# block 1

Figure 1. Clock wires, drivers and flops (block 1).
(6 px per um)
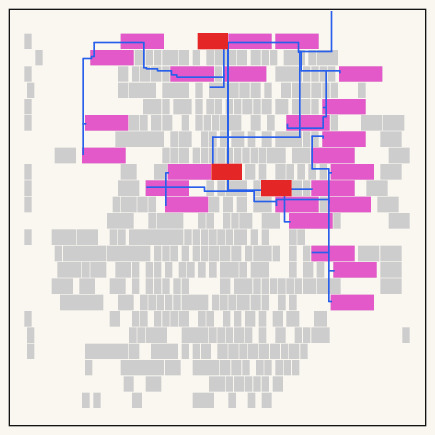

### config.mk
export PLATFORM = sky130hd
export DESIGN_NAME = kcode10to8_dec
export DESIGN_NICKNAME = d
export VERILOG_FILES = /design/src/rtl/kcode10to8_dec.sv
export SDC_FILE = /design/constraint.sdc
export NUM_CORES = 1
export LEC_CHECK = 0
export ABC_AREA = 1
export CAP_MARGIN = 0
export CORE_MARGIN = 2
export CORE_UTILIZATION = 46
export DETAILED_ROUTE_END_ITERATION = 7
export GPL_ROUTABILITY_DRIVEN = 0
export PLACE_DENSITY = 0.88
export SETUP_SLACK_MARGIN = 0.3
export SLEW_MARGIN = 20
export SYNTH_ARGS = -nofsm -noshare
export SYNTH_HDL_FRONTEND = slang
export SYNTH_SLANG_ARGS = --single-unit
### constraint.sdc
create_clock -name clk -period 3.45 [get_ports clk]
set_input_delay 0.5175 -clock clk [delete_from_list [all_inputs] [get_ports clk]]
set_output_delay 0.5175 -clock clk [all_outputs]
set_load 0.01 [all_outputs]
### src/rtl/kcode10to8_dec.sv
// kcode10to8_dec: 8b/10b receive-side control-symbol (K-code) decoder with
//   running-disparity tracking, code/disparity error flags and comma-based
//   link sync (LOS -> CHK -> SYNC).
// Latency: 1 cycle, all outputs registered. Backpressure: none, accepts a
//   symbol every cycle.
// Ports: clk, rst_n (sync, active-low); sym_in/sym_valid in; err_clr in;
//   data_out, k_out, out_valid, code_err, disp_err, in_sync, rd_out,
//   err_count out.
// Optional feature: define KDEC_ERRCNT_EN for a saturating error counter;
//   otherwise err_count is tied to 0 and err_clr is ignored.
module kcode10to8_dec #(
  parameter int unsigned COMMA_CNT = 3,
  parameter int unsigned ERR_LIMIT = 4
) (
  input  logic        clk,
  input  logic        rst_n,
  input  logic [9:0]  sym_in,
  input  logic        sym_valid,
  input  logic        err_clr,
  output logic [7:0]  data_out,
  output logic        k_out,
  output logic        out_valid,
  output logic        code_err,
  output logic        disp_err,
  output logic        in_sync,
  output logic        rd_out,
  output logic [15:0] err_count
);

  localparam logic [1:0] ST_LOS  = 2'd0;
  localparam logic [1:0] ST_CHK  = 2'd1;
  localparam logic [1:0] ST_SYNC = 2'd2;

  localparam logic [3:0] COMMA_N = COMMA_CNT[3:0];
  localparam logic [3:0] ERR_N   = ERR_LIMIT[3:0];

  // RD- column lookup; returns {hit, k_value}. The RD+ column is found by
  // feeding the complemented symbol through the same table.
  function automatic logic [8:0] kdec_neg(input logic [9:0] s);
    logic [8:0] r;
    case (s)
      10'h0F4: r = {1'b1, 8'h1C};
      10'h0F9: r = {1'b1, 8'h3C};
      10'h0F5: r = {1'b1, 8'h5C};
      10'h0F3: r = {1'b1, 8'h7C};
      10'h0F2: r = {1'b1, 8'h9C};
      10'h0FA: r = {1'b1, 8'hBC};
      10'h0F6: r = {1'b1, 8'hDC};
      10'h3A8: r = {1'b1, 8'hF7};
      10'h368: r = {1'b1, 8'hFB};
      10'h2E8: r = {1'b1, 8'hFD};
      10'h1E8: r = {1'b1, 8'hFE};
      default: r = 9'h000;
    endcase
    return r;
  endfunction

  logic [1:0]  state_q, state_d;
  logic [3:0]  good_q, good_d;
  logic [3:0]  bad_q, bad_d;
  logic        rd_q, rd_d;
  logic [7:0]  data_q, data_d;
  logic        k_q, k_d;
  logic        vld_q, vld_d;
  logic        code_q, code_d;
  logic        disp_q, disp_d;
  logic        sync_q, sync_d;
  logic [15:0] cnt_q, cnt_d;

  logic [8:0]  neg_lu, pos_lu;
  logic        hit, disp_e, err, is_comma;
  logic [7:0]  kval;
  logic [3:0]  ones;
  logic        rd_next;

  always_comb begin
    neg_lu   = kdec_neg(sym_in);
    pos_lu   = kdec_neg(~sym_in);
    hit      = neg_lu[8] | pos_lu[8];
    kval     = neg_lu[8] ? neg_lu[7:0] : pos_lu[7:0];
    is_comma = hit && (kval == 8'hBC);
    ones     = 4'($countones(sym_in));
    // Hit in the column opposite to the current disparity; masked in LOS
    // because rd has no meaning before the first comma.
    disp_e   = (rd_q ? neg_lu[8] : pos_lu[8]) && (state_q != ST_LOS);
    err      = ~hit | disp_e;

    rd_next = rd_q;
    if (hit) begin
      if (ones == 4'd6)      rd_next = 1'b1;
      else if (ones == 4'd4) rd_next = 1'b0;
    end

    state_d = state_q;
    good_d  = good_q;
    bad_d   = bad_q;
    if (sym_valid) begin
      case (state_q)
        ST_LOS: begin
          if (is_comma) begin
            if (COMMA_N == 4'd1) begin
              state_d = ST_SYNC;
              good_d  = 4'd0;
            end else begin
              state_d = ST_CHK;
              good_d  = 4'd1;
            end
          end
        end
        ST_CHK: begin
          if (err) begin
            state_d = ST_LOS;
            good_d  = 4'd0;
          end else if (is_comma) begin
            if (good_q + 4'd1 == COMMA_N) begin
              state_d = ST_SYNC;
              good_d  = 4'd0;
            end else begin
              good_d = good_q + 4'd1;
            end
          end
        end
        ST_SYNC: begin
          if (err) begin
            if (bad_q + 4'd1 == ERR_N) begin
              state_d = ST_LOS;
              bad_d   = 4'd0;
            end else begin
              bad_d = bad_q + 4'd1;
            end
          end else begin
            bad_d = 4'd0;
          end
        end
        default: begin
          state_d = ST_LOS;
          good_d  = 4'd0;
          bad_d   = 4'd0;
        end
      endcase
    end

    vld_d  = sym_valid;
    k_d    = sym_valid & hit;
    data_d = (sym_valid && hit) ? kval : 8'h00;
    code_d = sym_valid & ~hit;
    disp_d = sym_valid & disp_e;
    rd_d   = sym_valid ? rd_next : rd_q;
    sync_d = (state_d == ST_SYNC);

`ifdef KDEC_ERRCNT_EN
    cnt_d = cnt_q;
    if (err_clr)
      cnt_d = 16'h0000;
    else if (sym_valid && err && (cnt_q != 16'hFFFF))
      cnt_d = cnt_q + 16'd1;
`else
    cnt_d = 16'h0000;
`endif
  end

`ifndef KDEC_ERRCNT_EN
  logic unused_err_clr;
  assign unused_err_clr = err_clr;
`endif

  always_ff @(posedge clk) begin
    if (!rst_n) begin
      state_q <= ST_LOS;
      good_q  <= 4'd0;
      bad_q   <= 4'd0;
      rd_q    <= 1'b0;
      data_q  <= 8'h00;
      k_q     <= 1'b0;
      vld_q   <= 1'b0;
      code_q  <= 1'b0;
      disp_q  <= 1'b0;
      sync_q  <= 1'b0;
      cnt_q   <= 16'h0000;
    end else begin
      state_q <= state_d;
      good_q  <= good_d;
      bad_q   <= bad_d;
      rd_q    <= rd_d;
      data_q  <= data_d;
      k_q     <= k_d;
      vld_q   <= vld_d;
      code_q  <= code_d;
      disp_q  <= disp_d;
      sync_q  <= sync_d;
      cnt_q   <= cnt_d;
    end
  end

  assign data_out  = data_q;
  assign k_out     = k_q;
  assign out_valid = vld_q;
  assign code_err  = code_q;
  assign disp_err  = disp_q;
  assign in_sync   = sync_q;
  assign rd_out    = rd_q;
  assign err_count = cnt_q;

endmodule

# block 2

File: src/rtl/pcq_pm_thold_seq.sv
// rtl/pcq_pm_thold_seq.sv - power-management thold raise/lower sequencer
// Raises thold groups in ascending order every D+1 cycles and lowers them in reverse.
module pcq_pm_thold_seq #(
  parameter int STAGES    = 3,
  parameter int DLY_WIDTH = 4
) (
  input  logic                 nclk,
  input  logic                 rst_b,
  input  logic                 pm_raise_tholds,
  input  logic                 pm_ccflush_disable,
  input  logic                 dis_pwr_savings,
  input  logic [DLY_WIDTH-1:0] stage_dly,
  output logic [STAGES-1:0]    pm_tholds,
  output logic                 ccflush_disable_out,
  output logic                 tholds_up,
  output logic                 tholds_down,
  output logic [3:0]           sleep_cnt,
  output logic [7:0]           dbg_seq
);

  typedef enum logic [1:0] {
    IDLE  = 2'd0,
    RAISE = 2'd1,
    HELD  = 2'd2,
    LOWER = 2'd3
  } state_t;

  localparam int PW = (STAGES > 3) ? STAGES : 3;

  state_t               state, state_d;
  logic                 req, req_q, cc_q, cnt_zero;
  logic [DLY_WIDTH-1:0] dly_q, dly_d, cnt, cnt_d;
  logic [STAGES-1:0]    tholds_d, tholds_lo, tholds_hi;
  logic [3:0]           sleep_d;
  logic [PW-1:0]        th_pad;

  assign req       = pm_raise_tholds & pm_ccflush_disable & ~dis_pwr_savings;
  assign cnt_zero  = (cnt == '0);
  // Tholds always fill contiguously from bit 0, so shifts give next-up / next-down.
  assign tholds_lo = pm_tholds >> 1;
  assign tholds_hi = (pm_tholds << 1) | STAGES'(1);

  always_comb begin
    state_d  = state;
    tholds_d = pm_tholds;
    cnt_d    = cnt;
    dly_d    = dly_q;
    sleep_d  = sleep_cnt;
    case (state)
      IDLE: begin
        if (req_q) begin
          state_d  = RAISE;
          tholds_d = STAGES'(1);
          dly_d    = stage_dly;
          cnt_d    = stage_dly;
        end
      end
      RAISE: begin
        if (!req_q) begin
          tholds_d = tholds_lo;
          dly_d    = stage_dly;
          cnt_d    = stage_dly;
          state_d  = (tholds_lo == '0) ? IDLE : LOWER;
        end else if (!cnt_zero) begin
          cnt_d = cnt - 1'b1;
        end else begin
          cnt_d = dly_q;
          if (&pm_tholds) begin
            state_d = HELD;
            sleep_d = (sleep_cnt == 4'hF) ? sleep_cnt : sleep_cnt + 4'd1;
          end else begin
            tholds_d = tholds_hi;
          end
        end
      end
      HELD: begin
        if (!req_q) begin
          tholds_d = tholds_lo;
          dly_d    = stage_dly;
          cnt_d    = stage_dly;
          state_d  = (tholds_lo == '0) ? IDLE : LOWER;
        end
      end
      LOWER: begin
        // Requests are ignored here; lowering always runs to completion.
        if (!cnt_zero) begin
          cnt_d = cnt - 1'b1;
        end else begin
          cnt_d    = dly_q;
          tholds_d = tholds_lo;
          if (tholds_lo == '0) state_d = IDLE;
        end
      end
      default: state_d = IDLE;
    endcase
  end

  always_ff @(posedge nclk or negedge rst_b) begin
    if (!rst_b) begin
      state     <= IDLE;
      pm_tholds <= '0;
      cnt       <= '0;
      dly_q     <= '0;
      req_q     <= 1'b0;
      cc_q      <= 1'b0;
      sleep_cnt <= 4'd0;
    end else begin
      state     <= state_d;
      pm_tholds <= tholds_d;
      cnt       <= cnt_d;
      dly_q     <= dly_d;
      req_q     <= req;
      cc_q      <= pm_ccflush_disable;
      sleep_cnt <= sleep_d;
    end
  end

  assign ccflush_disable_out = cc_q | (state != IDLE);
  assign tholds_up           = (state == HELD);
  assign tholds_down         = (state == IDLE);
  assign th_pad              = PW'(pm_tholds);
  assign dbg_seq = {state, th_pad[0], th_pad[1], th_pad[2], req_q, cnt_zero, dis_pwr_savings};

endmodule

File: config.mk
export PLATFORM = sky130hd
export DESIGN_NAME = pcq_pm_thold_seq
export DESIGN_NICKNAME = d
export VERILOG_FILES = /design/src/rtl/pcq_pm_thold_seq.sv
export SDC_FILE = /design/constraint.sdc
export NUM_CORES = 1
export LEC_CHECK = 0
export ABC_AREA = 1
export CAP_MARGIN = 20
export CORE_ASPECT_RATIO = 1.5
export CORE_MARGIN = 2
export CORE_UTILIZATION = 55
export CTS_BUF_LIST = sky130_fd_sc_hd__clkbuf_8
export CTS_CLUSTER_SIZE = 8
export DETAILED_ROUTE_END_ITERATION = 12
export GPL_ROUTABILITY_DRIVEN = 1
export GPL_TIMING_DRIVEN = 0
export PLACE_DENSITY = 0.93
export SLEW_MARGIN = 20
export SYNTH_ARGS = -nofsm -noshare
export SYNTH_HDL_FRONTEND = slang
export SYNTH_SLANG_ARGS = --single-unit
File: constraint.sdc
create_clock -name nclk -period 2.59 [get_ports nclk]
set_input_delay 0.259 -clock nclk [delete_from_list [all_inputs] [get_ports nclk]]
set_output_delay 0.259 -clock nclk [all_outputs]
set_load 0.01 [all_outputs]
Figure 2. Track usage over the die (block 1).
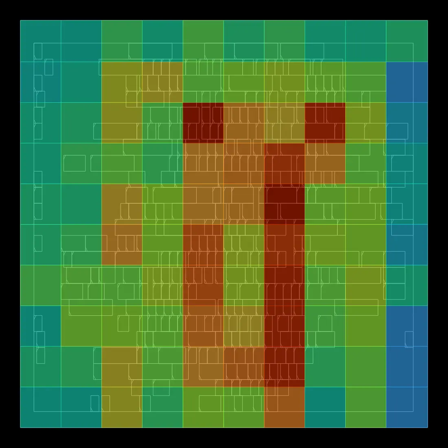
met2 Track Usage GR: 31.3%
M1 GR Usage: 21.9%
GRT Resource Usage Total: 17.8%

## Picture notes: Figure 1
clock wires: shown in blue, length 273 um. cells driving clock nets: shown in red, count 3. flip-flops: shown in magenta, count 24.
There are 4 routed clock nets.
clock skew: 1.94 ps
clock share of power: 29.6%
clk latency late pin: 260 ps
clk pwr: 0.000188 W

==> changes_impl.md, block 1 <==
### Implementation results

- Status: complete, no violations
- Mux cell area share: 0%
- Max Fclk: 308 MHz
- Synth Area in Adders: between 10% and 20%
- First drt pass iteration count: 4
- Top area contributor share: ~25%
- Crit path buffers/inverters: 3
- Placed Instances: 385
- Die y size: 69.1 um
- Data buffer area share: 13.2%
- Signal inverters: 50
- Max reg flops: 8
- Slowest stage cell, crit path: fa_1
- Post-cts sizing count: 28
- Hold EP: bad_q[3]
- Chip area: between 4000 and 5000 um2
- Critical path depth in cells: 14
- Ys flop type: dfxtp_1
- Number of max-cap violations: 0
- Vias in the first global route: between 1500 and 2000
- Leading cell kind: logic gates
- DP HPWL: 3400 um
- Core area: 4030 um2
- Final instance area: 2340 um2
- Final setup fails: 0
- Most numerous logic cell after layout: nand2_1
- Synth Cell Area: 1950 um2
- Crit start category: input pin
- Via Count: 1902
- Global-route wire length before repair: a little over 7000 um
- Setup bufs post-CTS: 2
- Top Layout Cells: 68 x nand2_1, 48 x nor2_1, 44 x inv_1, 31 x nand3_1, 24 x dfxtp_1
- Number of DRC markers in iteration 0: around 180
- Commonest cells in the netlist: 68 x nand2_1, 49 x nor2_1, 45 x inv_1
- Bufs w/o clock: 35
- Post-Synth XOR/XNOR Area: 1.79%
- Area growth syn-to-layout: 20.1%
- Cells after Synth: 303
==> block 1: layer usage <==
metal  wire (um)  share of wire, %  vias up  global-route usage (%)
li1            -                 -      993                       -
met1        1840                44      829                    21.9
met2        2000                49       67                    31.3
met3         199               4.8       13                    2.34
met4          91               2.2        0                    6.97
met5           0                 0        -                       0
==> block 1: through the flow <==
step	TNS (ps)	total power (W)	util [%]
after floorplan	0	0.000397	-
after global routing	0	0.000674	58.2
after global placement	-384	0.000430	56.4
after detailed placement	-434	0.000439	56.4
final	0	0.000635	58.2
after CTS	0	0.000638	58.0
Figure 3. Pin placement (block 2).
(4 px per um) Pins as bars across the die edge, other pins in grey.
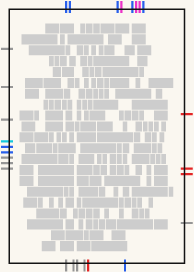
pm_tholds: shown in magenta, pins 3, direction output, edge top. stage_dly: shown in red, pins 4, direction input, edge 3 right, 1 bottom. dbg_seq: shown in blue, pins 8, direction output, edge 5 top, 2 left, 1 bottom. ccflush_disable_out: shown in cyan, pins 1, direction output, edge left.
All pins by edge: 9 left, 8 top, 6 bottom, 4 right.

Figure 4. Wiring heat map (block 2).
(6 px per um) 9 x 13 tiles, from white (low) to dark blue (high), scaled to the fullest tile. Values are wire area over tile area, all layers added.
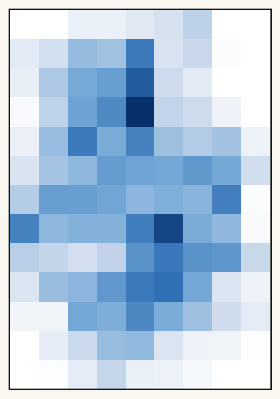
27% of the tiles are over half the peak. The emptiest ninth of the die: upper right. The mean over all tiles is 0.15. The fullest tile reaches 0.47.
WL final: 2620 um
routed wire length per instance: 12.0 um
GRT Resource Usage Total: 22.1%

==> changes_impl.md, block 2 <==
### Implementation results

- Largest net degree at the start of global routing: 20
- PD cells: about 860 nW/um2
- FF+latch area: 475 um2
- CP arrival: 1920 ps
- Cells after Synth: about 170
- Pwr top: combinational logic
- Largest regs: cnt: 4 flops, dly_q: 4 flops, sleep_cnt: 4 flops
- Status: complete, no violations
- CTS root buffer: clkbuf_8
- Max Fclk: 458 MHz
- Bufs w/o clock: 32
- Combinational share of power: 52.7%
- GRT overflow: 0
- Warning total across the stage logs: 31
- Fin nets: 213
- Top routing layer used: met4
- GR peak layer: met2
- #MultiIn Comb: 114
- Hold slack: 466 ps
- Final hold vios: 0
- Via Count: 1147
- Post-Layout Cell Count: 218
- Total Neg Setup Slack: 0 ps
- Crit path DRT: around 2300 ps
- Seq area share: 29.4%
- Leading cell kind: logic gates
- Die y size: 63.1 um
- Met2 wire len: 1430 um
- Top Layout Cells: 40 x nand2_1, 26 x clkdlybuf4s50_1, 21 x inv_1, 19 x dfrtp_1, 15 x a21oi_1
- Max clock buf depth: 2
- Setup bufs post-CTS: 0
- Top area contributor share: 37.1%
- DRT met1 WL: between 1000 and 1500 um
- Top-count cell post-synth: nand2_1
- Sw power: about 0.00059 W
- Port buffer count: 26
- Asr flop ratio synth: 100%
- Crit. End Element: output port
- Power Internal: a little under 0.0008 W
- Seq power: 0.000447 W
- Net Sw Frac: a little over two fifths
[block 2: kinds of logic (layout without fill, tap and decap cells)]
family | count (synthesis) | in the layout | synth area share, %
AND/OR/NAND/NOR | 79 | 79 | 31.0
buffers and inverters | 32 | 62 | 11.5
AND-OR/OR-AND | 25 | 25 | 10.6
flip-flops | 19 | 19 | 37.1
adder cells (fa/ha/maj) | 8 | 8 | 7.81
XOR/XNOR | 2 | 2 | 1.95
[block 2: worst max-delay path: stages (launching register included)]
cell and delay, ps:
dfrtp_1 390, inv_1 120, ha_1 250, nand3_4 150, inv_2 120, buf_4 100
clkdlybuf4s50_1 520

# block 3

File: config.mk
export PLATFORM = sky130hd
export DESIGN_NAME = mult_pipe
export DESIGN_NICKNAME = d
export VERILOG_FILES = /design/src/rtl/mult_pipe.sv
export SDC_FILE = /design/constraint.sdc
export NUM_CORES = 2
export LEC_CHECK = 0
export CELL_PAD_IN_SITES_DETAIL_PLACEMENT = 0
export CELL_PAD_IN_SITES_GLOBAL_PLACEMENT = 1
export CORE_UTILIZATION = 42
export DETAILED_ROUTE_END_ITERATION = 8
export GPL_TIMING_DRIVEN = 0
export PLACE_DENSITY_LB_ADDON = 0.1
export RECOVER_POWER = 50
export SKIP_CTS_REPAIR_TIMING = 1
export SLEW_MARGIN = 15
export SYNTH_ARGS = -nofsm -noshare
export SYNTH_HDL_FRONTEND = slang
export SYNTH_SLANG_ARGS = --single-unit
File: constraint.sdc
create_clock -name clk_i -period 7.9 [get_ports clk_i]
set_clock_uncertainty 0.1 [all_clocks]
set_input_delay 1.185 -clock clk_i [delete_from_list [all_inputs] [get_ports clk_i]]
set_output_delay 1.185 -clock clk_i [all_outputs]
set_load 0.005 [all_outputs]
File: src/rtl/mult_pipe.sv
// RV32M multiply pipeline (MUL/MULH/MULHSU/MULHU) with LATENCY register stages.
// Stage 1 holds two 33x17 partial products, stage 2 the selected 32-bit result.
module mult_pipe #(
  parameter int LATENCY = 4
) (
  input  logic        clk_i,
  input  logic        rsn_i,
  input  logic        stall_i,
  input  logic        flush_i,
  input  logic        mult1_int_write_enable_i,
  input  logic [31:0] mult1_rs1_data_i,
  input  logic [31:0] mult1_rs2_data_i,
  input  logic [4:0]  mult1_write_addr_i,
  input  logic [31:0] mult1_instruction_i,
  input  logic [31:0] mult1_pc_i,
  input  logic [4:0]  hz_rs1_addr_i,
  input  logic [4:0]  hz_rs2_addr_i,
  output logic        hazard_o,
  output logic [31:0] wb_int_write_data_o,
  output logic [4:0]  wb_write_addr_o,
  output logic        wb_int_write_enable_o,
  output logic [31:0] wb_instruction_o,
  output logic [31:0] wb_pc_o
);
  localparam int L = LATENCY;

  typedef struct packed {
    logic [4:0]  rd;
    logic [31:0] instr;
    logic [31:0] pc;
  } meta_t;

  meta_t [L:1]        meta_q, meta_d;
  logic  [L:1]        vld_pipe_q, vld_pipe_d;
  logic signed [49:0] pp_lo_q, pp_lo_d, pp_hi_q, pp_hi_d;
  logic  [L:2][31:0]  res_q, res_d;

  logic [2:0]  in_f3;
  logic        accept;
  logic        a_sgn, b_sgn;
  logic [32:0] a33, b33;
  logic [65:0] prod;
  logic [31:0] res_s2;
  logic        unused_prod_hi;

  always_comb begin
    in_f3  = mult1_instruction_i[14:12];
    accept = mult1_int_write_enable_i
          && (mult1_instruction_i[31:25] == 7'b0000001)
          && (mult1_instruction_i[6:0]   == 7'b0110011)
          && !in_f3[2]
          && (mult1_write_addr_i != 5'd0);
    a_sgn  = (in_f3 == 3'b001) || (in_f3 == 3'b010);
    b_sgn  = (in_f3 == 3'b001);
    a33    = {a_sgn & mult1_rs1_data_i[31], mult1_rs1_data_i};
    b33    = {b_sgn & mult1_rs2_data_i[31], mult1_rs2_data_i};
    // low limb of B is unsigned, high limb carries the extension sign
    pp_lo_d = $signed(a33) * $signed({1'b0, b33[15:0]});
    pp_hi_d = $signed(a33) * $signed(b33[32:16]);
  end

  always_comb begin
    prod   = {{16{pp_lo_q[49]}}, pp_lo_q} + {pp_hi_q, 16'b0};
    res_s2 = (meta_q[1].instr[14:12] == 3'b000) ? prod[31:0] : prod[63:32];
  end

  assign unused_prod_hi = ^prod[65:64];

  always_comb begin
    meta_d     = meta_q;
    vld_pipe_d = vld_pipe_q;
    res_d      = res_q;
    if (flush_i || !stall_i) begin
      meta_d[1]     = '{rd: mult1_write_addr_i, instr: mult1_instruction_i, pc: mult1_pc_i};
      vld_pipe_d[1] = accept & ~flush_i;
      for (int s = 2; s <= L; s++) begin
        meta_d[s]     = meta_q[s-1];
        vld_pipe_d[s] = vld_pipe_q[s-1] & ~flush_i;
      end
      res_d[2] = res_s2;
      for (int s = 3; s <= L; s++) res_d[s] = res_q[s-1];
    end
  end

  // partial products only matter when the stage-1 slot advances
  always_ff @(posedge clk_i) begin
    if (rsn_i) begin
      meta_q     <= '0;
      vld_pipe_q <= '0;
      res_q      <= '0;
      pp_lo_q    <= '0;
      pp_hi_q    <= '0;
    end else begin
      meta_q     <= meta_d;
      vld_pipe_q <= vld_pipe_d;
      res_q      <= res_d;
      if (flush_i || !stall_i) begin
        pp_lo_q <= pp_lo_d;
        pp_hi_q <= pp_hi_d;
      end
    end
  end

  always_comb begin
    hazard_o = 1'b0;
    for (int s = 1; s <= L; s++) begin
      if (vld_pipe_q[s] && (meta_q[s].rd != 5'd0) &&
          ((meta_q[s].rd == hz_rs1_addr_i) || (meta_q[s].rd == hz_rs2_addr_i)))
        hazard_o = 1'b1;
    end
  end

  assign wb_int_write_enable_o = vld_pipe_q[L];
  assign wb_int_write_data_o   = vld_pipe_q[L] ? res_q[L] : 32'd0;
  assign wb_write_addr_o       = meta_q[L].rd;
  assign wb_instruction_o      = meta_q[L].instr;
  assign wb_pc_o               = meta_q[L].pc;

endmodule

# block 4

<file path="src/rtl/shift_arbiter.sv">
// shift_arbiter
//   Round-robin arbiter that shares one combinational barrel shifter among
//   NUM_REQ requesters. A granted operation is shifted and captured into a
//   single response register, tagged with the id of the requester that
//   issued it. At most one operation is accepted per cycle.
//
// Ports
//   clk          clock, all state updates on the rising edge
//   rst          synchronous active-high reset
//   req_valid    per-requester operation present
//   req_ready    per-requester accept strobe (one-hot or zero)
//   req_in       operands, requester i at [i*WIDTH +: WIDTH]
//   req_sel      shift amounts, requester i at [i*AMT_W +: AMT_W]
//   req_sft_lft  per-requester direction, 1 = left, 0 = right
//   rsp_valid    response register holds a result
//   rsp_ready    consumer takes the response this cycle
//   rsp_out      shifted result
//   rsp_id       requester index that issued rsp_out
//
// Build option
//   SHIFT_ARB_ROTATE_EN  defined: rotate instead of zero-fill shift.
//
// State  | meaning
// IDLE   | response register empty
// FULL   | response register holds an unconsumed result
module shift_arbiter #(
  parameter int WIDTH   = 4,
  parameter int NUM_REQ = 4,
  parameter int AMT_W   = $clog2(WIDTH),
  parameter int ID_W    = $clog2(NUM_REQ)
) (
  input  logic                     clk,
  input  logic                     rst,
  input  logic [NUM_REQ-1:0]       req_valid,
  output logic [NUM_REQ-1:0]       req_ready,
  input  logic [NUM_REQ*WIDTH-1:0] req_in,
  input  logic [NUM_REQ*AMT_W-1:0] req_sel,
  input  logic [NUM_REQ-1:0]       req_sft_lft,
  output logic                     rsp_valid,
  input  logic                     rsp_ready,
  output logic [WIDTH-1:0]         rsp_out,
  output logic [ID_W-1:0]          rsp_id
);

  typedef enum logic {IDLE = 1'b0, FULL = 1'b1} state_t;

  state_t            state;
  logic [ID_W-1:0]   rr_ptr;
  logic [ID_W-1:0]   win;
  logic [ID_W-1:0]   next_ptr;
  logic              found;
  logic              can_accept;
  logic              accept;
  logic [WIDTH-1:0]  win_in;
  logic [AMT_W-1:0]  win_sel;
  logic              win_lft;
  logic [WIDTH-1:0]  shifted;

  // Index of the k-th candidate in the round-robin search, wrapped so that
  // non-power-of-2 requester counts still work.
  function automatic int wrap_idx(input int base, input int k);
    int s;
    s = base + k;
    return (s >= NUM_REQ) ? s - NUM_REQ : s;
  endfunction

  always_comb begin : arb
    int idx;
    idx     = 0;
    found   = 1'b0;
    win     = '0;
    win_in  = '0;
    win_sel = '0;
    win_lft = 1'b0;
    for (int k = 0; k < NUM_REQ; k++) begin
      idx = wrap_idx(int'(rr_ptr), k);
      if (!found && req_valid[idx]) begin
        found   = 1'b1;
        win     = ID_W'(idx);
        win_in  = req_in[idx*WIDTH +: WIDTH];
        win_sel = req_sel[idx*AMT_W +: AMT_W];
        win_lft = req_sft_lft[idx];
      end
    end
  end

  // A full register can still take a new result when it is drained in the
  // same cycle, which gives one operation per clock.
  assign can_accept = (state == IDLE) | ((state == FULL) & rsp_ready);
  assign req_ready  = (can_accept & found & ~rst) ? (NUM_REQ'(1) << win) : '0;
  assign accept     = |req_ready;
  assign next_ptr   = (win == ID_W'(NUM_REQ - 1)) ? '0 : win + ID_W'(1);

  always_comb begin : shifter
    logic [2*WIDTH-1:0] dbl;
    dbl     = '0;
    shifted = '0;
`ifdef SHIFT_ARB_ROTATE_EN
    // Doubling the operand lets a plain shift bring wrapped bits back in.
    if (win_lft) begin
      dbl     = {win_in, win_in} << win_sel;
      shifted = dbl[2*WIDTH-1:WIDTH];
    end else begin
      dbl     = {win_in, win_in} >> win_sel;
      shifted = dbl[WIDTH-1:0];
    end
`else
    if (win_lft) begin
      shifted = win_in << win_sel;
    end else begin
      shifted = win_in >> win_sel;
    end
`endif
  end

  always_ff @(posedge clk) begin
    if (rst) begin
      state   <= IDLE;
      rr_ptr  <= '0;
      rsp_out <= '0;
      rsp_id  <= '0;
    end else if (accept) begin
      state   <= FULL;
      rsp_out <= shifted;
      rsp_id  <= win;
      rr_ptr  <= next_ptr;
    end else if ((state == FULL) && rsp_ready) begin
      state   <= IDLE;
    end
  end

  assign rsp_valid = (state == FULL);

endmodule

</file>
<file path="config.mk">
export PLATFORM = sky130hd
export DESIGN_NAME = shift_arbiter
export DESIGN_NICKNAME = d
export VERILOG_FILES = /design/src/rtl/shift_arbiter.sv
export SDC_FILE = /design/constraint.sdc
export NUM_CORES = 1
export LEC_CHECK = 0
export CAP_MARGIN = 0
export CORE_ASPECT_RATIO = 1.5
export CORE_UTILIZATION = 52
export CTS_BUF_LIST = sky130_fd_sc_hd__clkbuf_4 sky130_fd_sc_hd__clkbuf_8
export CTS_CLUSTER_DIAMETER = 100
export DETAILED_ROUTE_END_ITERATION = 8
export PLACE_DENSITY_LB_ADDON = 0.1
export SLEW_MARGIN = 40
export SYNTH_ARGS = -nofsm -noshare
export SYNTH_HDL_FRONTEND = slang
export SYNTH_SLANG_ARGS = --single-unit
</file>
<file path="constraint.sdc">
create_clock -name clk -period 4.7 [get_ports clk]
set_clock_uncertainty 0.15 [all_clocks]
set_input_delay 0.47 -clock clk [delete_from_list [all_inputs] [get_ports clk]]
set_output_delay 0.47 -clock clk [all_outputs]
set_load 0.1 [all_outputs]
</file>
# block 5

$ cat config.mk
export PLATFORM = sky130hd
export DESIGN_NAME = kernel_window
export DESIGN_NICKNAME = d
export VERILOG_FILES = /design/src/rtl/hog_pkg.sv /design/src/rtl/window_shift_reg.sv /design/src/rtl/kernel_window.sv
export SDC_FILE = /design/constraint.sdc
export NUM_CORES = 1
export LEC_CHECK = 0
export CORE_ASPECT_RATIO = 1.2
export CORE_UTILIZATION = 52
export DETAILED_ROUTE_END_ITERATION = 8
export PLACE_DENSITY_LB_ADDON = 0.3
export RECOVER_POWER = 50
export REMOVE_ABC_BUFFERS = 1
export SLEW_MARGIN = 20
export SYNTH_ARGS = -nofsm -noshare
export SYNTH_HDL_FRONTEND = slang
export SYNTH_SLANG_ARGS = --single-unit
$ cat constraint.sdc
create_clock -name clk -period 8.15 [get_ports clk]
set_input_delay 1.63 -clock clk [delete_from_list [all_inputs] [get_ports clk]]
set_output_delay 1.63 -clock clk [all_outputs]
set_load 0.005 [all_outputs]
$ cat src/rtl/hog_pkg.sv
// Shared definitions for the line-buffer / kernel-window / HOG pipeline:
// window FSM encodings, default frame geometry and the pixel-slice helper.
package hog_pkg;

    typedef enum logic [1:0] {
        S_FILL = 2'd0,
        S_RUN  = 2'd1,
        S_DONE = 2'd2
    } win_state_t;

    localparam int DEF_IMG_WIDTH  = 854;
    localparam int DEF_IMG_HEIGHT = 480;

    // Bit offset of window pixel (r, c) inside a flattened K x K window.
    function automatic int pix_base(input int r, input int c, input int k, input int dw);
        return (r * k + c) * dw;
    endfunction

endpackage

$ cat src/rtl/window_shift_reg.sv
// K x K pixel register array. Each shift moves every column one step left
// and loads the incoming column into the rightmost position.
module window_shift_reg
    import hog_pkg::*;
#(
    parameter int DATA_WIDTH   = 8,
    parameter int KERNEL_WIDTH = 3
) (
    input  logic                                             clk,
    input  logic                                             rst,
    input  logic                                             shift_en,
    input  logic [KERNEL_WIDTH*DATA_WIDTH-1:0]               col_in,
    output logic [KERNEL_WIDTH*KERNEL_WIDTH*DATA_WIDTH-1:0]  win_out
);

    localparam int K   = KERNEL_WIDTH;
    localparam int DW  = DATA_WIDTH;
    localparam int TOT = K * K * DW;

    logic [TOT-1:0] win_q;
    logic [TOT-1:0] win_d;

    always_comb begin
        win_d = win_q;
        if (shift_en) begin
            for (int r = 0; r < K; r++) begin
                for (int c = 0; c < K; c++) begin
                    if (c == K - 1) begin
                        win_d[pix_base(r, c, K, DW) +: DW] = col_in[r*DW +: DW];
                    end else begin
                        win_d[pix_base(r, c, K, DW) +: DW] = win_q[pix_base(r, c + 1, K, DW) +: DW];
                    end
                end
            end
        end
    end

    always_ff @(posedge clk or posedge rst) begin
        if (rst) begin
            win_q <= '0;
        end else begin
            win_q <= win_d;
        end
    end

    assign win_out = win_q;

endmodule

$ cat src/rtl/kernel_window.sv
// Consumer end of the line-buffer chain: shifts pixel columns into a K x K
// window and emits only windows lying fully inside one image row.
module kernel_window
    import hog_pkg::*;
#(
    parameter int DATA_WIDTH   = 8,
    parameter int KERNEL_WIDTH = 3,
    parameter int IMG_WIDTH    = DEF_IMG_WIDTH,
    parameter int IMG_HEIGHT   = DEF_IMG_HEIGHT
) (
    input  logic                                             clk,
    input  logic                                             rst,
    input  logic [KERNEL_WIDTH*DATA_WIDTH-1:0]               col_data,
    input  logic                                             col_valid,
    output logic                                             col_ready,
    output logic [KERNEL_WIDTH*KERNEL_WIDTH*DATA_WIDTH-1:0]  win_data,
    output logic                                             win_valid,
    input  logic                                             win_ready,
    output logic [$clog2(IMG_WIDTH)-1:0]                     win_col,
    output logic [$clog2(IMG_HEIGHT)-1:0]                    win_row,
    output logic                                             win_last
);

    localparam int K  = KERNEL_WIDTH;
    localparam int CW = $clog2(IMG_WIDTH);
    localparam int RW = $clog2(IMG_HEIGHT);

    localparam logic [CW-1:0] COL_LAST     = CW'(IMG_WIDTH - 1);
    localparam logic [CW-1:0] COL_FILL_END = CW'(K - 2);
    localparam logic [RW-1:0] ROW_LAST     = RW'(IMG_HEIGHT - K);

    win_state_t    state_q, state_d;
    logic [CW-1:0] col_cnt_q, col_cnt_d;
    logic [RW-1:0] row_cnt_q, row_cnt_d;
    logic          win_valid_q, win_valid_d;
    logic          win_last_q, win_last_d;
    logic [CW-1:0] win_col_q, win_col_d;
    logic [RW-1:0] win_row_q, win_row_d;

    logic accept;
    logic out_hs;

    // A new column may only enter when the output slot is free or being drained.
    assign col_ready = (state_q != S_DONE) && (!win_valid_q || win_ready);
    assign accept    = col_valid && col_ready;
    assign out_hs    = win_valid_q && win_ready;

    always_comb begin
        state_d     = state_q;
        col_cnt_d   = col_cnt_q;
        row_cnt_d   = row_cnt_q;
        win_valid_d = win_valid_q;
        win_last_d  = win_last_q;
        win_col_d   = win_col_q;
        win_row_d   = win_row_q;

        if (out_hs) begin
            win_valid_d = 1'b0;
            win_last_d  = 1'b0;
        end

        if (accept) begin
            if (col_cnt_q == COL_LAST) begin
                col_cnt_d = '0;
                row_cnt_d = row_cnt_q + 1'b1;
            end else begin
                col_cnt_d = col_cnt_q + 1'b1;
            end

            case (state_q)
                S_FILL: begin
                    if (col_cnt_q == COL_FILL_END) begin
                        state_d = S_RUN;
                    end
                end
                S_RUN: begin
                    win_valid_d = 1'b1;
                    win_col_d   = col_cnt_q;
                    win_row_d   = row_cnt_q;
                    win_last_d  = 1'b0;
                    // End of row: refill so no window spans the row wrap.
                    if (col_cnt_q == COL_LAST) begin
                        if (row_cnt_q == ROW_LAST) begin
                            win_last_d = 1'b1;
                            row_cnt_d  = '0;
                            state_d    = S_DONE;
                        end else begin
                            state_d = S_FILL;
                        end
                    end
                end
                default: begin
                end
            endcase
        end

        if ((state_q == S_DONE) && out_hs) begin
            state_d   = S_FILL;
            col_cnt_d = '0;
            row_cnt_d = '0;
        end
    end

    always_ff @(posedge clk or posedge rst) begin
        if (rst) begin
            state_q     <= S_FILL;
            col_cnt_q   <= '0;
            row_cnt_q   <= '0;
            win_valid_q <= 1'b0;
            win_last_q  <= 1'b0;
            win_col_q   <= '0;
            win_row_q   <= '0;
        end else begin
            state_q     <= state_d;
            col_cnt_q   <= col_cnt_d;
            row_cnt_q   <= row_cnt_d;
            win_valid_q <= win_valid_d;
            win_last_q  <= win_last_d;
            win_col_q   <= win_col_d;
            win_row_q   <= win_row_d;
        end
    end

    window_shift_reg #(
        .DATA_WIDTH   (DATA_WIDTH),
        .KERNEL_WIDTH (KERNEL_WIDTH)
    ) u_shift (
        .clk      (clk),
        .rst      (rst),
        .shift_en (accept),
        .col_in   (col_data),
        .win_out  (win_data)
    );

    assign win_valid = win_valid_q;
    assign win_last  = win_last_q;
    assign win_col   = win_col_q;
    assign win_row   = win_row_q;

endmodule
# block 6

===== config.mk =====
export PLATFORM = sky130hd
export DESIGN_NAME = zbt_sample_port
export DESIGN_NICKNAME = d
export VERILOG_FILES = /design/src/rtl/zbt_sample_port.sv
export SDC_FILE = /design/constraint.sdc
export NUM_CORES = 1
export LEC_CHECK = 0
export CAP_MARGIN = 0
export CORE_MARGIN = 3
export CORE_UTILIZATION = 35
export CTS_CLUSTER_DIAMETER = 100
export DETAILED_ROUTE_END_ITERATION = 10
export GPL_ROUTABILITY_DRIVEN = 0
export HOLD_SLACK_MARGIN = 0.08
export SYNTH_ARGS = -nofsm -noshare
export SYNTH_HDL_FRONTEND = slang
export SYNTH_SLANG_ARGS = --single-unit
export TNS_END_PERCENT = 30

===== constraint.sdc =====
create_clock -name clk -period 5.9 [get_ports clk]
set_input_delay 0.885 -clock clk [delete_from_list [all_inputs] [get_ports clk]]
set_output_delay 0.885 -clock clk [all_outputs]
set_load 0.01 [all_outputs]

===== src/rtl/zbt_sample_port.sv =====
// Purpose : packs three AC97 samples per 36-bit ZBT word (record) or unpacks one read word into three samples (playback).
// Latency : write 1 clk after the third record strobe; sample_valid READ_LAT+2 clk after every accepted playback strobe.
// Backpr.  : none; a strobe landing in WRITE or RD_WAIT is dropped and raises the sticky overrun flag.
//
// Ports:
//   clk, reset (async, active-low)      clock and reset
//   ready, record_mode, song_done       AC97 slot strobe and mode/gating from the address calculator
//   mem_address, sample_in              word address and record sample
//   zbt_addr, zbt_we, zbt_wdata,        ZBT SRAM side (READ_LAT-cycle read pipeline)
//   zbt_rdata
//   sample_out, sample_valid, overrun   playback sample, its strobe, sticky error flag
module zbt_sample_port #(
    parameter int SAMPLE_W = 12,
    parameter int ADDR_W   = 19,
    parameter int READ_LAT = 2
) (
    input  logic                    clk,
    input  logic                    reset,
    input  logic                    ready,
    input  logic                    record_mode,
    input  logic                    song_done,
    input  logic [ADDR_W-1:0]       mem_address,
    input  logic [SAMPLE_W-1:0]     sample_in,
    output logic [ADDR_W-1:0]       zbt_addr,
    output logic                    zbt_we,
    output logic [3*SAMPLE_W-1:0]   zbt_wdata,
    input  logic [3*SAMPLE_W-1:0]   zbt_rdata,
    output logic [SAMPLE_W-1:0]     sample_out,
    output logic                    sample_valid,
    output logic                    overrun
);

    localparam int WORD_W = 3 * SAMPLE_W;
    // Stages ahead of the sample_valid register; together they give READ_LAT+2.
    localparam int PIPE_D = READ_LAT + 1;
    localparam int CNT_W  = (READ_LAT < 1) ? 1 : $clog2(READ_LAT + 1);

    typedef enum logic [2:0] {
        IDLE    = 3'd0,
        FILL    = 3'd1,
        WRITE   = 3'd2,
        RD_WAIT = 3'd3,
        PLAY    = 3'd4
    } state_t;

    state_t              state;
    state_t              state_nxt;
    logic [1:0]          phase;
    logic                word_mode;     // record_mode captured at the phase-0 strobe
    logic [ADDR_W-1:0]   addr_q;
    logic [WORD_W-1:0]   pack;
    logic [WORD_W-1:0]   hold;
    logic [CNT_W-1:0]    rd_cnt;
    logic [PIPE_D-1:0]   vld_pipe;
    logic [1:0]          slot_pipe [PIPE_D];

    logic                accept;
    logic                abort;
    logic                busy;
    logic                take;
    logic                play_take;
    logic                rd_done;
    logic [WORD_W-1:0]   src_word;

    // Slot 0 is the most significant field of the word.
    function automatic logic [SAMPLE_W-1:0] field(input logic [WORD_W-1:0] w, input logic [1:0] slot);
        logic [SAMPLE_W-1:0] f;
        f = '0;
        case (slot)
            2'd0:    f = w[3*SAMPLE_W-1:2*SAMPLE_W];
            2'd1:    f = w[2*SAMPLE_W-1:SAMPLE_W];
            2'd2:    f = w[SAMPLE_W-1:0];
            default: f = '0;
        endcase
        return f;
    endfunction

    // A partial word dies when the mode flips or the song ends before slot 2.
    // A word that already reached WRITE has phase 0 and is not affected.
    assign accept    = ready & ~song_done;
    assign abort     = (phase != 2'd0) & (song_done | (record_mode != word_mode));
    assign busy      = (state == WRITE) | (state == RD_WAIT);
    assign take      = accept & ~abort & ~busy;
    assign play_take = take & ~record_mode;

    // ---------------- FSM: state register ----------------
    always_ff @(posedge clk or negedge reset) begin
        if (!reset) begin
            state <= IDLE;
        end else begin
            state <= state_nxt;
        end
    end

    // ---------------- FSM: next state ----------------
    always_comb begin
        state_nxt = state;
        if (abort) begin
            state_nxt = IDLE;
        end else begin
            case (state)
                IDLE: begin
                    if (take) state_nxt = record_mode ? FILL : RD_WAIT;
                end
                FILL: begin
                    if (take && phase == 2'd2) state_nxt = WRITE;
                end
                WRITE: begin
                    state_nxt = IDLE;
                end
                RD_WAIT: begin
                    if (rd_done) state_nxt = PLAY;
                end
                PLAY: begin
                    if (take && phase == 2'd2) state_nxt = IDLE;
                end
                default: state_nxt = IDLE;
            endcase
        end
    end

    // ---------------- FSM: outputs ----------------
    // zbt_we decodes straight from the state register so reset kills it at once.
    always_comb begin
        zbt_we  = 1'b0;
        rd_done = 1'b0;
        case (state)
            WRITE:   zbt_we  = 1'b1;
            RD_WAIT: rd_done = (rd_cnt == CNT_W'(READ_LAT));
            default: ;
        endcase
    end

    // The capture cycle lines up with the slot-0 entry leaving the delay line,
    // so slot 0 is taken straight off the read bus instead of the hold register.
    assign src_word = rd_done ? zbt_rdata : hold;

    // ---------------- phase, word bookkeeping, write path ----------------
    always_ff @(posedge clk or negedge reset) begin
        if (!reset) begin
            phase     <= 2'd0;
            word_mode <= 1'b0;
            addr_q    <= '0;
            pack      <= '0;
            zbt_addr  <= '0;
            zbt_wdata <= '0;
            overrun   <= 1'b0;
        end else begin
            if (accept && !abort && busy) begin
                overrun <= 1'b1;
            end

            if (abort || song_done) begin
                phase <= 2'd0;
            end else if (take) begin
                phase <= (phase == 2'd2) ? 2'd0 : phase + 2'd1;
            end

            if (abort) begin
                pack <= '0;
            end else if (take) begin
                if (phase == 2'd0) begin
                    word_mode <= record_mode;
                    if (record_mode) begin
                        addr_q <= mem_address;
                        pack   <= {sample_in, {(2*SAMPLE_W){1'b0}}};
                    end else begin
                        // Read is issued the cycle after the strobe.
                        zbt_addr <= mem_address;
                    end
                end else if (state == FILL) begin
                    if (phase == 2'd1) begin
                        pack[2*SAMPLE_W-1:SAMPLE_W] <= sample_in;
                    end else begin
                        pack[SAMPLE_W-1:0] <= sample_in;
                        zbt_addr           <= addr_q;
                        zbt_wdata          <= {pack[WORD_W-1:SAMPLE_W], sample_in};
                    end
                end
            end
        end
    end

    // ---------------- read path and sample delay line ----------------
    always_ff @(posedge clk or negedge reset) begin
        if (!reset) begin
            rd_cnt       <= '0;
            hold         <= '0;
            vld_pipe     <= '0;
            sample_out   <= '0;
            sample_valid <= 1'b0;
            for (int i = 0; i < PIPE_D; i++) begin
                slot_pipe[i] <= 2'd0;
            end
        end else begin
            if (state == RD_WAIT) begin
                rd_cnt <= rd_cnt + CNT_W'(1);
            end else begin
                rd_cnt <= '0;
            end

            if (rd_done) begin
                hold <= zbt_rdata;
            end

            for (int i = PIPE_D - 1; i > 0; i--) begin
                vld_pipe[i]  <= vld_pipe[i-1];
                slot_pipe[i] <= slot_pipe[i-1];
            end
            vld_pipe[0]  <= play_take;
            slot_pipe[0] <= phase;

            // Samples of a discarded word never reach the output.
            if (abort) begin
                vld_pipe <= '0;
            end

            sample_valid <= vld_pipe[PIPE_D-1] & ~abort;
            if (vld_pipe[PIPE_D-1] && !abort) begin
                sample_out <= field(src_word, slot_pipe[PIPE_D-1]);
            end
        end
    end

endmodule

Figure 5. Wiring heat map (block 6).
(2 px per um) 30 x 30 tiles, from white (low) to dark blue (high), scaled to the fullest tile. Values are wire area over tile area, all layers added.
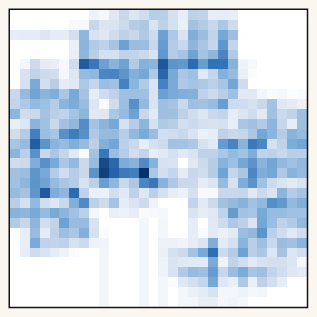
22% of the tiles are nearly empty. The emptiest ninth of the die: bottom centre. 10% of the tiles are over half the peak. The fullest tile reaches 0.50.

Figure 6. M4 wires (block 6).
(3 px per um) Supply wires on this layer in grey.
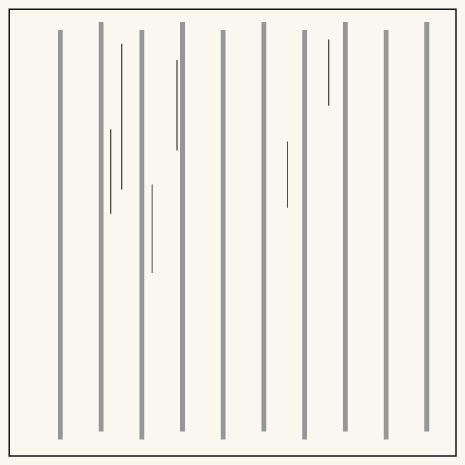
The layer carries 179 um of wire. The layer holds 1.1% of the routed length. 4 nets have wire on it.
Via Count: 4937
WL final: 16800 um

==> changes_impl.md, block 6 <==
### Implementation results

- Status: complete, no violations
- Fin nets: 838
- Crit. End Element: register
- Cell count of the worst hold path: 0
- Max clock buf depth: 2
- Top Layout Cells: 229 x nand2_1, 165 x dfrtp_1, 140 x clkdlybuf4s50_1, 40 x mux2_1, 28 x inv_1
- Routed wire length per instance: 16.1 um
- Bufs w/o clock: 148
- Post-cts sizing count: 0
- Hold slack: 349 ps
- Leading cell kind: sequential cells
- Initial antenna violation count: 0
- CTS tree: yes
- Count of cell types in the netlist: 43
## block 6: synthesized netlist by cell type, drive strengths merged, types with 2 or more instances
library cell  count  area share, %
mux2i            25            3.5
nand2b            5           0.44
a21oi            15            1.2
dfrtp           165             58
a211oi            2           0.21
a22oi            13            1.4
buf              16            1.9
clkbuf           16           0.85
and2              2           0.18
inv              28            1.5
nor2              9           0.48
nand4             2           0.39
mux4             12            3.8
mux2             67             11
nor3              3           0.21
o21ai             3           0.21
nand2           229             12
nor2b             2           0.18
nand4b            2           0.33
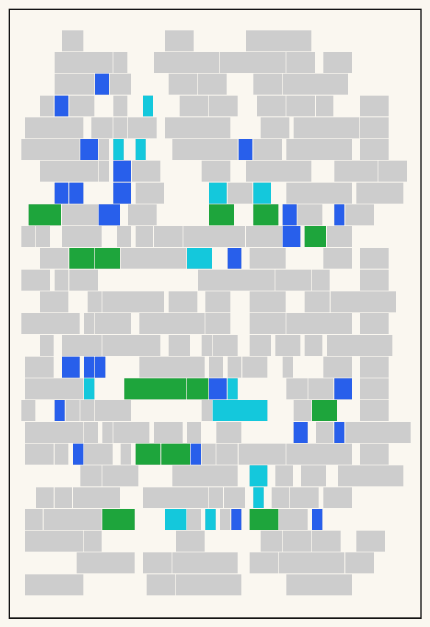
Figure 7: block 4, selected gate families.
(8 px per um)
NAND gates: shown in blue, cells 25, most used nand2_1. AND-OR and OR-AND gates: shown in green, cells 13. NOR gates: shown in cyan, cells 13, most used nor2_1.

==> changes_impl.md, block 4 <==
### Implementation results

- Status: complete, no violations
- DP HPWL: roughly 3900 um
- CP arrival: 4110 ps
- Worst Setup EP: rsp_out[1]
- Register share after synthesis: under 10%
- Reg-to-reg setup timing slack: 620 ps
- Commonest cells in the netlist: 25 x mux4_2, 18 x mux2i_1, 10 x a21oi_1
- Mux cell area share: 39.2%
- Fin nets: 270
- Critical Path Source: rr_ptr[0]
- HP Start: rsp_id[1]
- Post-Layout Cell Count: approximately 270
- Initial Util: 54.9%
- Slew headroom: 67.7%
- RSZ-0062 raised after global routing: no
- Ys cells: 182
[block 4: routing by layer]
metal	GRT usage (%)	wire length, um	up-vias
met4	11.9	119	0
li1	-	-	832
met1	34.8	2050	881
met5	0	0	-
met2	49.5	2780	54
met3	2.21	130	11
[block 4: cell type report]
class                   count  area (um2)
fillers                   277        1030
repair buffers             52         508
flip-flops and latches      9         181
inverters                   9        33.8
well taps                  42        52.6
clock buffers               4        48.8
multi-input cells         151        1590
[block 4: sequential cells by signal, indices dropped and copies added, names as in the netlist]
name,flops
rsp_valid,1
rsp_out,4
rsp_id,2
rr_ptr,2
Figure 8. Layout detail (block 3).
Window x 170 to 200, y 96 to 126 um. Cells in grey, sequential cells in the stronger grey; small squares are vias.
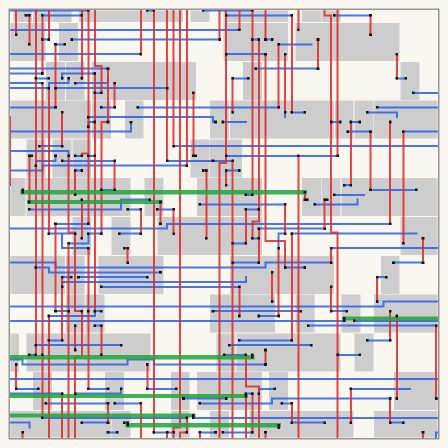
met3: shown in green. met2: shown in red. met1: shown in blue.
Sequential cells in the window: 0. 57 logic cells have their middle in the window. Most frequent: inv_1 (24), fa_1 (15), nand2_1 (11).

==> changes_impl.md, block 3 <==
### Implementation results

- Status: complete, no violations
- Crit. End Element: register
- GRT overflow: 0
- Warning total across the stage logs: 28
- Ys cells: 6770
- CTS buffer count: 45
- Register share after synthesis: about 17%
- CTS clock-pin slew for the worst setup and hold paths: about 70 ps
- Final setup fails: 0
- CLK BUF: 65
- Clk latency late pin: roughly 600 ps
- Dominant comb cell: adder cells
- Slew headroom: 19.7%
- Slowest stage cell, crit path: clkbuf_1
- Final ANT Viol Nets: 0
- Clock network area share: 2.34%
- Initial Util: 42.2%
- Via Count: 45300
- Routed wire length per instance: 22.4 um
- Post-synthesis compound-gate area fraction: 9.81%
- Yosys stat area: 57200 um2
- Die y size: 371 um
- Number of DRC markers in iteration 0: 2925
- Final hold vios: 0
- Layout cells sized above 1: roughly 5.4%
- Crit path buffers/inverters: 5
- Cell mode on critical path: fa_1
- Final Util: 47.2%
- Data buffer area share: 7.61%
- FF+latch area: 9490 um2
- Final instance area: about 64000 um2
- Final min period: 7880 ps
- Leading cell kind: logic gates
- Fin nets: around 8500
- Met3 routed WL: ~11000 um
- Synth Area in Adders: 42.1%
- Synth flops: about 470
- Met2 Track Usage GR: 48.8%
- Clk sinks: around 470
- Max Fclk: ~130 MHz
- First drt pass iteration count: 5
- DP HPWL: 170000 um
- Cells after Synth: 6770
- DRT met1 WL: about 86000 um
- RSZ-0062 raised after global routing: yes
- Chip area: 138000 um2
- WL final: 199000 um
- Seq area share: 14.9%
- Mux cell area share: 0.140%
- Part of the cycle the worst path needs: between 90 and 100%
- IO Pins: between 200 and 300
- Number of max-cap violations: 0
- Vias per std cell: 5.10
- GR peak layer: met2
- Placed Instances: ~8800
- Placed inst area: 61800 um2
- Area growth syn-to-layout: 11.8%
## block 3: sequential cells by signal, summed over array words and instances, names as in the netlist
register,flops
wb_pc_o,32
res_q,96
vld_pipe_q,4
pp_lo_q,50
meta_q,207
wb_instruction_o,32
wb_write_addr_o,5
pp_hi_q,48
## block 3: worst paths after layout
check | end | startpoint | slack [ps] | cells after the start
hold reg to reg | res_q[40] | res_q[8] | 350 | 2
setup / recovery | pp_lo_q[43] | mult1_rs1_data_i[16] | 20 | 22
hold / removal | res_q[40] | res_q[8] | 350 | 2
setup reg to reg | res_q[29] | pp_lo_q[22] | 4110 | 11
Figure 9. Wiring heat map (block 5).
(4 px per um) 18 x 21 tiles, from white (low) to dark blue (high), scaled to the fullest tile. Values are wire area over tile area, all layers added.
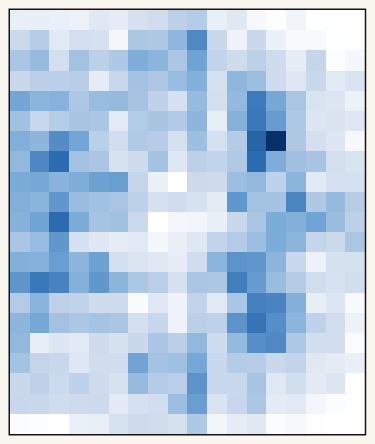
The mean over all tiles is 0.17. The densest ninth of the die: middle left. The fullest tile reaches 0.58. 12% of the tiles are over half the peak. 5.0% of the tiles are nearly empty.

Figure 10. Selected gate families (block 5).
(6 px per um)
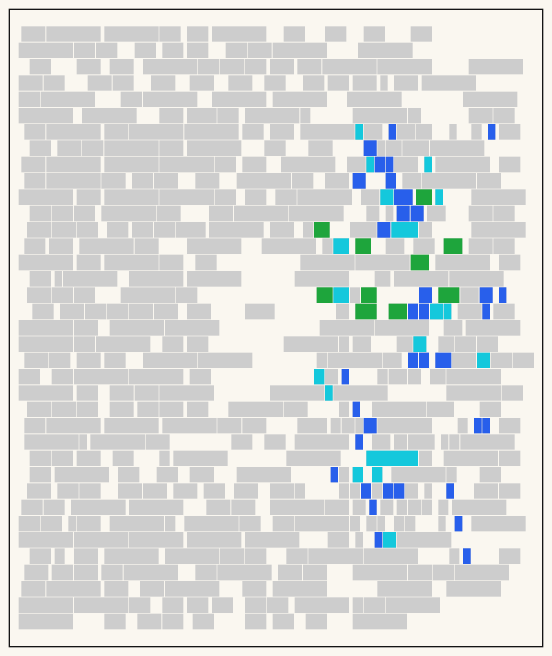
AND-OR and OR-AND gates: shown in green, cells 10, most used a21o_1. NAND gates: shown in blue, cells 35, most used nand2_1. NOR gates: shown in cyan, cells 18, most used nor2_1.

==> changes_impl.md, block 5 <==
### Implementation results

- Warning total across the stage logs: 27
- Routing usage on met3: 11.3%
- Number of max-cap violations: 1
- Vias per std cell: 5.45
- DRT met1 WL: 3700 um
- Top routing layer used: met4
- Most numerous logic cell after layout: dfrtp_1
- CTS buffer count: 17
- Final ANT Viol Nets: 0
- Violated checks: max-capacitance violations, max-slew violations
- Seq_cells: about 110
- Initial antenna violation count: 0
- Yosys Warn Count: 0
- Type of the worst min-delay path: reg -> reg
- Reg-to-reg setup timing slack: 5780 ps
- Syn avg cell area: 13.7 um2
- Slew Viols, Final: roughly 66
- Crit start category: input pin
- Final min period: 4630 ps
- Status: finished with violations
- Crit path buffers/inverters: 2
- FF+latch area: 2850 um2
- Max Fclk: 216 MHz
- DIE WIDTH: 88.7 um
- Ys cells: between 300 and 400
- Die y size: 106 um
- Critical Path Source: win_ready
- Slew headroom: -87.1%
- Hold EP: win_col[7]
[block 5: per-stage QoR]
step,instance area [um2],hold slack (ps)
floorplan,4620,473
global placement,5990,460
detailed placement,5990,471
CTS,6500,483
global route,6500,513
finish,6500,468
[block 5: logic make-up after synthesis]
kind of cell	synth area share [%]
XOR/XNOR	0.934
multiplexers	20.4
flip-flops	60.9
buffers and inverters	2.14
AND/OR/NAND/NOR	9.26
AND-OR/OR-AND	5.31
adder cells (fa/ha/maj)	1.07

# block 7

Figure 11. Wiring heat map (block 7).
(6 px per um) 12 x 12 tiles, from white (low) to dark blue (high), scaled to the fullest tile. Values are wire area over tile area, all layers added.
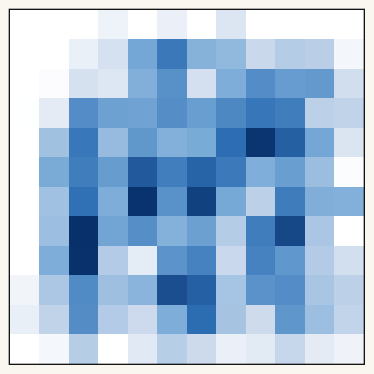

[src/rtl/bist_pkg.sv]
// Shared definitions for the 4-bit BIST datapath: controller states and the
// seed / golden-signature constants also used by the TPG and MISR.
package bist_pkg;

  typedef enum logic [2:0] {
    ST_IDLE    = 3'd0,
    ST_INIT    = 3'd1,
    ST_RUN     = 3'd2,
    ST_COMPARE = 3'd3,
    ST_DONE    = 3'd4
  } bist_state_e;

  localparam int                     WIDTH_DEF      = 4;
  localparam logic [WIDTH_DEF-1:0]   SEED_DEF       = 4'h1;
  localparam logic [WIDTH_DEF-1:0]   GOLDEN_SIG_DEF = 4'hA;

endpackage

[src/rtl/bist_delay_line.sv]
// DEPTH-stage shift register that aligns misr_en with the CUT pipeline.
// A depth of 0 is a straight pass-through of the registered tpg_en.
module bist_delay_line #(
  parameter int DEPTH = 0
) (
  input  logic clk_i,
  input  logic rst_i,
  input  logic clr_i,
  input  logic d_i,
  output logic q_o
);

  if (DEPTH == 0) begin : g_pass
    logic unused_ok;
    assign unused_ok = &{1'b0, clk_i, rst_i, clr_i};
    assign q_o       = d_i;
  end else begin : g_shift
    logic [DEPTH-1:0] sr_q;

    always_ff @(posedge clk_i or posedge rst_i) begin
      if (rst_i) begin
        sr_q <= '0;
      end else if (clr_i) begin
        sr_q <= '0;
      end else begin
        sr_q[0] <= d_i;
        for (int i = 1; i < DEPTH; i++) begin
          sr_q[i] <= sr_q[i-1];
        end
      end
    end

    assign q_o = sr_q[DEPTH-1];
  end

endmodule

[src/rtl/bist_controller.sv]
// BIST sequencer: seeds the TPG, clears the MISR, runs NUM_PATTERNS patterns
// (plus CUT_LATENCY flush cycles) and latches a pass/fail verdict.
module bist_controller
  import bist_pkg::*;
#(
  parameter int               WIDTH        = WIDTH_DEF,
  parameter int               NUM_PATTERNS = 15,
  parameter int               CUT_LATENCY  = 0,
  parameter logic [WIDTH-1:0] GOLDEN_SIG   = WIDTH'(GOLDEN_SIG_DEF)
) (
  input  logic              clock,
  input  logic              reset,
  input  logic              start,
  input  logic              abort,
  input  logic [WIDTH-1:0]  signature,
  output logic              test_mode,
  output logic              tpg_load,
  output logic              tpg_en,
  output logic              misr_clr,
  output logic              misr_en,
  output logic              busy,
  output logic              done,
  output logic              pass,
  output logic              fail,
  output bist_state_e       dbg_state
);

  localparam int            TOTAL    = NUM_PATTERNS + CUT_LATENCY;
  localparam int            CW       = $clog2(TOTAL + 1);
  localparam logic [CW-1:0] LAST_K   = CW'(TOTAL - 1);
  localparam logic [CW-1:0] TPG_LAST = CW'(NUM_PATTERNS - 1);

  bist_state_e   state_q;
  logic [CW-1:0] cnt_q;
  logic          test_mode_q, tpg_load_q, tpg_en_q, misr_clr_q;
  logic          busy_q, done_q, pass_q, fail_q;
  logic          dly_clr;

  // An abort can only land while busy; IDLE and DONE ignore it so start wins.
  always_ff @(posedge clock or posedge reset) begin
    if (reset) begin
      state_q     <= ST_IDLE;
      cnt_q       <= '0;
      test_mode_q <= 1'b0;
      tpg_load_q  <= 1'b0;
      tpg_en_q    <= 1'b0;
      misr_clr_q  <= 1'b0;
      busy_q      <= 1'b0;
      done_q      <= 1'b0;
      pass_q      <= 1'b0;
      fail_q      <= 1'b0;
    end else if (abort && busy_q) begin
      state_q     <= ST_IDLE;
      cnt_q       <= '0;
      test_mode_q <= 1'b0;
      tpg_load_q  <= 1'b0;
      tpg_en_q    <= 1'b0;
      misr_clr_q  <= 1'b0;
      busy_q      <= 1'b0;
      done_q      <= 1'b0;
      pass_q      <= 1'b0;
      fail_q      <= 1'b0;
    end else begin
      case (state_q)
        ST_IDLE, ST_DONE: begin
          if (start) begin
            state_q     <= ST_INIT;
            cnt_q       <= '0;
            test_mode_q <= 1'b1;
            tpg_load_q  <= 1'b1;
            misr_clr_q  <= 1'b1;
            busy_q      <= 1'b1;
            done_q      <= 1'b0;
            pass_q      <= 1'b0;
            fail_q      <= 1'b0;
          end
        end
        ST_INIT: begin
          state_q    <= ST_RUN;
          cnt_q      <= '0;
          tpg_load_q <= 1'b0;
          misr_clr_q <= 1'b0;
          tpg_en_q   <= 1'b1;
        end
        ST_RUN: begin
          if (cnt_q == LAST_K) begin
            state_q  <= ST_COMPARE;
            tpg_en_q <= 1'b0;
          end else begin
            cnt_q    <= cnt_q + 1'b1;
            tpg_en_q <= (cnt_q < TPG_LAST);
          end
        end
        ST_COMPARE: begin
          state_q     <= ST_DONE;
          test_mode_q <= 1'b0;
          busy_q      <= 1'b0;
          done_q      <= 1'b1;
          pass_q      <= (signature == GOLDEN_SIG);
          fail_q      <= (signature != GOLDEN_SIG);
        end
        default: state_q <= ST_IDLE;
      endcase
    end
  end

  // The flush stages must empty on abort so misr_en drops with everything else.
  assign dly_clr = abort && busy_q;

  bist_delay_line #(
    .DEPTH (CUT_LATENCY)
  ) u_misr_dly (
    .clk_i (clock),
    .rst_i (reset),
    .clr_i (dly_clr),
    .d_i   (tpg_en_q),
    .q_o   (misr_en)
  );

  assign test_mode = test_mode_q;
  assign tpg_load  = tpg_load_q;
  assign tpg_en    = tpg_en_q;
  assign misr_clr  = misr_clr_q;
  assign busy      = busy_q;
  assign done      = done_q;
  assign pass      = pass_q;
  assign fail      = fail_q;
  assign dbg_state = state_q;

endmodule

[config.mk]
export PLATFORM = sky130hd
export DESIGN_NAME = bist_controller
export DESIGN_NICKNAME = d
export VERILOG_FILES = /design/src/rtl/bist_pkg.sv /design/src/rtl/bist_delay_line.sv /design/src/rtl/bist_controller.sv
export SDC_FILE = /design/constraint.sdc
export NUM_CORES = 1
export LEC_CHECK = 0
export CAP_MARGIN = 10
export CELL_PAD_IN_SITES_DETAIL_PLACEMENT = 2
export CELL_PAD_IN_SITES_GLOBAL_PLACEMENT = 2
export CORE_MARGIN = 2
export CORE_UTILIZATION = 25
export DETAILED_ROUTE_END_ITERATION = 16
export PLACE_DENSITY_LB_ADDON = 0.1
export SKIP_CTS_REPAIR_TIMING = 1
export SYNTH_ARGS = -nofsm -noshare
export SYNTH_HDL_FRONTEND = slang
export SYNTH_HIERARCHICAL = 1
export SYNTH_SLANG_ARGS = --single-unit
[constraint.sdc]
create_clock -name clock -period 1.25 [get_ports clock]
set_input_delay 0.1875 -clock clock [delete_from_list [all_inputs] [get_ports clock]]
set_output_delay 0.1875 -clock clock [all_outputs]
set_load 0.01 [all_outputs]
# block 8

File: config.mk
export PLATFORM = sky130hd
export DESIGN_NAME = fir_ctrl
export DESIGN_NICKNAME = d
export VERILOG_FILES = /design/src/rtl/fir_pkg.sv /design/src/rtl/tap_counter.sv /design/src/rtl/fir_ctrl.sv
export SDC_FILE = /design/constraint.sdc
export NUM_CORES = 1
export LEC_CHECK = 0
export CELL_PAD_IN_SITES_DETAIL_PLACEMENT = 0
export CELL_PAD_IN_SITES_GLOBAL_PLACEMENT = 2
export CORE_MARGIN = 10
export CORE_UTILIZATION = 33
export CTS_CLUSTER_DIAMETER = 100
export DETAILED_ROUTE_END_ITERATION = 8
export PLACE_DENSITY_LB_ADDON = 0.1
export SETUP_SLACK_MARGIN = 0.2
export SLEW_MARGIN = 0
export SYNTH_ARGS = -nofsm -noshare
export SYNTH_HDL_FRONTEND = slang
export SYNTH_HIERARCHICAL = 1
export SYNTH_SLANG_ARGS = --single-unit
File: constraint.sdc
create_clock -name clk -period 3 [get_ports clk]
set_input_delay 0.6 -clock clk [delete_from_list [all_inputs] [get_ports clk]]
set_output_delay 0.6 -clock clk [all_outputs]
set_load 0.02 [all_outputs]
File: src/rtl/fir_pkg.sv
// Shared definitions for the FIR datapath: controller state encoding and default sizes
// used by the controller, shift-register and MAC blocks.
package fir_pkg;

  localparam int DEF_WIDTH_DATA = 8;
  localparam int DEF_N_TAPS     = 16;

  typedef enum logic [2:0] {
    IDLE,
    FLUSH,
    SHIFT,
    MAC,
    DRAIN,
    DONE
  } state_t;

endpackage

File: src/rtl/tap_counter.sv
// Tap index counter for the MAC sweep: counts up when enabled, synchronous
// load-to-zero has priority, tc flags the last tap.
module tap_counter #(
  parameter int AW = 4
) (
  input  logic          clk,
  input  logic          clr,
  input  logic          en,
  input  logic          load_zero,
  output logic [AW-1:0] count,
  output logic          tc
);

  always_ff @(posedge clk or negedge clr) begin
    if (!clr) begin
      count <= '0;
    end else if (load_zero) begin
      count <= '0;
    end else if (en) begin
      count <= count + 1'b1;
    end
  end

  assign tc = &count;

endmodule

File: src/rtl/fir_ctrl.sv
// FIR sequencing controller: accepts one sample, shifts it into the tap history,
// sweeps all taps through the MAC, then holds the result until the consumer takes it.
module fir_ctrl
  import fir_pkg::*;
#(
  parameter int WIDTH_DATA = DEF_WIDTH_DATA,
  parameter int N_TAPS     = DEF_N_TAPS,
  localparam int AW        = $clog2(N_TAPS)
) (
  input  logic          clk,
  input  logic          clr,
  input  logic          in_valid,
  output logic          in_ready,
  input  logic          flush,
  output logic          out_valid,
  input  logic          out_ready,
  output logic          asr_en,
  output logic          asr_clr,
  output logic [AW-1:0] asr_add,
  output logic [AW-1:0] coef_add,
  output logic          mac_clr,
  output logic          mac_en,
  output logic          warm
);

  localparam int WW = $clog2(N_TAPS + 1);

  if (N_TAPS < 2 || (N_TAPS & (N_TAPS - 1)) != 0 || WIDTH_DATA < 1) begin : g_param_check
    $error("fir_ctrl: N_TAPS must be a power of two >= 2 and WIDTH_DATA >= 1");
  end

  state_t        state, state_next;
  logic [WW-1:0] warm_cnt, warm_cnt_next;
  logic [AW-1:0] tap;
  logic          tap_tc;

  tap_counter #(.AW(AW)) u_tap_counter (
    .clk       (clk),
    .clr       (clr),
    .en        (state == MAC),
    .load_zero ((state != MAC) || tap_tc),
    .count     (tap),
    .tc        (tap_tc)
  );

  // Warm count moves on the same edge that launches the clear/shift strobe.
  always_comb begin
    state_next    = state;
    warm_cnt_next = warm_cnt;
    case (state)
      IDLE: begin
        if (flush) begin
          state_next    = FLUSH;
          warm_cnt_next = '0;
        end else if (in_valid) begin
          state_next = SHIFT;
          if (warm_cnt != WW'(N_TAPS)) begin
            warm_cnt_next = warm_cnt + 1'b1;
          end
        end
      end
      FLUSH:   state_next = IDLE;
      SHIFT:   state_next = MAC;
      MAC:     if (tap_tc) state_next = DRAIN;
      DRAIN:   state_next = DONE;
      DONE:    if (out_ready) state_next = IDLE;
      default: state_next = IDLE;
    endcase
  end

  always_ff @(posedge clk or negedge clr) begin
    if (!clr) begin
      state     <= IDLE;
      warm_cnt  <= '0;
      asr_en    <= 1'b0;
      asr_clr   <= 1'b0;
      mac_en    <= 1'b0;
      mac_clr   <= 1'b0;
      out_valid <= 1'b0;
      warm      <= 1'b0;
    end else begin
      state     <= state_next;
      warm_cnt  <= warm_cnt_next;
      asr_en    <= (state_next == SHIFT);
      asr_clr   <= (state_next == FLUSH);
      mac_en    <= (state_next == MAC);
      mac_clr   <= (state_next == MAC) && (state != MAC);
      out_valid <= (state_next == DONE);
      warm      <= (warm_cnt_next == WW'(N_TAPS));
    end
  end

  assign in_ready = (state == IDLE);
  assign asr_add  = tap;
  assign coef_add = tap;

endmodule

# block 9

[src/rtl/mcu_spi_combined_if.sv]
// SPI wire bundle between the external master and the MCU slave front end.
interface mcu_spi_combined_if;
  logic MOSI_in;
  logic sclk_in;
  logic SS_in;
  logic MISO_out;

  modport master (output MOSI_in, output sclk_in, output SS_in, input MISO_out);
  modport slave  (input MOSI_in, input sclk_in, input SS_in, output MISO_out);
endinterface

[src/rtl/mcu_spi_combined.sv]
// SPI slave front end: receives four config bytes into a register map, then
// streams the selected 16-bit angle out on MISO, MSB first, on each SCLK rise.
module mcu_spi_combined (
  input  logic        clk,
  input  logic        rst,
  mcu_spi_combined_if.slave spi,
  input  logic        write_enable_in,
  input  logic [1:0]  output_select_in,
  input  logic [15:0] roll_angle_in,
  input  logic [15:0] pitch_angle_in,
  input  logic [15:0] yaw_angle_in,
  output logic [7:0]  config_data_out,
  output logic [2:0]  addr_out,
  input  logic [7:0]  data_in,
  input  logic [2:0]  addr_in,
  output logic        done_out,
  output logic        configured_out,
  output logic        data_ready_out,
  output logic [7:0]  acc_add_out,
  output logic [7:0]  gyro_add_out,
  output logic [7:0]  mag_add_out,
  output logic [7:0]  declination_out
);
  typedef enum logic [1:0] {CONFIG, WRITE, IDLE, SHIFT} state_t;

  state_t      state_q;
  logic        sclk_s1_q, sclk_s2_q, sclk_prev_q;
  logic        mosi_s1_q, mosi_s2_q;
  logic [7:0]  rx_q;
  logic [3:0]  bit_cnt_q;
  logic [1:0]  byte_idx_q;
  logic [15:0] shreg_q;
  logic        miso_q;
  logic [7:0]  config_data_q;
  logic [2:0]  addr_q;
  logic        done_q, configured_q, data_ready_q;
  logic [7:0]  acc_q, gyro_q, mag_q, decl_q;

  logic        sclk_rise;
  logic [7:0]  rx_d;
  logic [15:0] angle_d;
  logic        unused_ss;

  assign unused_ss = spi.SS_in;
  assign sclk_rise = sclk_s2_q & ~sclk_prev_q;
  assign rx_d      = {rx_q[6:0], mosi_s2_q};

  always_comb begin
    angle_d = 16'h0000;
    case (output_select_in)
      2'b00:   angle_d = roll_angle_in;
      2'b01:   angle_d = pitch_angle_in;
      2'b10:   angle_d = yaw_angle_in;
      default: angle_d = 16'h0000;
    endcase
  end

  always_ff @(posedge clk) begin
    if (rst) begin
      sclk_s1_q   <= 1'b0;
      sclk_s2_q   <= 1'b0;
      sclk_prev_q <= 1'b0;
      mosi_s1_q   <= 1'b0;
      mosi_s2_q   <= 1'b0;
    end else begin
      sclk_s1_q   <= spi.sclk_in;
      sclk_s2_q   <= sclk_s1_q;
      sclk_prev_q <= sclk_s2_q;
      mosi_s1_q   <= spi.MOSI_in;
      mosi_s2_q   <= mosi_s1_q;
    end
  end

  always_ff @(posedge clk) begin
    if (rst) begin
      state_q       <= CONFIG;
      rx_q          <= 8'h00;
      bit_cnt_q     <= 4'd0;
      byte_idx_q    <= 2'd0;
      shreg_q       <= 16'h0000;
      miso_q        <= 1'b0;
      config_data_q <= 8'h00;
      addr_q        <= 3'b111;
      done_q        <= 1'b0;
      configured_q  <= 1'b0;
      data_ready_q  <= 1'b0;
    end else begin
      done_q <= 1'b0;
      case (state_q)
        CONFIG: if (sclk_rise) begin
          rx_q <= rx_d;
          if (bit_cnt_q == 4'd7) begin
            // Present the byte during WRITE so the looped map latches it at its end.
            bit_cnt_q     <= 4'd0;
            config_data_q <= rx_d;
            addr_q        <= {1'b0, byte_idx_q};
            state_q       <= WRITE;
          end else begin
            bit_cnt_q <= bit_cnt_q + 4'd1;
          end
        end
        WRITE: begin
          addr_q     <= 3'b111;
          byte_idx_q <= byte_idx_q + 2'd1;
          if (byte_idx_q == 2'd3) begin
            configured_q <= 1'b1;
            state_q      <= IDLE;
          end else begin
            state_q <= CONFIG;
          end
        end
        IDLE: if (write_enable_in && configured_q) begin
          shreg_q      <= angle_d;
          data_ready_q <= 1'b1;
          bit_cnt_q    <= 4'd0;
          state_q      <= SHIFT;
        end
        SHIFT: if (sclk_rise) begin
          miso_q    <= shreg_q[15];
          shreg_q   <= {shreg_q[14:0], 1'b0};
          bit_cnt_q <= bit_cnt_q + 4'd1;
          if (bit_cnt_q == 4'd15) begin
            done_q       <= 1'b1;
            data_ready_q <= 1'b0;
            state_q      <= IDLE;
          end
        end
        default: state_q <= CONFIG;
      endcase
    end
  end

  // Register map: written from the externally looped data_in/addr_in port.
  always_ff @(posedge clk) begin
    if (rst) begin
      acc_q  <= 8'h00;
      gyro_q <= 8'h00;
      mag_q  <= 8'h00;
      decl_q <= 8'h00;
    end else begin
      case (addr_in)
        3'b000:  acc_q  <= data_in;
        3'b001:  gyro_q <= data_in;
        3'b010:  mag_q  <= data_in;
        3'b011:  decl_q <= data_in;
        default: ;
      endcase
    end
  end

  assign spi.MISO_out     = miso_q;
  assign config_data_out  = config_data_q;
  assign addr_out         = addr_q;
  assign done_out         = done_q;
  assign configured_out   = configured_q;
  assign data_ready_out   = data_ready_q;
  assign acc_add_out      = acc_q;
  assign gyro_add_out     = gyro_q;
  assign mag_add_out      = mag_q;
  assign declination_out  = decl_q;
endmodule

[src/flat_wrapper.sv]
// flat-port wrapper written by rule: the top's interface ports become plain ports
module mcu_spi_combined_flat 
  (clk, rst, write_enable_in, output_select_in, roll_angle_in, pitch_angle_in, yaw_angle_in, config_data_out, addr_out, data_in, addr_in, done_out, configured_out, data_ready_out, acc_add_out, gyro_add_out, mag_add_out, declination_out, spi_MOSI_in, spi_sclk_in, spi_SS_in, spi_MISO_out);
  mcu_spi_combined_if spi_i ();
  input  logic clk;
  input  logic rst;
  input  logic write_enable_in;
  input  logic [1:0] output_select_in;
  input  logic [15:0] roll_angle_in;
  input  logic [15:0] pitch_angle_in;
  input  logic [15:0] yaw_angle_in;
  output logic [7:0] config_data_out;
  output logic [2:0] addr_out;
  input  logic [7:0] data_in;
  input  logic [2:0] addr_in;
  output logic done_out;
  output logic configured_out;
  output logic data_ready_out;
  output logic [7:0] acc_add_out;
  output logic [7:0] gyro_add_out;
  output logic [7:0] mag_add_out;
  output logic [7:0] declination_out;
  input wire logic [$bits(spi_i.MOSI_in)-1:0] spi_MOSI_in;
  input wire logic [$bits(spi_i.sclk_in)-1:0] spi_sclk_in;
  input wire logic [$bits(spi_i.SS_in)-1:0] spi_SS_in;
  output wire logic [$bits(spi_i.MISO_out)-1:0] spi_MISO_out;
  assign spi_i.MOSI_in = spi_MOSI_in;
  assign spi_i.sclk_in = spi_sclk_in;
  assign spi_i.SS_in = spi_SS_in;
  assign spi_MISO_out = spi_i.MISO_out;
  mcu_spi_combined u_core (.clk(clk), .rst(rst), .spi(spi_i), .write_enable_in(write_enable_in), .output_select_in(output_select_in), .roll_angle_in(roll_angle_in), .pitch_angle_in(pitch_angle_in), .yaw_angle_in(yaw_angle_in), .config_data_out(config_data_out), .addr_out(addr_out), .data_in(data_in), .addr_in(addr_in), .done_out(done_out), .configured_out(configured_out), .data_ready_out(data_ready_out), .acc_add_out(acc_add_out), .gyro_add_out(gyro_add_out), .mag_add_out(mag_add_out), .declination_out(declination_out));
endmodule
[config.mk]
export PLATFORM = sky130hd
export DESIGN_NAME = mcu_spi_combined_flat
export DESIGN_NICKNAME = d
export VERILOG_FILES = /design/src/rtl/mcu_spi_combined_if.sv /design/src/rtl/mcu_spi_combined.sv /design/src/flat_wrapper.sv
export SDC_FILE = /design/constraint.sdc
export NUM_CORES = 1
export LEC_CHECK = 0
export ABC_AREA = 1
export CAP_MARGIN = 20
export CORE_AREA = 2 2 92 94
export DETAILED_ROUTE_END_ITERATION = 8
export DIE_AREA = 0 0 94 96
export HOLD_SLACK_MARGIN = 0.02
export PLACE_DENSITY = 0.87
export SLEW_MARGIN = 20
export SYNTH_ARGS = -nofsm -noshare
export SYNTH_HDL_FRONTEND = slang
export SYNTH_SLANG_ARGS = --single-unit
[constraint.sdc]
create_clock -name clk -period 1.9 [get_ports clk]
set_input_delay 0.285 -clock clk [delete_from_list [all_inputs] [get_ports clk]]
set_output_delay 0.285 -clock clk [all_outputs]
set_load 0.05 [all_outputs]
Figure 12. Clock wires, drivers and flops (block 7).
(6 px per um)
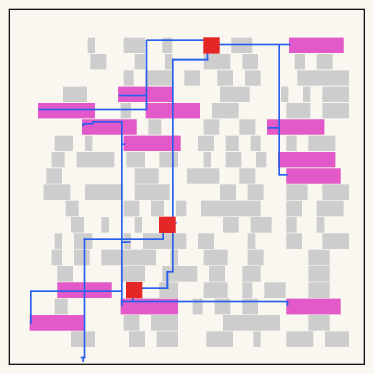
clock wires: shown in blue, length 261 um. flip-flops: shown in magenta, count 13. cells driving clock nets: shown in red, count 3.
There are 4 routed clock nets.

Figure 13. Track usage over the die (block 7).
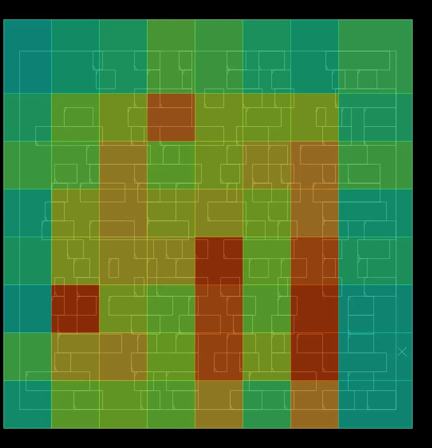
M1 GR Usage: 18.6%
routed wire length per instance: 19.6 um
routing usage on met3: 2.64%

About Figure 11:
The densest ninth of the die: centre. The mean over all tiles is 0.13. 36% of the tiles are over half the peak. 16% of the tiles are nearly empty. The emptiest ninth of the die: upper left. The fullest tile reaches 0.35.
WL final: 3060 um
GRT Resource Usage Total: 14.9%

==> changes_impl.md, block 7 <==
### Implementation results

- Status: finished with violations
- Violated checks: design-rule violations, negative setup slack
- Critical path depth in cells: 4
- Vias in the first global route: ~790
- Core area: 2810 um2
- DR DRC count: 1
- Clock share of power: about a tenth
- Final setup margin: -22.7 ps
- Post-Layout Cell Count: 156
- Top cells by area: dfrtp_1 43%, o21ai_0 4.0%, buf_4 4.0%, inv_1 4.0%, a21oi_1 3.3%
- Power Internal: 0.00182 W
- Syn avg cell area: between 9 and 10 um2
- Clock skew: between 4 and 5 ps
- Final setup fails: 4
- N_taps: 31
- Met2 Track Usage GR: ~25%
## block 7: kinds of logic (layout without fill, tap and decap cells)
kind of cell               count (synthesis)  in the layout
AOI/OAI and AO/OA                         26             26
xor gates and xnor gates                   1              1
adders and majority gates                  2              2
buffers and inverters                     13             58
DFF                                       13             13
muxes                                      2              2
and+or+nand+nor                           22             23
## block 7: registers in the layout (all words and copies together) (netlist names)
signal / flops
pass: 1
done: 1
misr_clr: 1
cnt_q: 4
fail: 1
tpg_en: 1
dbg_state: 3
busy: 1
## block 7: tightest hold or removal path, delay by kind of cell
family,cells,cell delay (ps)
buffers and inverters,3,660
Figure 14. Selected gate families (block 9).
(6 px per um)
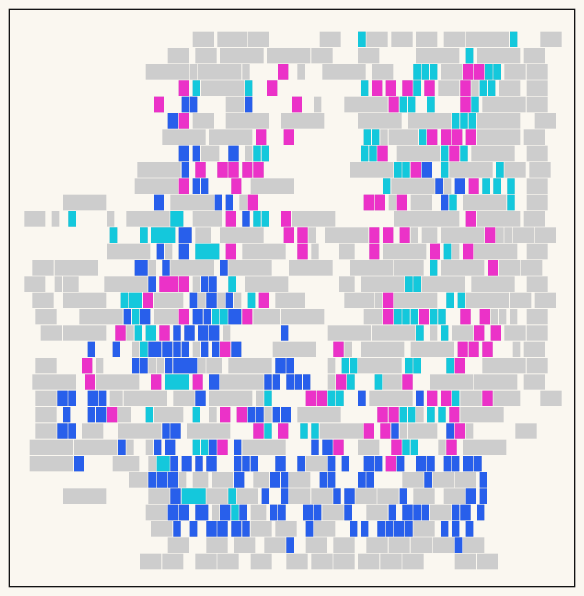
NAND gates: shown in blue, cells 164, most used nand2_1. inverting AOI/OAI gates: shown in magenta, cells 99, most used o21ai_0. NOR gates: shown in cyan, cells 100, most used nor2_1.
most numerous logic cell after layout: clkdlybuf4s50_1
Post-Layout Cell Count: 746

Figure 15. M4 wires (block 9).
(4 px per um) Supply wires on this layer in grey.
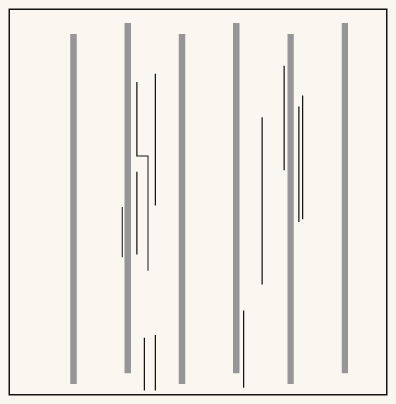
The wires run mostly vertical. 10 nets have wire on it. The longest straight run is 41.5 um. The layer carries 287 um of wire. The layer holds 2.9% of the routed length.

==> changes_impl.md, block 9 <==
### Implementation results

- Status: complete, no violations
- Asr flop ratio synth: 0%
- DR DRC count: 0
- Bufs w/o clock: 120
- Max reg flops: 16
- Critical path depth in cells: 1
- Mux cell area share: 0%
- Worst-path fanout max: 2
- Rows: 33
- GRT overflow: 0
- Slowest stage cell, crit path: clkdlybuf4s50_1
- Top cells by area: dfxtp_1 46%, nand2_1 11%, nor2_1 9.5%, o21ai_0 7.6%, nand3_1 6.9%
- Final Util: 62.8%
- Clk sinks: 83
- Top Layout Cells: 109 x clkdlybuf4s50_1, 108 x nand2_1, 92 x nor2_1, 83 x dfxtp_1, 55 x o21ai_0
- Routed wire length per instance: 13.2 um
- Seq area share: 32.9%
- Antenna diodes: 0
- Routing usage on met3: 4.54%
- IO Pins: 114
- #MultiIn Comb: 368
- Vias per std cell: 5.11
- N_taps: 105
- Synth Area in Adders: 0.688%
- Crit path DRT: 1620 ps
- FF+latch area: between 1500 and 2000 um2
- Comb/total area: 32.8%
- Final ANT Viol Nets: 0
- Leak: approximately 2.1 nW
- Via Count: 3810
- Synth Cell Area: 3640 um2
- Max clock buf depth: 2
- PD cells: 731 nW/um2
- Commonest cells in the netlist: 108 x nand2_1, 92 x nor2_1, 83 x dfxtp_1
- Seq_cells: 83
- Cells after Synth: 527
- Largest reg by FF count: u_core.shreg_q
- Area growth syn-to-layout: 38.9%
- Fin nets: between 700 and 800
- Final hold vios: 0
- Placed Instances: roughly 730
- GR peak layer: met2
- Number of DRC markers in iteration 0: 207
- CTS buffer count: 9
-- block 9: power by group --
part / switching [W] / total [W] / internal (W)
clock network: 0.000698 / 0.00133 / 0.000630
logic: 0.000306 / 0.000551 / 0.000244
registers: 0.0000287 / 0.00181 / 0.00179
-- block 9: path summary, 6_finish.rpt --
kind	endpoint	slack (ps)	startpoint
worst max register to register	u_core.config_data_out[6]	270	u_core.bit_cnt_q[0]
worst max-delay path	acc_add_out[6]	70	u_core.acc_add_out[6]
worst min-delay path	u_core.sclk_s2_q	410	u_core.sclk_s1_q
worst min register to register	u_core.sclk_s2_q	410	u_core.sclk_s1_q
Figure 16. Clock wires, drivers and flops (block 8).
(4 px per um)
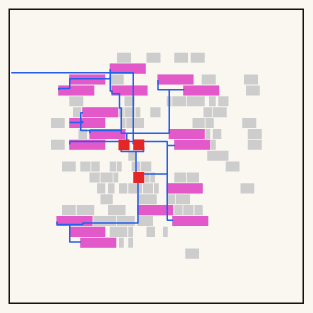
clock wires: shown in blue, length 246 um. cells driving clock nets: shown in red, count 3. flip-flops: shown in magenta, count 18.
There are 4 routed clock nets.

==> changes_impl.md, block 8 <==
### Implementation results

- CTS tree: yes
- Number of DRC markers in iteration 0: 20
- Reg-to-reg setup timing slack: 1270 ps
- Hold slack: around 550 ps
- Syn_nets: a little over 90
- Status: complete, no violations
- Slowest stage cell, crit path: clkdlybuf4s50_1
- Register share after synthesis: 48.3%
- Global-route wire length before repair: 3140 um
- Clk latency late pin: about 290 ps
- GR peak layer: met2
- H-tree Lvls: 1
- Yosys Warn Count: 6
- Crit path buffers/inverters: 2
- IO Pins: 20
- Warning total across the stage logs: 27
- Layout cells sized above 1: 17.8%
- Post-synthesis compound-gate area fraction: 13.0%
- Cells after Synth: about 85
- FF+latch area: 450 um2
- Max clock buf depth: 2
- Placed inst area: between 1000 and 1500 um2
- Least-Margin Pin Slew: 792 ps
- Top area contributor share: 48.3%
- DIE WIDTH: 73.1 um
- Vias in the first global route: 642
- Most numerous logic cell after layout: clkdlybuf4s50_1
- Final instance area: 1140 um2
- Clock share of power: 16.6%
- Asr flop ratio synth: 100%
- Count of cell types in the netlist: 39
- Leading cell kind: sequential cells
- Final min period: 2610 ps
- Combinational Area: 408 um2
- R2r startpoint: state[1]
- Clock network area share: 3.17%
- Vias per std cell: 5.06
- Comb/total area: 35.7%
- Routing usage on met3: 2.72%
- R2r endpoint: warm
- Syn avg cell area: 11.0 um2
- Dominant comb cell: simple AND/OR/NAND/NOR gates
- Cell family with most CP delay: buffers and inverters
- Worst-path fanout max: 8
- Critical path depth in cells: 3
- Die y size: 73.1 um
- Synth flops: 18
- Seq_cells: 18
- VDD IR max: 0.398 mV
- Core area: 2730 um2
- Net Sw Frac: 37.7%
- DP HPWL: 1440 um
- Met2 Track Usage GR: 10.8%
- Total Neg Setup Slack: 0 ps
- Slew Viols, Final: 0
- Power Internal: 0.000561 W
- Top Layout Cells: 19 x clkdlybuf4s50_1, 18 x dfrtp_1, 7 x nor2_1
- Yosys simple share: 22.0%
- #MultiIn Comb: 55
- Final Util: 41.8%
- Clk sinks: 18
- Tot Pwr: between 0.0009 and 0.001 W
- CTS root buffer: clkbuf_4
- Part of the cycle the worst path needs: 87.0%
- Cell count of the worst hold path: 1
- Signal inverters: 5
- Hold buffers post-CTS: 0
-- block 8: metal layers --
metal,vias to the layer above,share of wire [%]
li1,331,-
met1,317,47
met3,2,7.9
met4,0,0.89
met2,18,44
met5,-,0
-- block 8: sequential cells by signal (all words and copies together) (netlist names) --
register / cells
warm_cnt: 5
u_tap_counter/count: 4
state: 3
asr_clr: 1
asr_en: 1
mac_clr: 1
mac_en: 1
out_valid: 1
warm: 1
-- block 8: metrics by stage --
step,std cells,setup WS (ps)
floorplan,85,1360
finish,132,390
detailed placement,128,707
CTS,132,370
global route,132,292
global placement,128,712

==> gallery <==
Layout detail.
image #1
Window x 22 to 52, y 7 to 37 um. Cells in grey, sequential cells in the stronger grey; small squares are vias.
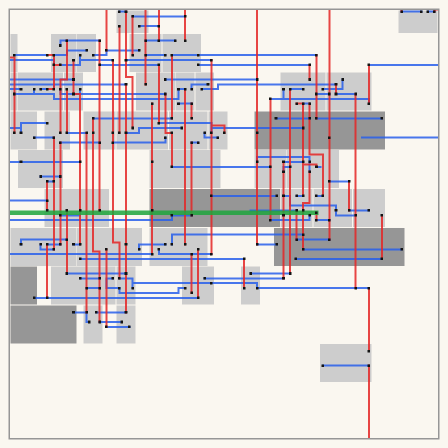
image #2
Window x 14 to 44, y 3 to 33 um. Cells in grey, sequential cells in the stronger grey; small squares are vias.
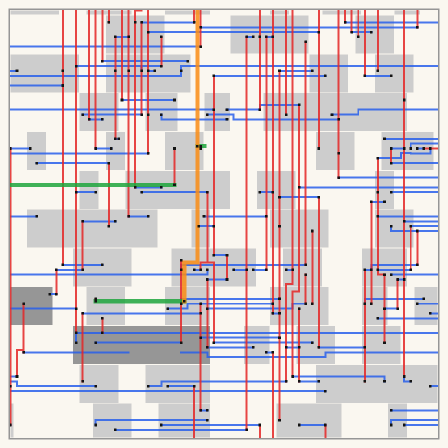
image #3
Window x 32 to 62, y 14 to 44 um. Cells in grey, sequential cells in the stronger grey; small squares are vias.
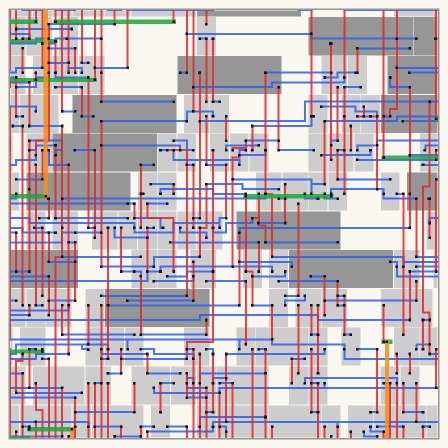
| picture | from |
|---|---|
| image #3 | block 9 |
| image #1 | block 8 |
| image #2 | block 7 |

Key to image #1:
met2: shown in red. met3: shown in green. met1: shown in blue.
Sequential cells in the window: 4. Netlist names of flops here include warm_cnt (4). Most frequent: dfrtp_1 (4). 41 logic cells have their middle in the window.


# block 10

Figure 17. Selected gate families (block 10).
(12 px per um)
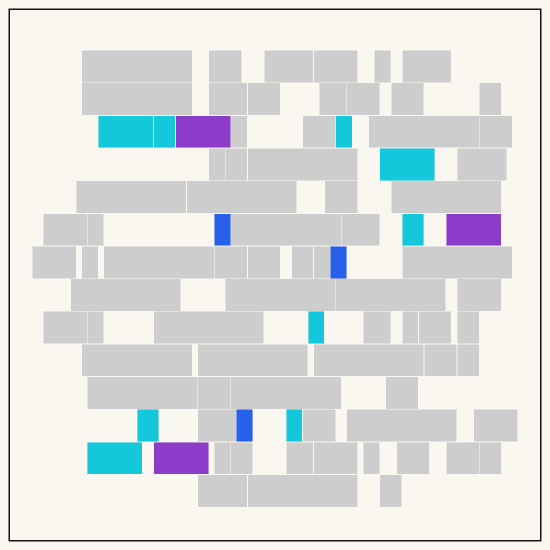

===== config.mk =====
export PLATFORM = sky130hd
export DESIGN_NAME = request_conditioner
export DESIGN_NICKNAME = d
export VERILOG_FILES = /design/src/rtl/traffic_pkg.sv /design/src/rtl/key_debouncer.sv /design/src/rtl/request_conditioner.sv
export SDC_FILE = /design/constraint.sdc
export NUM_CORES = 1
export LEC_CHECK = 0
export ABC_AREA = 0
export CORE_UTILIZATION = 45
export CTS_CLUSTER_DIAMETER = 100
export DETAILED_ROUTE_END_ITERATION = 16
export GPL_TIMING_DRIVEN = 0
export PLACE_DENSITY_LB_ADDON = 0.25
export SLEW_MARGIN = 20
export SYNTH_ARGS = -nofsm -noshare
export SYNTH_HDL_FRONTEND = slang
export SYNTH_SLANG_ARGS = --single-unit

===== constraint.sdc =====
create_clock -name clk -period 1.12 [get_ports clk]
set_input_delay 0.112 -clock clk [delete_from_list [all_inputs] [get_ports clk]]
set_output_delay 0.112 -clock clk [all_outputs]
set_load 0.02 [all_outputs]

===== src/rtl/traffic_pkg.sv =====
// ----------------------------------------------------------------------------
// traffic_pkg : shared defaults and pushbutton channel indices
// Rev 1.0
// ----------------------------------------------------------------------------
`default_nettype none

package traffic_pkg;

  localparam int DEBOUNCE_CYCLES_DEF = 4;
  localparam int NUM_KEYS_DEF        = 3;

  localparam int KEY_LEFT    = 0;
  localparam int KEY_NS_WALK = 1;
  localparam int KEY_EW_WALK = 2;

endpackage

`default_nettype wire


===== src/rtl/key_debouncer.sv =====
// ----------------------------------------------------------------------------
// key_debouncer : one channel of sync, debounce, press pulse and request latch
// Rev 1.0
// ----------------------------------------------------------------------------
`default_nettype none

module key_debouncer
  import traffic_pkg::*;
#(
  parameter int DEBOUNCE_CYCLES = DEBOUNCE_CYCLES_DEF
) (
  input  logic clk,
  input  logic not_reset,
  input  logic i_not_key,
  input  logic i_ack,
  output logic o_key_level,
  output logic o_press_pulse,
  output logic o_pending
);

  localparam int             CW          = $clog2(DEBOUNCE_CYCLES);
  localparam logic [CW-1:0]  c_count_max = CW'(DEBOUNCE_CYCLES - 1);

  logic          r_sync1;
  logic          r_sync2;
  logic          r_key_level;
  logic          r_press_pulse;
  logic          r_pending;
  logic [CW-1:0] r_count;

  logic w_differ;
  logic w_accept;
  logic w_rise;

  assign w_differ = (r_sync2 != r_key_level);
  assign w_accept = w_differ && (r_count == c_count_max);
  assign w_rise   = w_accept && r_sync2;

  always_ff @(posedge clk or negedge not_reset) begin
    if (!not_reset) begin
      r_sync1       <= 1'b0;
      r_sync2       <= 1'b0;
      r_key_level   <= 1'b0;
      r_press_pulse <= 1'b0;
      r_pending     <= 1'b0;
      r_count       <= '0;
    end else begin
      r_sync1 <= ~i_not_key;
      r_sync2 <= r_sync1;
      if (!w_differ || w_accept) begin
        r_count <= '0;
      end else begin
        r_count <= r_count + CW'(1);
      end
      if (w_accept) begin
        r_key_level <= r_sync2;
      end
      r_press_pulse <= w_rise;
      // A press accepted on the same edge as an ack keeps the request alive.
      r_pending     <= w_rise | (r_pending & ~i_ack);
    end
  end

  assign o_key_level   = r_key_level;
  assign o_press_pulse = r_press_pulse;
  assign o_pending     = r_pending;

endmodule

`default_nettype wire


===== src/rtl/request_conditioner.sv =====
// ----------------------------------------------------------------------------
// request_conditioner : NUM_KEYS independent pushbutton request channels
// Rev 1.0
// ----------------------------------------------------------------------------
`default_nettype none

module request_conditioner
  import traffic_pkg::*;
#(
  parameter int NUM_KEYS        = NUM_KEYS_DEF,
  parameter int DEBOUNCE_CYCLES = DEBOUNCE_CYCLES_DEF
) (
  input  logic                clk,
  input  logic                not_reset,
  input  logic [NUM_KEYS-1:0] not_keys,
  input  logic [NUM_KEYS-1:0] ack,
  output logic [NUM_KEYS-1:0] key_level,
  output logic [NUM_KEYS-1:0] press_pulse,
  output logic [NUM_KEYS-1:0] pending
);

  generate
    for (genvar g = 0; g < NUM_KEYS; g++) begin : g_key
      key_debouncer #(
        .DEBOUNCE_CYCLES (DEBOUNCE_CYCLES)
      ) u_key_debouncer (
        .clk           (clk),
        .not_reset     (not_reset),
        .i_not_key     (not_keys[g]),
        .i_ack         (ack[g]),
        .o_key_level   (key_level[g]),
        .o_press_pulse (press_pulse[g]),
        .o_pending     (pending[g])
      );
    end
  endgenerate

endmodule

`default_nettype wire

# block 11

## config.mk

```make
export PLATFORM = sky130hd
export DESIGN_NAME = tm1638_ctrl
export DESIGN_NICKNAME = d
export VERILOG_FILES = /design/src/rtl/tm1638_ctrl.sv
export SDC_FILE = /design/constraint.sdc
export NUM_CORES = 1
export LEC_CHECK = 0
export CAP_MARGIN = 20
export CORE_ASPECT_RATIO = 0.5
export CORE_MARGIN = 2
export CORE_UTILIZATION = 49
export CTS_CLUSTER_SIZE = 20
export DETAILED_ROUTE_END_ITERATION = 12
export PLACE_DENSITY = 0.77
export SYNTH_ARGS = -nofsm -noshare
export SYNTH_HDL_FRONTEND = slang
export SYNTH_SLANG_ARGS = --single-unit
export TNS_END_PERCENT = 50
```

## constraint.sdc

```tcl
create_clock -name clki -period 4.25 [get_ports clki]
set_input_delay 1.275 -clock clki [delete_from_list [all_inputs] [get_ports clki]]
set_output_delay 1.275 -clock clki [all_outputs]
set_load 0.05 [all_outputs]
```

## src/rtl/tm1638_ctrl.sv

```systemverilog
// Write-only TM1638 controller: on start, latches 16 display bytes plus brightness/on settings
// and sends the data-command, address+data and display-control frames LSB first on STB/CLK/DIO.
module tm1638_ctrl #(
  parameter int unsigned CLK_DIV = 25
) (
  input  logic         clki,
  input  logic         rst_n,
  input  logic         start,
  input  logic [127:0] disp_data,
  input  logic [2:0]   bright,
  input  logic         disp_on,
  output logic         stb,
  output logic         sclk,
  output logic         dio,
  output logic         busy,
  output logic         done
);

  typedef enum logic [1:0] {
    IDLE   = 2'd0,
    BIT_LO = 2'd1,
    BIT_HI = 2'd2,
    GAP    = 2'd3
  } state_e;

  localparam logic [16:0] PHASE_LAST = 17'(CLK_DIV - 1);
  localparam logic [16:0] GAP_LAST   = 17'(2 * CLK_DIV - 1);

  state_e         state_q, state_d;
  logic [15:0]    div_q, div_d;
  logic [2:0]     bit_q, bit_d;
  logic [4:0]     byte_q, byte_d;
  logic [1:0]     frame_q, frame_d;
  logic [127:0]   data_q, data_d;
  logic [2:0]     bright_q, bright_d;
  logic           on_q, on_d;
  logic           stb_q, stb_d, sclk_q, sclk_d, dio_q, dio_d;
  logic           busy_q, busy_d, done_q, done_d;
  logic [7:0]     cur_byte_s;

  // Byte on the wire for a given frame/index; F1 index 0 is the address command.
  function automatic logic [7:0] frame_byte(input logic [1:0] frame, input logic [4:0] idx,
                                            input logic [127:0] data, input logic [2:0] lvl,
                                            input logic on);
    logic [3:0] slot;
    logic [7:0] b;
    slot = 4'(idx - 5'd1);
    case (frame)
      2'd0:    b = 8'h40;
      2'd1:    b = (idx == 5'd0) ? 8'hC0 : data[{slot, 3'b000} +: 8];
      2'd2:    b = {4'b1000, on, lvl};
      default: b = 8'hFF;
    endcase
    return b;
  endfunction

  // Sequencer next state; line levels are derived from the next state so they change with it.
  always_comb begin
    state_d  = state_q;
    div_d    = div_q;
    bit_d    = bit_q;
    byte_d   = byte_q;
    frame_d  = frame_q;
    data_d   = data_q;
    bright_d = bright_q;
    on_d     = on_q;
    case (state_q)
      IDLE: begin
        if (start) begin
          state_d  = BIT_LO;
          div_d    = 16'd0;
          bit_d    = 3'd0;
          byte_d   = 5'd0;
          frame_d  = 2'd0;
          data_d   = disp_data;
          bright_d = bright;
          on_d     = disp_on;
        end else begin
          state_d = IDLE;
        end
      end
      BIT_LO: begin
        if ({1'b0, div_q} == PHASE_LAST) begin
          div_d   = 16'd0;
          state_d = BIT_HI;
        end else begin
          div_d = div_q + 16'd1;
        end
      end
      BIT_HI: begin
        if ({1'b0, div_q} == PHASE_LAST) begin
          div_d = 16'd0;
          if (bit_q != 3'd7) begin
            bit_d   = bit_q + 3'd1;
            state_d = BIT_LO;
          end else if (frame_q == 2'd1 && byte_q != 5'd16) begin
            bit_d   = 3'd0;
            byte_d  = byte_q + 5'd1;
            state_d = BIT_LO;
          end else begin
            bit_d   = 3'd0;
            state_d = GAP;
          end
        end else begin
          div_d = div_q + 16'd1;
        end
      end
      GAP: begin
        if ({1'b0, div_q} == GAP_LAST) begin
          div_d = 16'd0;
          if (frame_q == 2'd2) begin
            frame_d = 2'd0;
            state_d = IDLE;
          end else begin
            frame_d = frame_q + 2'd1;
            byte_d  = 5'd0;
            state_d = BIT_LO;
          end
        end else begin
          div_d = div_q + 16'd1;
        end
      end
      default: state_d = IDLE;
    endcase

    cur_byte_s = frame_byte(frame_d, byte_d, data_d, bright_d, on_d);
    stb_d  = (state_d == IDLE) || (state_d == GAP);
    sclk_d = (state_d != BIT_LO);
    dio_d  = (state_d == BIT_LO || state_d == BIT_HI) ? cur_byte_s[bit_d] : 1'b1;
    busy_d = (state_d != IDLE);
    done_d = (state_q == GAP) && (state_d == IDLE);
  end

  // State, counters, shadow settings and registered line outputs.
  always_ff @(posedge clki or negedge rst_n) begin
    if (!rst_n) begin
      state_q  <= IDLE;
      div_q    <= 16'd0;
      bit_q    <= 3'd0;
      byte_q   <= 5'd0;
      frame_q  <= 2'd0;
      data_q   <= 128'd0;
      bright_q <= 3'd0;
      on_q     <= 1'b0;
      stb_q    <= 1'b1;
      sclk_q   <= 1'b1;
      dio_q    <= 1'b1;
      busy_q   <= 1'b0;
      done_q   <= 1'b0;
    end else begin
      state_q  <= state_d;
      div_q    <= div_d;
      bit_q    <= bit_d;
      byte_q   <= byte_d;
      frame_q  <= frame_d;
      data_q   <= data_d;
      bright_q <= bright_d;
      on_q     <= on_d;
      stb_q    <= stb_d;
      sclk_q   <= sclk_d;
      dio_q    <= dio_d;
      busy_q   <= busy_d;
      done_q   <= done_d;
    end
  end

  assign stb  = stb_q;
  assign sclk = sclk_q;
  assign dio  = dio_q;
  assign busy = busy_q;
  assign done = done_q;

endmodule
```

# block 12

### src/rtl/intra_net_tile_sched.sv
// Tile scheduler for the intra-network compute array.
// Accepts one command describing a run of tiles. For each tile it holds
// gen_start high for 2*rows cycles and then low for two gap cycles so the
// downstream address generator returns to zero. The output and activation
// base addresses advance by their strides between tiles.
module intra_net_tile_sched #(
  parameter int ADDR_WIDTH = 10,
  parameter int COL_DIM    = 16,
  parameter int TILE_WIDTH = 8,
  localparam int RW        = $clog2(COL_DIM) + 1
) (
  input  logic                  clk,
  input  logic                  reset,
  input  logic                  cmd_valid,
  output logic                  cmd_ready,
  input  logic [ADDR_WIDTH-1:0] cmd_o_base,
  input  logic [ADDR_WIDTH-1:0] cmd_a_base,
  input  logic [ADDR_WIDTH-1:0] cmd_o_stride,
  input  logic [ADDR_WIDTH-1:0] cmd_a_stride,
  input  logic [RW-1:0]         cmd_rows,
  input  logic [TILE_WIDTH-1:0] cmd_num_tiles,
  input  logic                  abort,
  output logic                  gen_start,
  output logic [ADDR_WIDTH-1:0] gen_o_base,
  output logic [ADDR_WIDTH-1:0] gen_a_base,
  output logic [RW-1:0]         gen_rows,
  output logic [TILE_WIDTH-1:0] tile_idx,
  output logic                  busy,
  output logic                  done
);

  // One extra bit over RW so the run counter can reach 2*(2^RW-1).
  localparam int CW = RW + 1;

  typedef enum logic [1:0] {IDLE, RUN, GAP, DONE} state_t;

  state_t                  state_q, state_nx;
  logic [CW-1:0]           cnt_q;
  logic [ADDR_WIDTH-1:0]   o_stride_q, a_stride_q;
  logic [TILE_WIDTH-1:0]   num_tiles_q;
  logic                    gen_start_q;
  logic [CW-1:0]           run_last;
  logic                    last_tile;
  logic                    degenerate;

  // Base addresses wrap around the buffer; never saturate.
  function automatic logic [ADDR_WIDTH-1:0] add_wrap(
    input logic [ADDR_WIDTH-1:0] a,
    input logic [ADDR_WIDTH-1:0] b
  );
    return a + b;
  endfunction

  assign run_last   = {gen_rows, 1'b0} - CW'(1);
  assign last_tile  = (tile_idx == num_tiles_q - TILE_WIDTH'(1));
  assign degenerate = (cmd_rows == '0) || (cmd_num_tiles == '0);

  // State register
  always_ff @(posedge clk or posedge reset) begin
    if (reset) state_q <= IDLE;
    else       state_q <= state_nx;
  end

  // Next-state logic; abort overrides the normal RUN/GAP progression
  always_comb begin
    state_nx = state_q;
    case (state_q)
      IDLE: if (cmd_valid) state_nx = degenerate ? DONE : RUN;
      RUN: begin
        if (abort)                 state_nx = DONE;
        else if (cnt_q == run_last) state_nx = GAP;
      end
      GAP: begin
        if (abort)                 state_nx = DONE;
        else if (cnt_q == CW'(1))  state_nx = last_tile ? DONE : RUN;
      end
      DONE:    state_nx = IDLE;
      default: state_nx = IDLE;
    endcase
  end

  // Output decode from the current state
  always_comb begin
    cmd_ready = (state_q == IDLE);
    busy      = (state_q != IDLE);
    done      = (state_q == DONE);
    gen_start = gen_start_q;
  end

  // Command latch, per-tile base stepping and phase counter
  always_ff @(posedge clk or posedge reset) begin
    if (reset) begin
      gen_start_q <= 1'b0;
      gen_o_base  <= '0;
      gen_a_base  <= '0;
      o_stride_q  <= '0;
      a_stride_q  <= '0;
      gen_rows    <= '0;
      num_tiles_q <= '0;
      tile_idx    <= '0;
      cnt_q       <= '0;
    end else begin
      // gen_start is a flop so the generator never sees a decode glitch
      gen_start_q <= (state_nx == RUN);
      case (state_q)
        IDLE: begin
          if (cmd_valid) begin
            gen_o_base  <= cmd_o_base;
            gen_a_base  <= cmd_a_base;
            o_stride_q  <= cmd_o_stride;
            a_stride_q  <= cmd_a_stride;
            gen_rows    <= cmd_rows;
            num_tiles_q <= cmd_num_tiles;
            tile_idx    <= '0;
            cnt_q       <= '0;
          end
        end
        RUN: begin
          cnt_q <= (state_nx == RUN) ? cnt_q + CW'(1) : '0;
        end
        GAP: begin
          cnt_q <= (state_nx == GAP) ? cnt_q + CW'(1) : '0;
          if (state_nx == RUN) begin
            tile_idx   <= tile_idx + TILE_WIDTH'(1);
            gen_o_base <= add_wrap(gen_o_base, o_stride_q);
            gen_a_base <= add_wrap(gen_a_base, a_stride_q);
          end
        end
        default: cnt_q <= '0;
      endcase
    end
  end

endmodule

### config.mk
export PLATFORM = sky130hd
export DESIGN_NAME = intra_net_tile_sched
export DESIGN_NICKNAME = d
export VERILOG_FILES = /design/src/rtl/intra_net_tile_sched.sv
export SDC_FILE = /design/constraint.sdc
export NUM_CORES = 1
export LEC_CHECK = 0
export ABC_CLOCK_PERIOD_IN_PS = 6300
export CAP_MARGIN = 10
export CORE_MARGIN = 4
export CORE_UTILIZATION = 50
export DETAILED_ROUTE_END_ITERATION = 8
export GPL_TIMING_DRIVEN = 0
export PLACE_DENSITY = 0.84
export SYNTH_ARGS = -nofsm -noshare
export SYNTH_HDL_FRONTEND = slang
export SYNTH_SLANG_ARGS = --single-unit
### constraint.sdc
create_clock -name clk -period 6.3 [get_ports clk]
set_input_delay 1.89 -clock clk [delete_from_list [all_inputs] [get_ports clk]]
set_output_delay 1.89 -clock clk [all_outputs]
set_load 0.05 [all_outputs]
# block 13

$ cat src/rtl/prbs15_byte_checker_pkg.sv
// Shared PRBS-15 definitions: FSM state encoding, polynomial taps and the byte step function.
package prbs_pkg;

  localparam int PRBS_LEN = 15;
  localparam int TAP_A    = 14;
  localparam int TAP_B    = 13;

  typedef enum logic [1:0] {
    HUNT  = 2'd0,
    PAT   = 2'd1,
    SEED  = 2'd2,
    CHECK = 2'd3
  } state_e;

  // Eight Fibonacci steps of x^15+x^14+1; the first generated bit lands in bit 7.
  function automatic logic [PRBS_LEN+7:0] prbs15_next8(input logic [PRBS_LEN-1:0] lfsr);
    logic [PRBS_LEN-1:0] s;
    logic [7:0]          byte_v;
    logic                b;
    s      = lfsr;
    byte_v = '0;
    for (int i = 0; i < 8; i++) begin
      b      = s[TAP_A] ^ s[TAP_B];
      s      = {s[PRBS_LEN-2:0], b};
      byte_v = {byte_v[6:0], b};
    end
    return {s, byte_v};
  endfunction

endpackage

$ cat src/rtl/prbs15_byte_checker_lfsr.sv
// PRBS-15 byte LFSR: parallel load, shift-in of a received byte for seeding, or one-byte advance.
module prbs15_byte_lfsr
  import prbs_pkg::*;
(
  input  logic                clk,
  input  logic                rst,
  input  logic                load_i,
  input  logic [PRBS_LEN-1:0] load_val_i,
  input  logic                shift_in_i,
  input  logic                advance_i,
  input  logic [7:0]          data_i,
  output logic [PRBS_LEN-1:0] seed_o,
  output logic [7:0]          byte_o
);

  logic [PRBS_LEN-1:0] lfsr_q, lfsr_d, step_lfsr;

  always_comb begin
    {step_lfsr, byte_o} = prbs15_next8(lfsr_q);
  end

  // Register value if data_i were shifted in: the last 15 stream bits.
  assign seed_o = {lfsr_q[PRBS_LEN-9:0], data_i};

  always_comb begin
    lfsr_d = lfsr_q;
    if (load_i)          lfsr_d = load_val_i;
    else if (shift_in_i) lfsr_d = seed_o;
    else if (advance_i)  lfsr_d = step_lfsr;
  end

  always_ff @(posedge clk or posedge rst) begin
    if (rst) lfsr_q <= '0;
    else     lfsr_q <= lfsr_d;
  end

endmodule

$ cat config.mk
export PLATFORM = sky130hd
export DESIGN_NAME = prbs15_byte_lfsr
export DESIGN_NICKNAME = d
export VERILOG_FILES = /design/src/rtl/prbs15_byte_checker_pkg.sv /design/src/rtl/prbs15_byte_checker_lfsr.sv
export SDC_FILE = /design/constraint.sdc
export NUM_CORES = 1
export LEC_CHECK = 0
export ABC_CLOCK_PERIOD_IN_PS = 2420
export CAP_MARGIN = 20
export CORE_MARGIN = 1.5
export CORE_UTILIZATION = 30
export DETAILED_ROUTE_END_ITERATION = 16
export HOLD_SLACK_MARGIN = 0.06
export REMOVE_ABC_BUFFERS = 1
export SYNTH_ARGS = -nofsm -noshare
export SYNTH_HDL_FRONTEND = slang
export SYNTH_SLANG_ARGS = --single-unit
$ cat constraint.sdc
create_clock -name clk -period 2.42 [get_ports clk]
set_clock_uncertainty 0.15 [all_clocks]
set_input_delay 0.363 -clock clk [delete_from_list [all_inputs] [get_ports clk]]
set_output_delay 0.363 -clock clk [all_outputs]
set_load 0.03 [all_outputs]
Figure 18. Wiring heat map (block 10).
(8 px per um) 9 x 9 tiles, from white (low) to dark blue (high), scaled to the fullest tile. Values are wire area over tile area, all layers added.
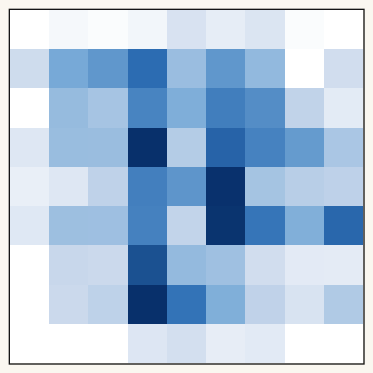
26% of the tiles are over half the peak. The fullest tile reaches 0.26. The densest ninth of the die: centre. The mean over all tiles is 0.088. 14% of the tiles are nearly empty.
GRT Resource Usage Total: 14.3%
routed wire length per instance: 10.5 um

Figure 19. Pin placement (block 10).
(6 px per um) Pins as bars across the die edge, other pins in grey.
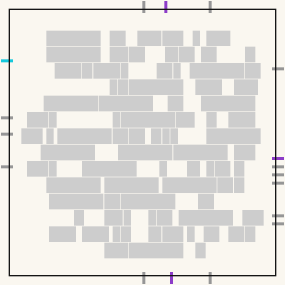
clk: shown in cyan, pins 1, direction input, edge left. ack: shown in purple, pins 3, direction input, edge 1 bottom, 1 right, 1 top.
All pins by edge: 7 right, 4 left, 3 bottom, 3 top.

Notes on Figure 17 above:
NAND gates: shown in blue, cells 3, most used nand2_1. NOR gates: shown in cyan, cells 9. adder and majority cells: shown in purple, cells 3, most used ha_1.
Post-Layout Cell Count: 103
Comb/total area: 17.0%
most numerous logic cell after layout: dfrtp_1

==> changes_impl.md, block 10 <==
### Implementation results

- N_taps: 16
- Setup bufs post-CTS: 3
- Met2 wire len: around 530 um
- Clock network area share: 2.59%
- Worst R2R Path Depth: 4
- Crit start category: register
- Status: complete, no violations
- Layout cells sized above 1: between 30% and 40%
- Cell family with most CP delay: flip-flops
- Yosys top cell by area: dfrtp_1
- Count of cell types in the netlist: 11
- Combinational Area: 173 um2
- Cells after Synth: 63
- Seq area share: around half
- Sw power: about 0.00065 W
- Final setup fails: 0
- Total Neg Setup Slack: 0 ps
- Port buffer count: 16
- Slowest stage cell, crit path: dfrtp_1
- DRT met1 WL: a little under 500 um
- IO Pins: 17
- Fin nets: 99
- #MultiIn Comb: 24
- Power Internal: 0.00153 W
- Yosys simple share: 9.39%
- Placed Instances: 95
- Tot Pwr: 0.00218 W
- Clock skew: 3.57 ps
- Initial Util: 50.7%
- Reg-to-reg setup timing slack: 60 ps
- Antenna diodes: 0
- Rows: 14
- Top cells by area: dfrtp_1 66%, buf_4 8.5%, ha_1 4.7%, nor3b_2 4.7%, inv_1 4.2%
- Post-Synth XOR/XNOR Area: 3.29%
- Flop pwr share: 46.6%
- Worst-path fanout max: 2
- Max Fclk: a little over 900 MHz
- Vias per std cell: 4.58
- Ys flop type: dfrtp_1
- CLK BUF: 4
- Leading cell kind: sequential cells
- Type of the worst min-delay path: in -> reg
- Register share after synthesis: 65.7%
- Via Count: ~470
- Slew headroom: 42.0%
- GR peak layer: met2
- Number of max-cap violations: 0
- Asr flop ratio synth: 100%
- Top Layout Cells: 21 x dfrtp_1, 13 x buf_4, 9 x inv_1, 7 x clkdlybuf4s50_1, 5 x buf_2
- Final instance area: 1020 um2
- Final min period: 1080 ps
- Crit. End Element: output port
- Post-synthesis compound-gate area fraction: approximately 4.2%
- Met3 routed WL: 51 um
==> block 10: power groups by stage <==
| stage | combinational (W) | sequential, W | clock, W |
|---|---|---|---|
| after floorplan | 0.000468 | 0.00104 | 0 |
| after global placement | 0.000665 | 0.00106 | 0 |
| after detailed placement | 0.000695 | 0.00107 | 0 |
| after CTS | 0.000736 | 0.00101 | 0.000364 |
| after global routing | 0.000912 | 0.00104 | 0.000392 |
| final | 0.000820 | 0.00101 | 0.000343 |
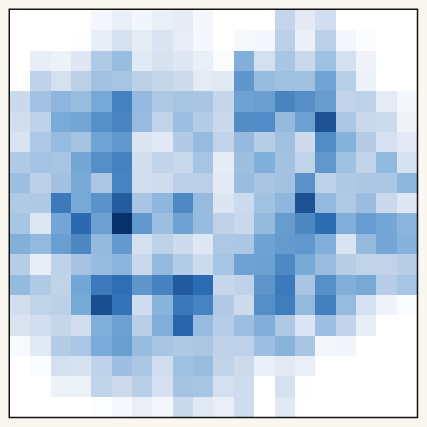
Figure 20: block 12, wiring heat map.
(4 px per um) 20 x 20 tiles, from white (low) to dark blue (high), scaled to the fullest tile. Values are wire area over tile area, all layers added.
The fullest tile reaches 0.54. The emptiest ninth of the die: lower right. 19% of the tiles are over half the peak. 14% of the tiles are nearly empty. The densest ninth of the die: middle left.

==> changes_impl.md, block 12 <==
### Implementation results

- Final-layout fill cell count: 635
- Number of max-cap violations: 0
- Combinational share of power: about 63%
- N_taps: 105
- Tot Pwr: 0.00334 W
- Register share after synthesis: about two fifths
- R2r startpoint: state_q[1]
- GRT Resource Usage Total: 21.4%
- Met2 wire len: 5320 um
- Final hold vios: 0
- Worst R2R Path Depth: 12
- Synth flops: 70
- Top cells by area: dfrtp_1 40%, mux2_2 8.7%, ha_1 7.7%, mux2i_1 4.3%, xor2_1 3.8%
- Post-Layout Cell Count: 632
- Warning total across the stage logs: 30
- Clock share of power: 12.1%
- Cell family with most CP delay: simple AND/OR/NAND/NOR gates
- Layout cells sized above 1: 15.7%
- RSZ-0062 raised after global routing: no
- Crit-path max cell delay: 550 ps
- Via Count: 3499
- Cell count of the worst hold path: 1
- Status: complete, no violations
- Met3 routed WL: 679 um
- Routed wire length per instance: 16.5 um
- IO Pins: 94
- Count of cell types in the netlist: 59
- Top area contributor share: 39.9%
- Core area: 8380 um2
- Synth Area in Adders: 8.61%
- DP HPWL: 8010 um
- Reg-to-reg setup timing slack: 3010 ps
- DR DRC count: 0
- R2r endpoint: gen_a_base[3]
- CTS root buffer: clkbuf_8
- Yosys Warn Count: 0
- Least-Margin Pin Slew: 870 ps
- Synth Cell Area: 4390 um2
- Total Neg Setup Slack: 0 ps
- Cell mode on critical path: buf_4
- Post-Synth XOR/XNOR Area: 6.98%
- DRT met1 WL: approximately 4300 um
- CP arrival: 4560 ps
- Comb/total area: 43.3%
- #MultiIn Comb: about 310
- HP Start: a_stride_q[6]
- PD cells: about 600 nW/um2
- Crit path DRT: between 6000 and 7000 ps
- Critical path depth in cells: 10
- Clk pwr: 0.000403 W
- Flop pwr share: 24.6%
- Final instance area: 5670 um2
- Final setup fails: 0
- Initial Util: a little over half
- Crit start category: input pin
- Chip area: 10300 um2
- GRT overflow: 0
- Clock skew: 11.1 ps
- Slew Viols, Final: 0
- Area growth syn-to-layout: 29.2%
- Sw power: around 0.0016 W
==> block 12: kinds of logic after synthesis <==
kind of cell | Yosys count
AOI/OAI and AO/OA | 75
DFF | 70
buffers and inverters | 41
muxes | 54
and+or+nand+nor | 114
adders and majority gates | 29
xor gates and xnor gates | 35
==> block 12: layer usage <==
metal | global-route usage [%] | vias to the layer above
li1 | - | 1692
met1 | 25.1 | 1693
met2 | 38.4 | 103
met3 | 5.17 | 11
met4 | 7.06 | 0
met5 | 0 | -
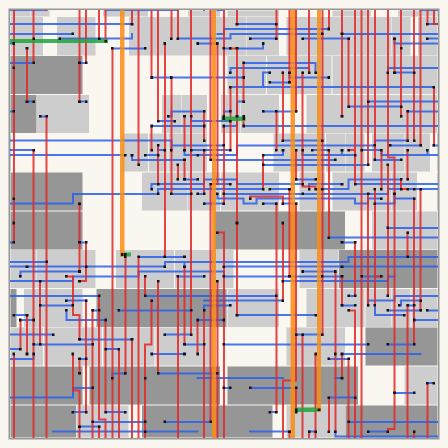
Figure 21: block 11, layout detail.
Window x 80 to 110, y 14 to 44 um. Cells in grey, sequential cells in the stronger grey; small squares are vias.
met3: shown in green. met4: shown in orange. met1: shown in blue. met2: shown in red.
Netlist names of flops here include data_q (11). Most frequent: mux2_2 (14), dfrtp_1 (13), o21ai_0 (5). Sequential cells in the window: 13. 62 logic cells have their middle in the window.

==> changes_impl.md, block 11 <==
### Implementation results

- Clk pwr: 0.00167 W
- Worst R2R Path Depth: 17
- Post-Synth XOR/XNOR Area: under 10%
- Fin nets: 1032
- Met2 wire len: ~10000 um
- GP Congestion: roughly 0.92
- Yosys Warn Count: 0
- R2r endpoint: dio
- Asr flop ratio synth: 100%
- DRT met1 WL: 9360 um
- Final Util: 67.5%
- Post-cts sizing count: 0
- Synth flops: ~170
- Syn avg cell area: about 12 um2
- DP Worst Slack: -400 ps
- Yosys simple share: 10.5%
- Ordered list of cells on the worst path: inv_1, ha_1, nor2b_1, and2_1, nand4_1, and2_1, ha_4, xnor2_4, buf_12, buf_6, buf_4, mux2i_1, mux2i_1, o311a_1, o22ai_1, nor4_1, a211o_1
- Count of library flops with an enable pin: 0
- Crit start category: register
- Top routing layer used: met4
- DR DRC count: 0
- Net Sw Frac: 21.2%
- CTS root buffer: clkbuf_16
- Tot Pwr: 0.00341 W
- Antenna diodes: 0
- CTS buffer count: 17
- DP HPWL: 15300 um
- Final hold vios: 0
- Warning total across the stage logs: 35
- Top cells by area: dfrtp_1 48%, mux2_2 17%, mux2i_1 6.7%, ha_1 2.2%, mux4_2 2.1%
- Largest net degree at the start of global routing: around 76
- Clock skew: 16.8 ps
- Die y size: 96.6 um
- Hold EP: data_q[17]
- Max clock buf depth: 2
- Commonest cells in the netlist: 162 x dfrtp_1, 130 x mux2_2, 56 x mux2i_1
- Met3 routed WL: 1120 um
- Most numerous logic cell after layout: dfrtp_1
- R2r startpoint: state_q[0]
- Initial antenna violation count: 0
- Final ANT Viol Nets: 0
- Post-synthesis compound-gate area fraction: 7.67%
- Final setup margin: around 260 ps
- Worst-path fanout max: 15
- Max Fclk: 251 MHz
- Status: complete, no violations
- GRT Resource Usage Total: 22.9%
- Routed wire length per instance: approximately 19 um
- Crit. End Element: register
- Cell count of the worst hold path: 1
[block 11: flip-flops by register name, summed over array words and instances, names as in the netlist]
| register | cells |
|---|---|
| data_q | 128 |
| div_q | 16 |
| byte_q | 5 |
| bit_q | 3 |
| bright_q | 3 |
| frame_q | 2 |
| state_q | 2 |
| busy | 1 |
| dio | 1 |
| done | 1 |
| on_q | 1 |
| sclk | 1 |
| stb | 1 |
[block 11: final cells by class]
type                    count  area [um2]
clock buffers              18         429
flip-flops and latches    165        4130
clock inverters            14         214
repair buffers            200        1930
well taps                 227         284
fillers                  1237        5400
inverters                  24        90.1
multi-input cells         474        4120
Figure 22. Clock wires, drivers and flops (block 13).
(6 px per um)
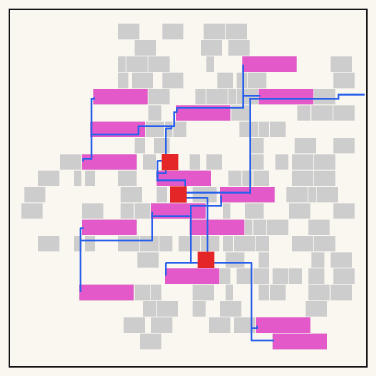
flip-flops: shown in magenta, count 15. cells driving clock nets: shown in red, count 3. clock wires: shown in blue, length 222 um.
There are 4 routed clock nets.

==> changes_impl.md, block 13 <==
### Implementation results

- Status: complete, no violations
- Reg-to-reg setup timing slack: 1270 ps
- Clock network area share: 1.86%
- Least-Margin Pin Slew: just over 600 ps
- Top Layout Cells: 50 x clkdlybuf4s50_1, 15 x dfrtp_1
- Post-cts sizing count: 0
- Top cells by area: dfrtp_1 39%, buf_4 12%, mux2i_1 7.4%, xor2_1 7.4%, o31ai_1 6.3%
- Max Fclk: ~460 MHz
- Met2 Track Usage GR: 26.1%
- Clk sinks: 15
- Part of the cycle the worst path needs: 89.9%
- Synth Cell Area: about 950 um2
- Core area: 3030 um2
- Vias in the first global route: 851
- Area growth syn-to-layout: 48.8%
- Fin nets: 167
- PD cells: 566 nW/um2
- Worst-path fanout max: 3
- Slew headroom: 59.2%
- Largest regs: lfsr_q: 15 flops
- Final-layout fill cell count: a little under 300
- Die y size: 59.3 um
- Net Sw Frac: 37.0%
- CTS clock-pin slew for the worst setup and hold paths: 90 ps
- Type of the worst min-delay path: in -> async
- Leak: between 0.5 and 0.6 nW
- Slowest stage cell, crit path: clkdlybuf4s50_1
- Clock share of power: 18.1%
- Pwr top: combinational logic
- CTS tree: yes
- WL final: 2550 um
- Chip area: 3520 um2
- Top area contributor share: between 30% and 40%
- Antenna diodes: 0
- Critical path depth in cells: 2
[block 13: stage by stage]
step | total power, W | hold WS (ps) | util, % | cell area (um2)
finish | 0.000802 | 297 | 46.8 | 1420
global route | 0.000849 | 337 | 46.8 | 1420
CTS | 0.000811 | 314 | 46.8 | 1420
detailed placement | 0.000663 | 444 | 45.9 | 1390
global placement | 0.000661 | 423 | 45.9 | 1390
floorplan | 0.000468 | 114 | - | 805
[block 13: cell families after synthesis]
group | synth area share [%]
compound gates | 19.4
buf+inv | 16.3
simple gates | 10.1
xor+xnor | 7.36
mux | 7.36
flops | 39.4

## Gallery

Track usage over the die.
shot_01.png
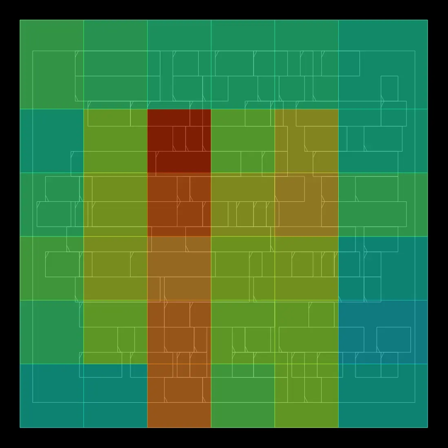
shot_02.png
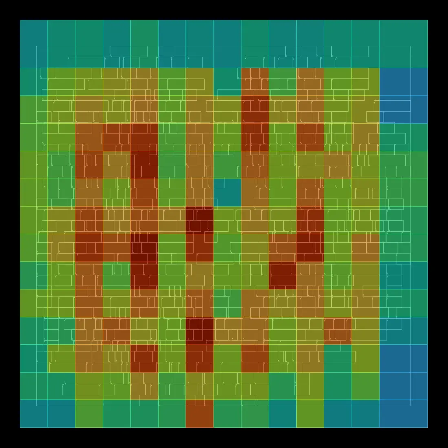
shot_03.png
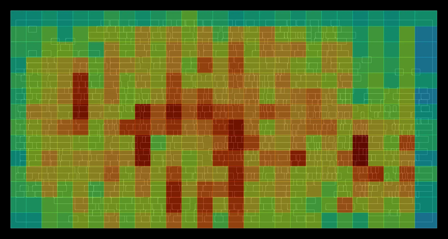
shot_04.png
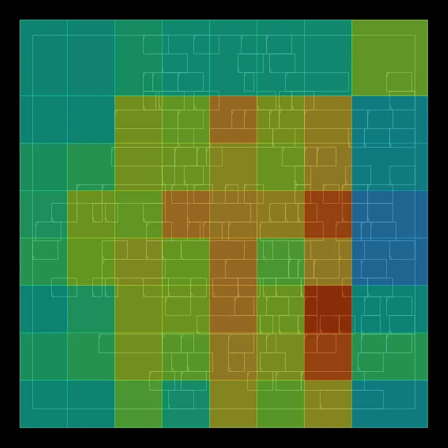
- block 12 = shot_02.png
- block 13 = shot_04.png
- block 10 = shot_01.png
- block 11 = shot_03.png
The one with the least wire per cell is shot_01.png.



==> notes/layouts.md <==
Pictures saved along the way, in no particular order.

Selected gate families.
Plate I
(10 px per um)
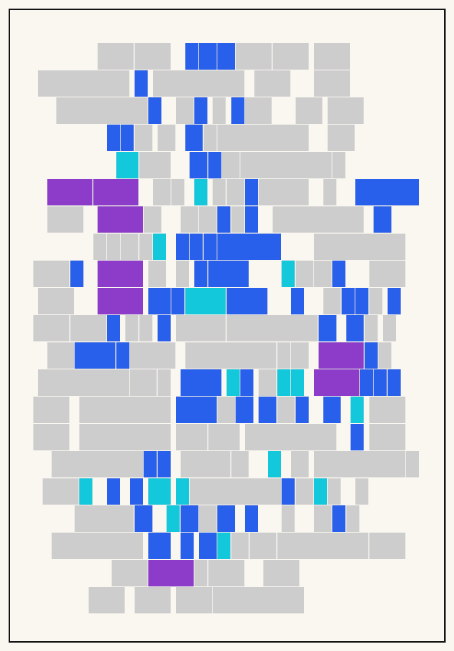
Plate II
(8 px per um)
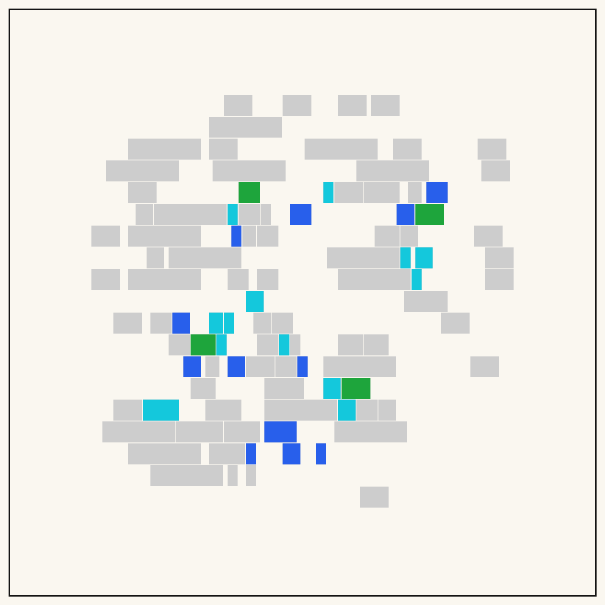
Plate III
(4 px per um)
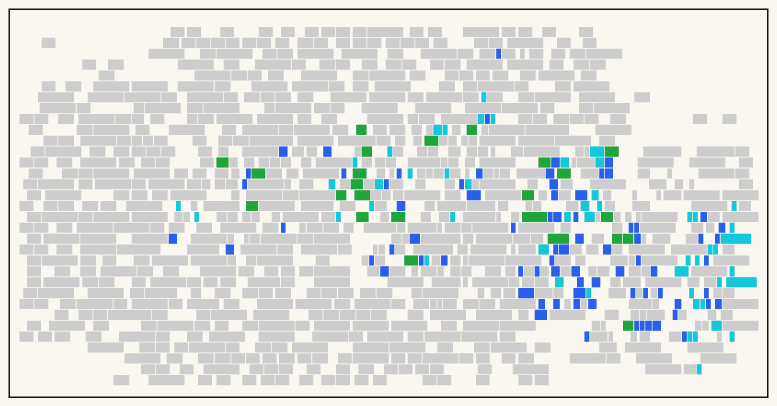
Plate IV
(8 px per um)
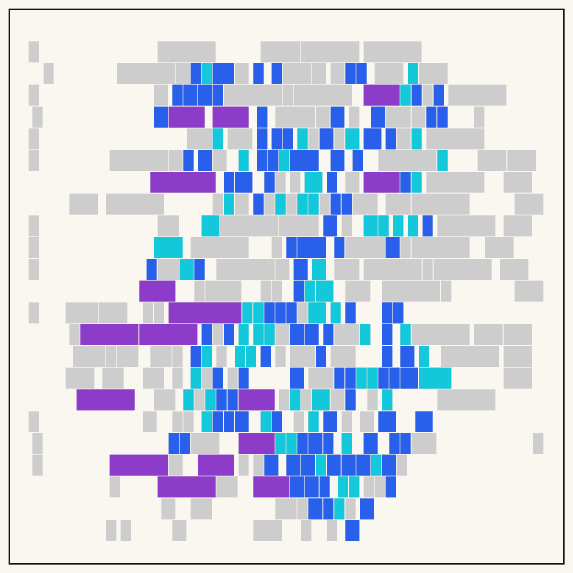
Plate V
(4 px per um)
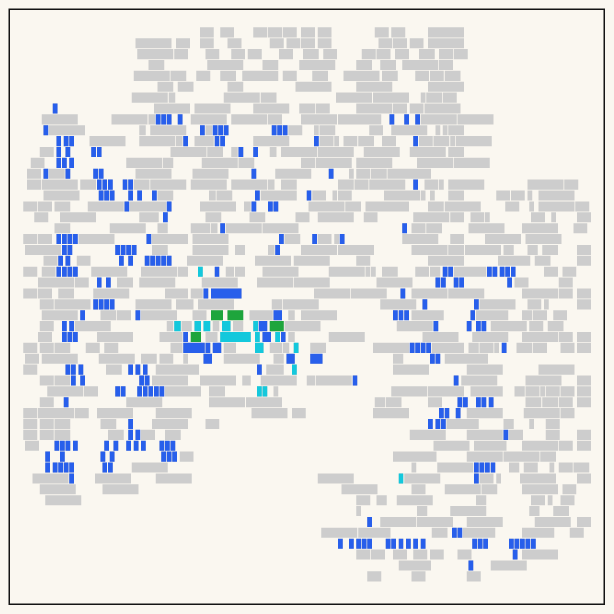
Plate VI
(6 px per um)
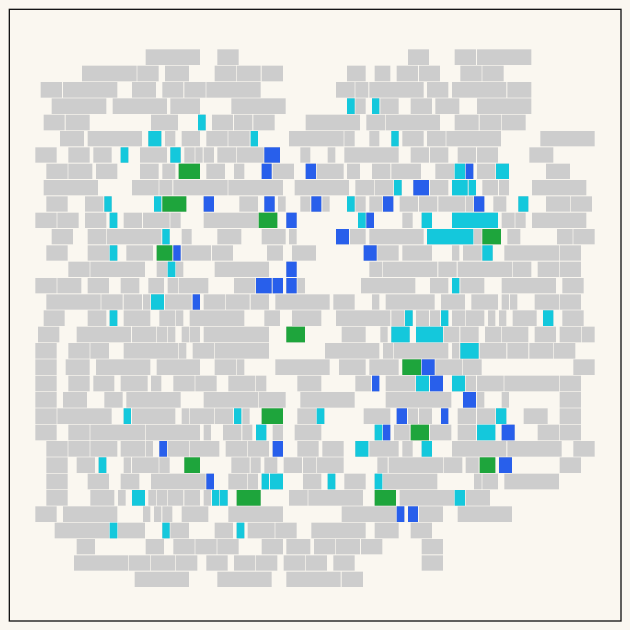
Of these, fewest cells: Plate II
| from | picture |
|---|---|
| block 6 | Plate V |
| block 1 | Plate IV |
| block 8 | Plate II |
| block 2 | Plate I |
| block 12 | Plate VI |
| block 11 | Plate III |


==> gallery <==
Track usage over the die.
panel A
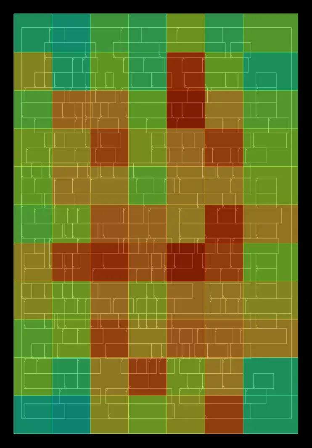
panel B
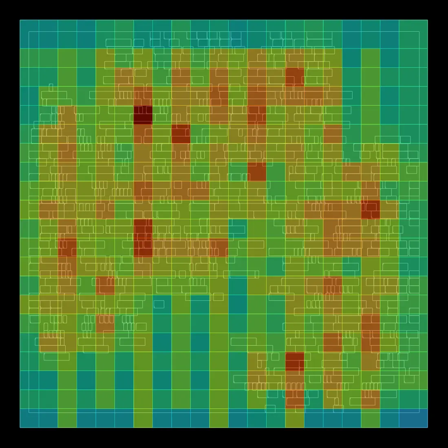
panel C
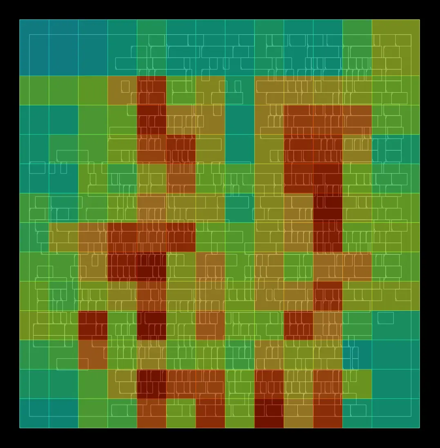
panel D
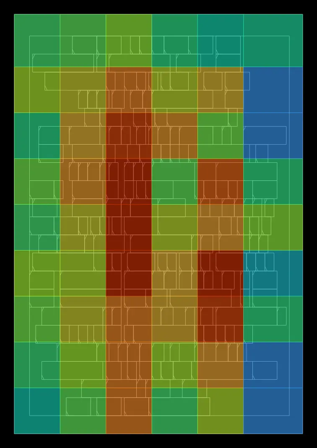
panel E
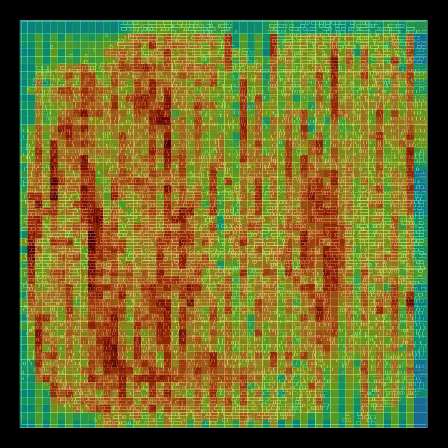
panel F
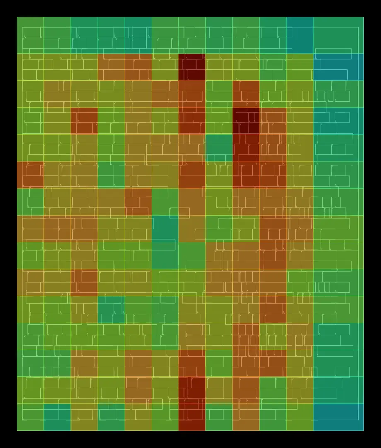
Panel E comes from block 3.
Panel B comes from block 6.
Panel A comes from block 4.
Panel C comes from block 9.
Panel D comes from block 2.
Panel F comes from block 5.

Power is estimated from default activity; no workload was simulated.
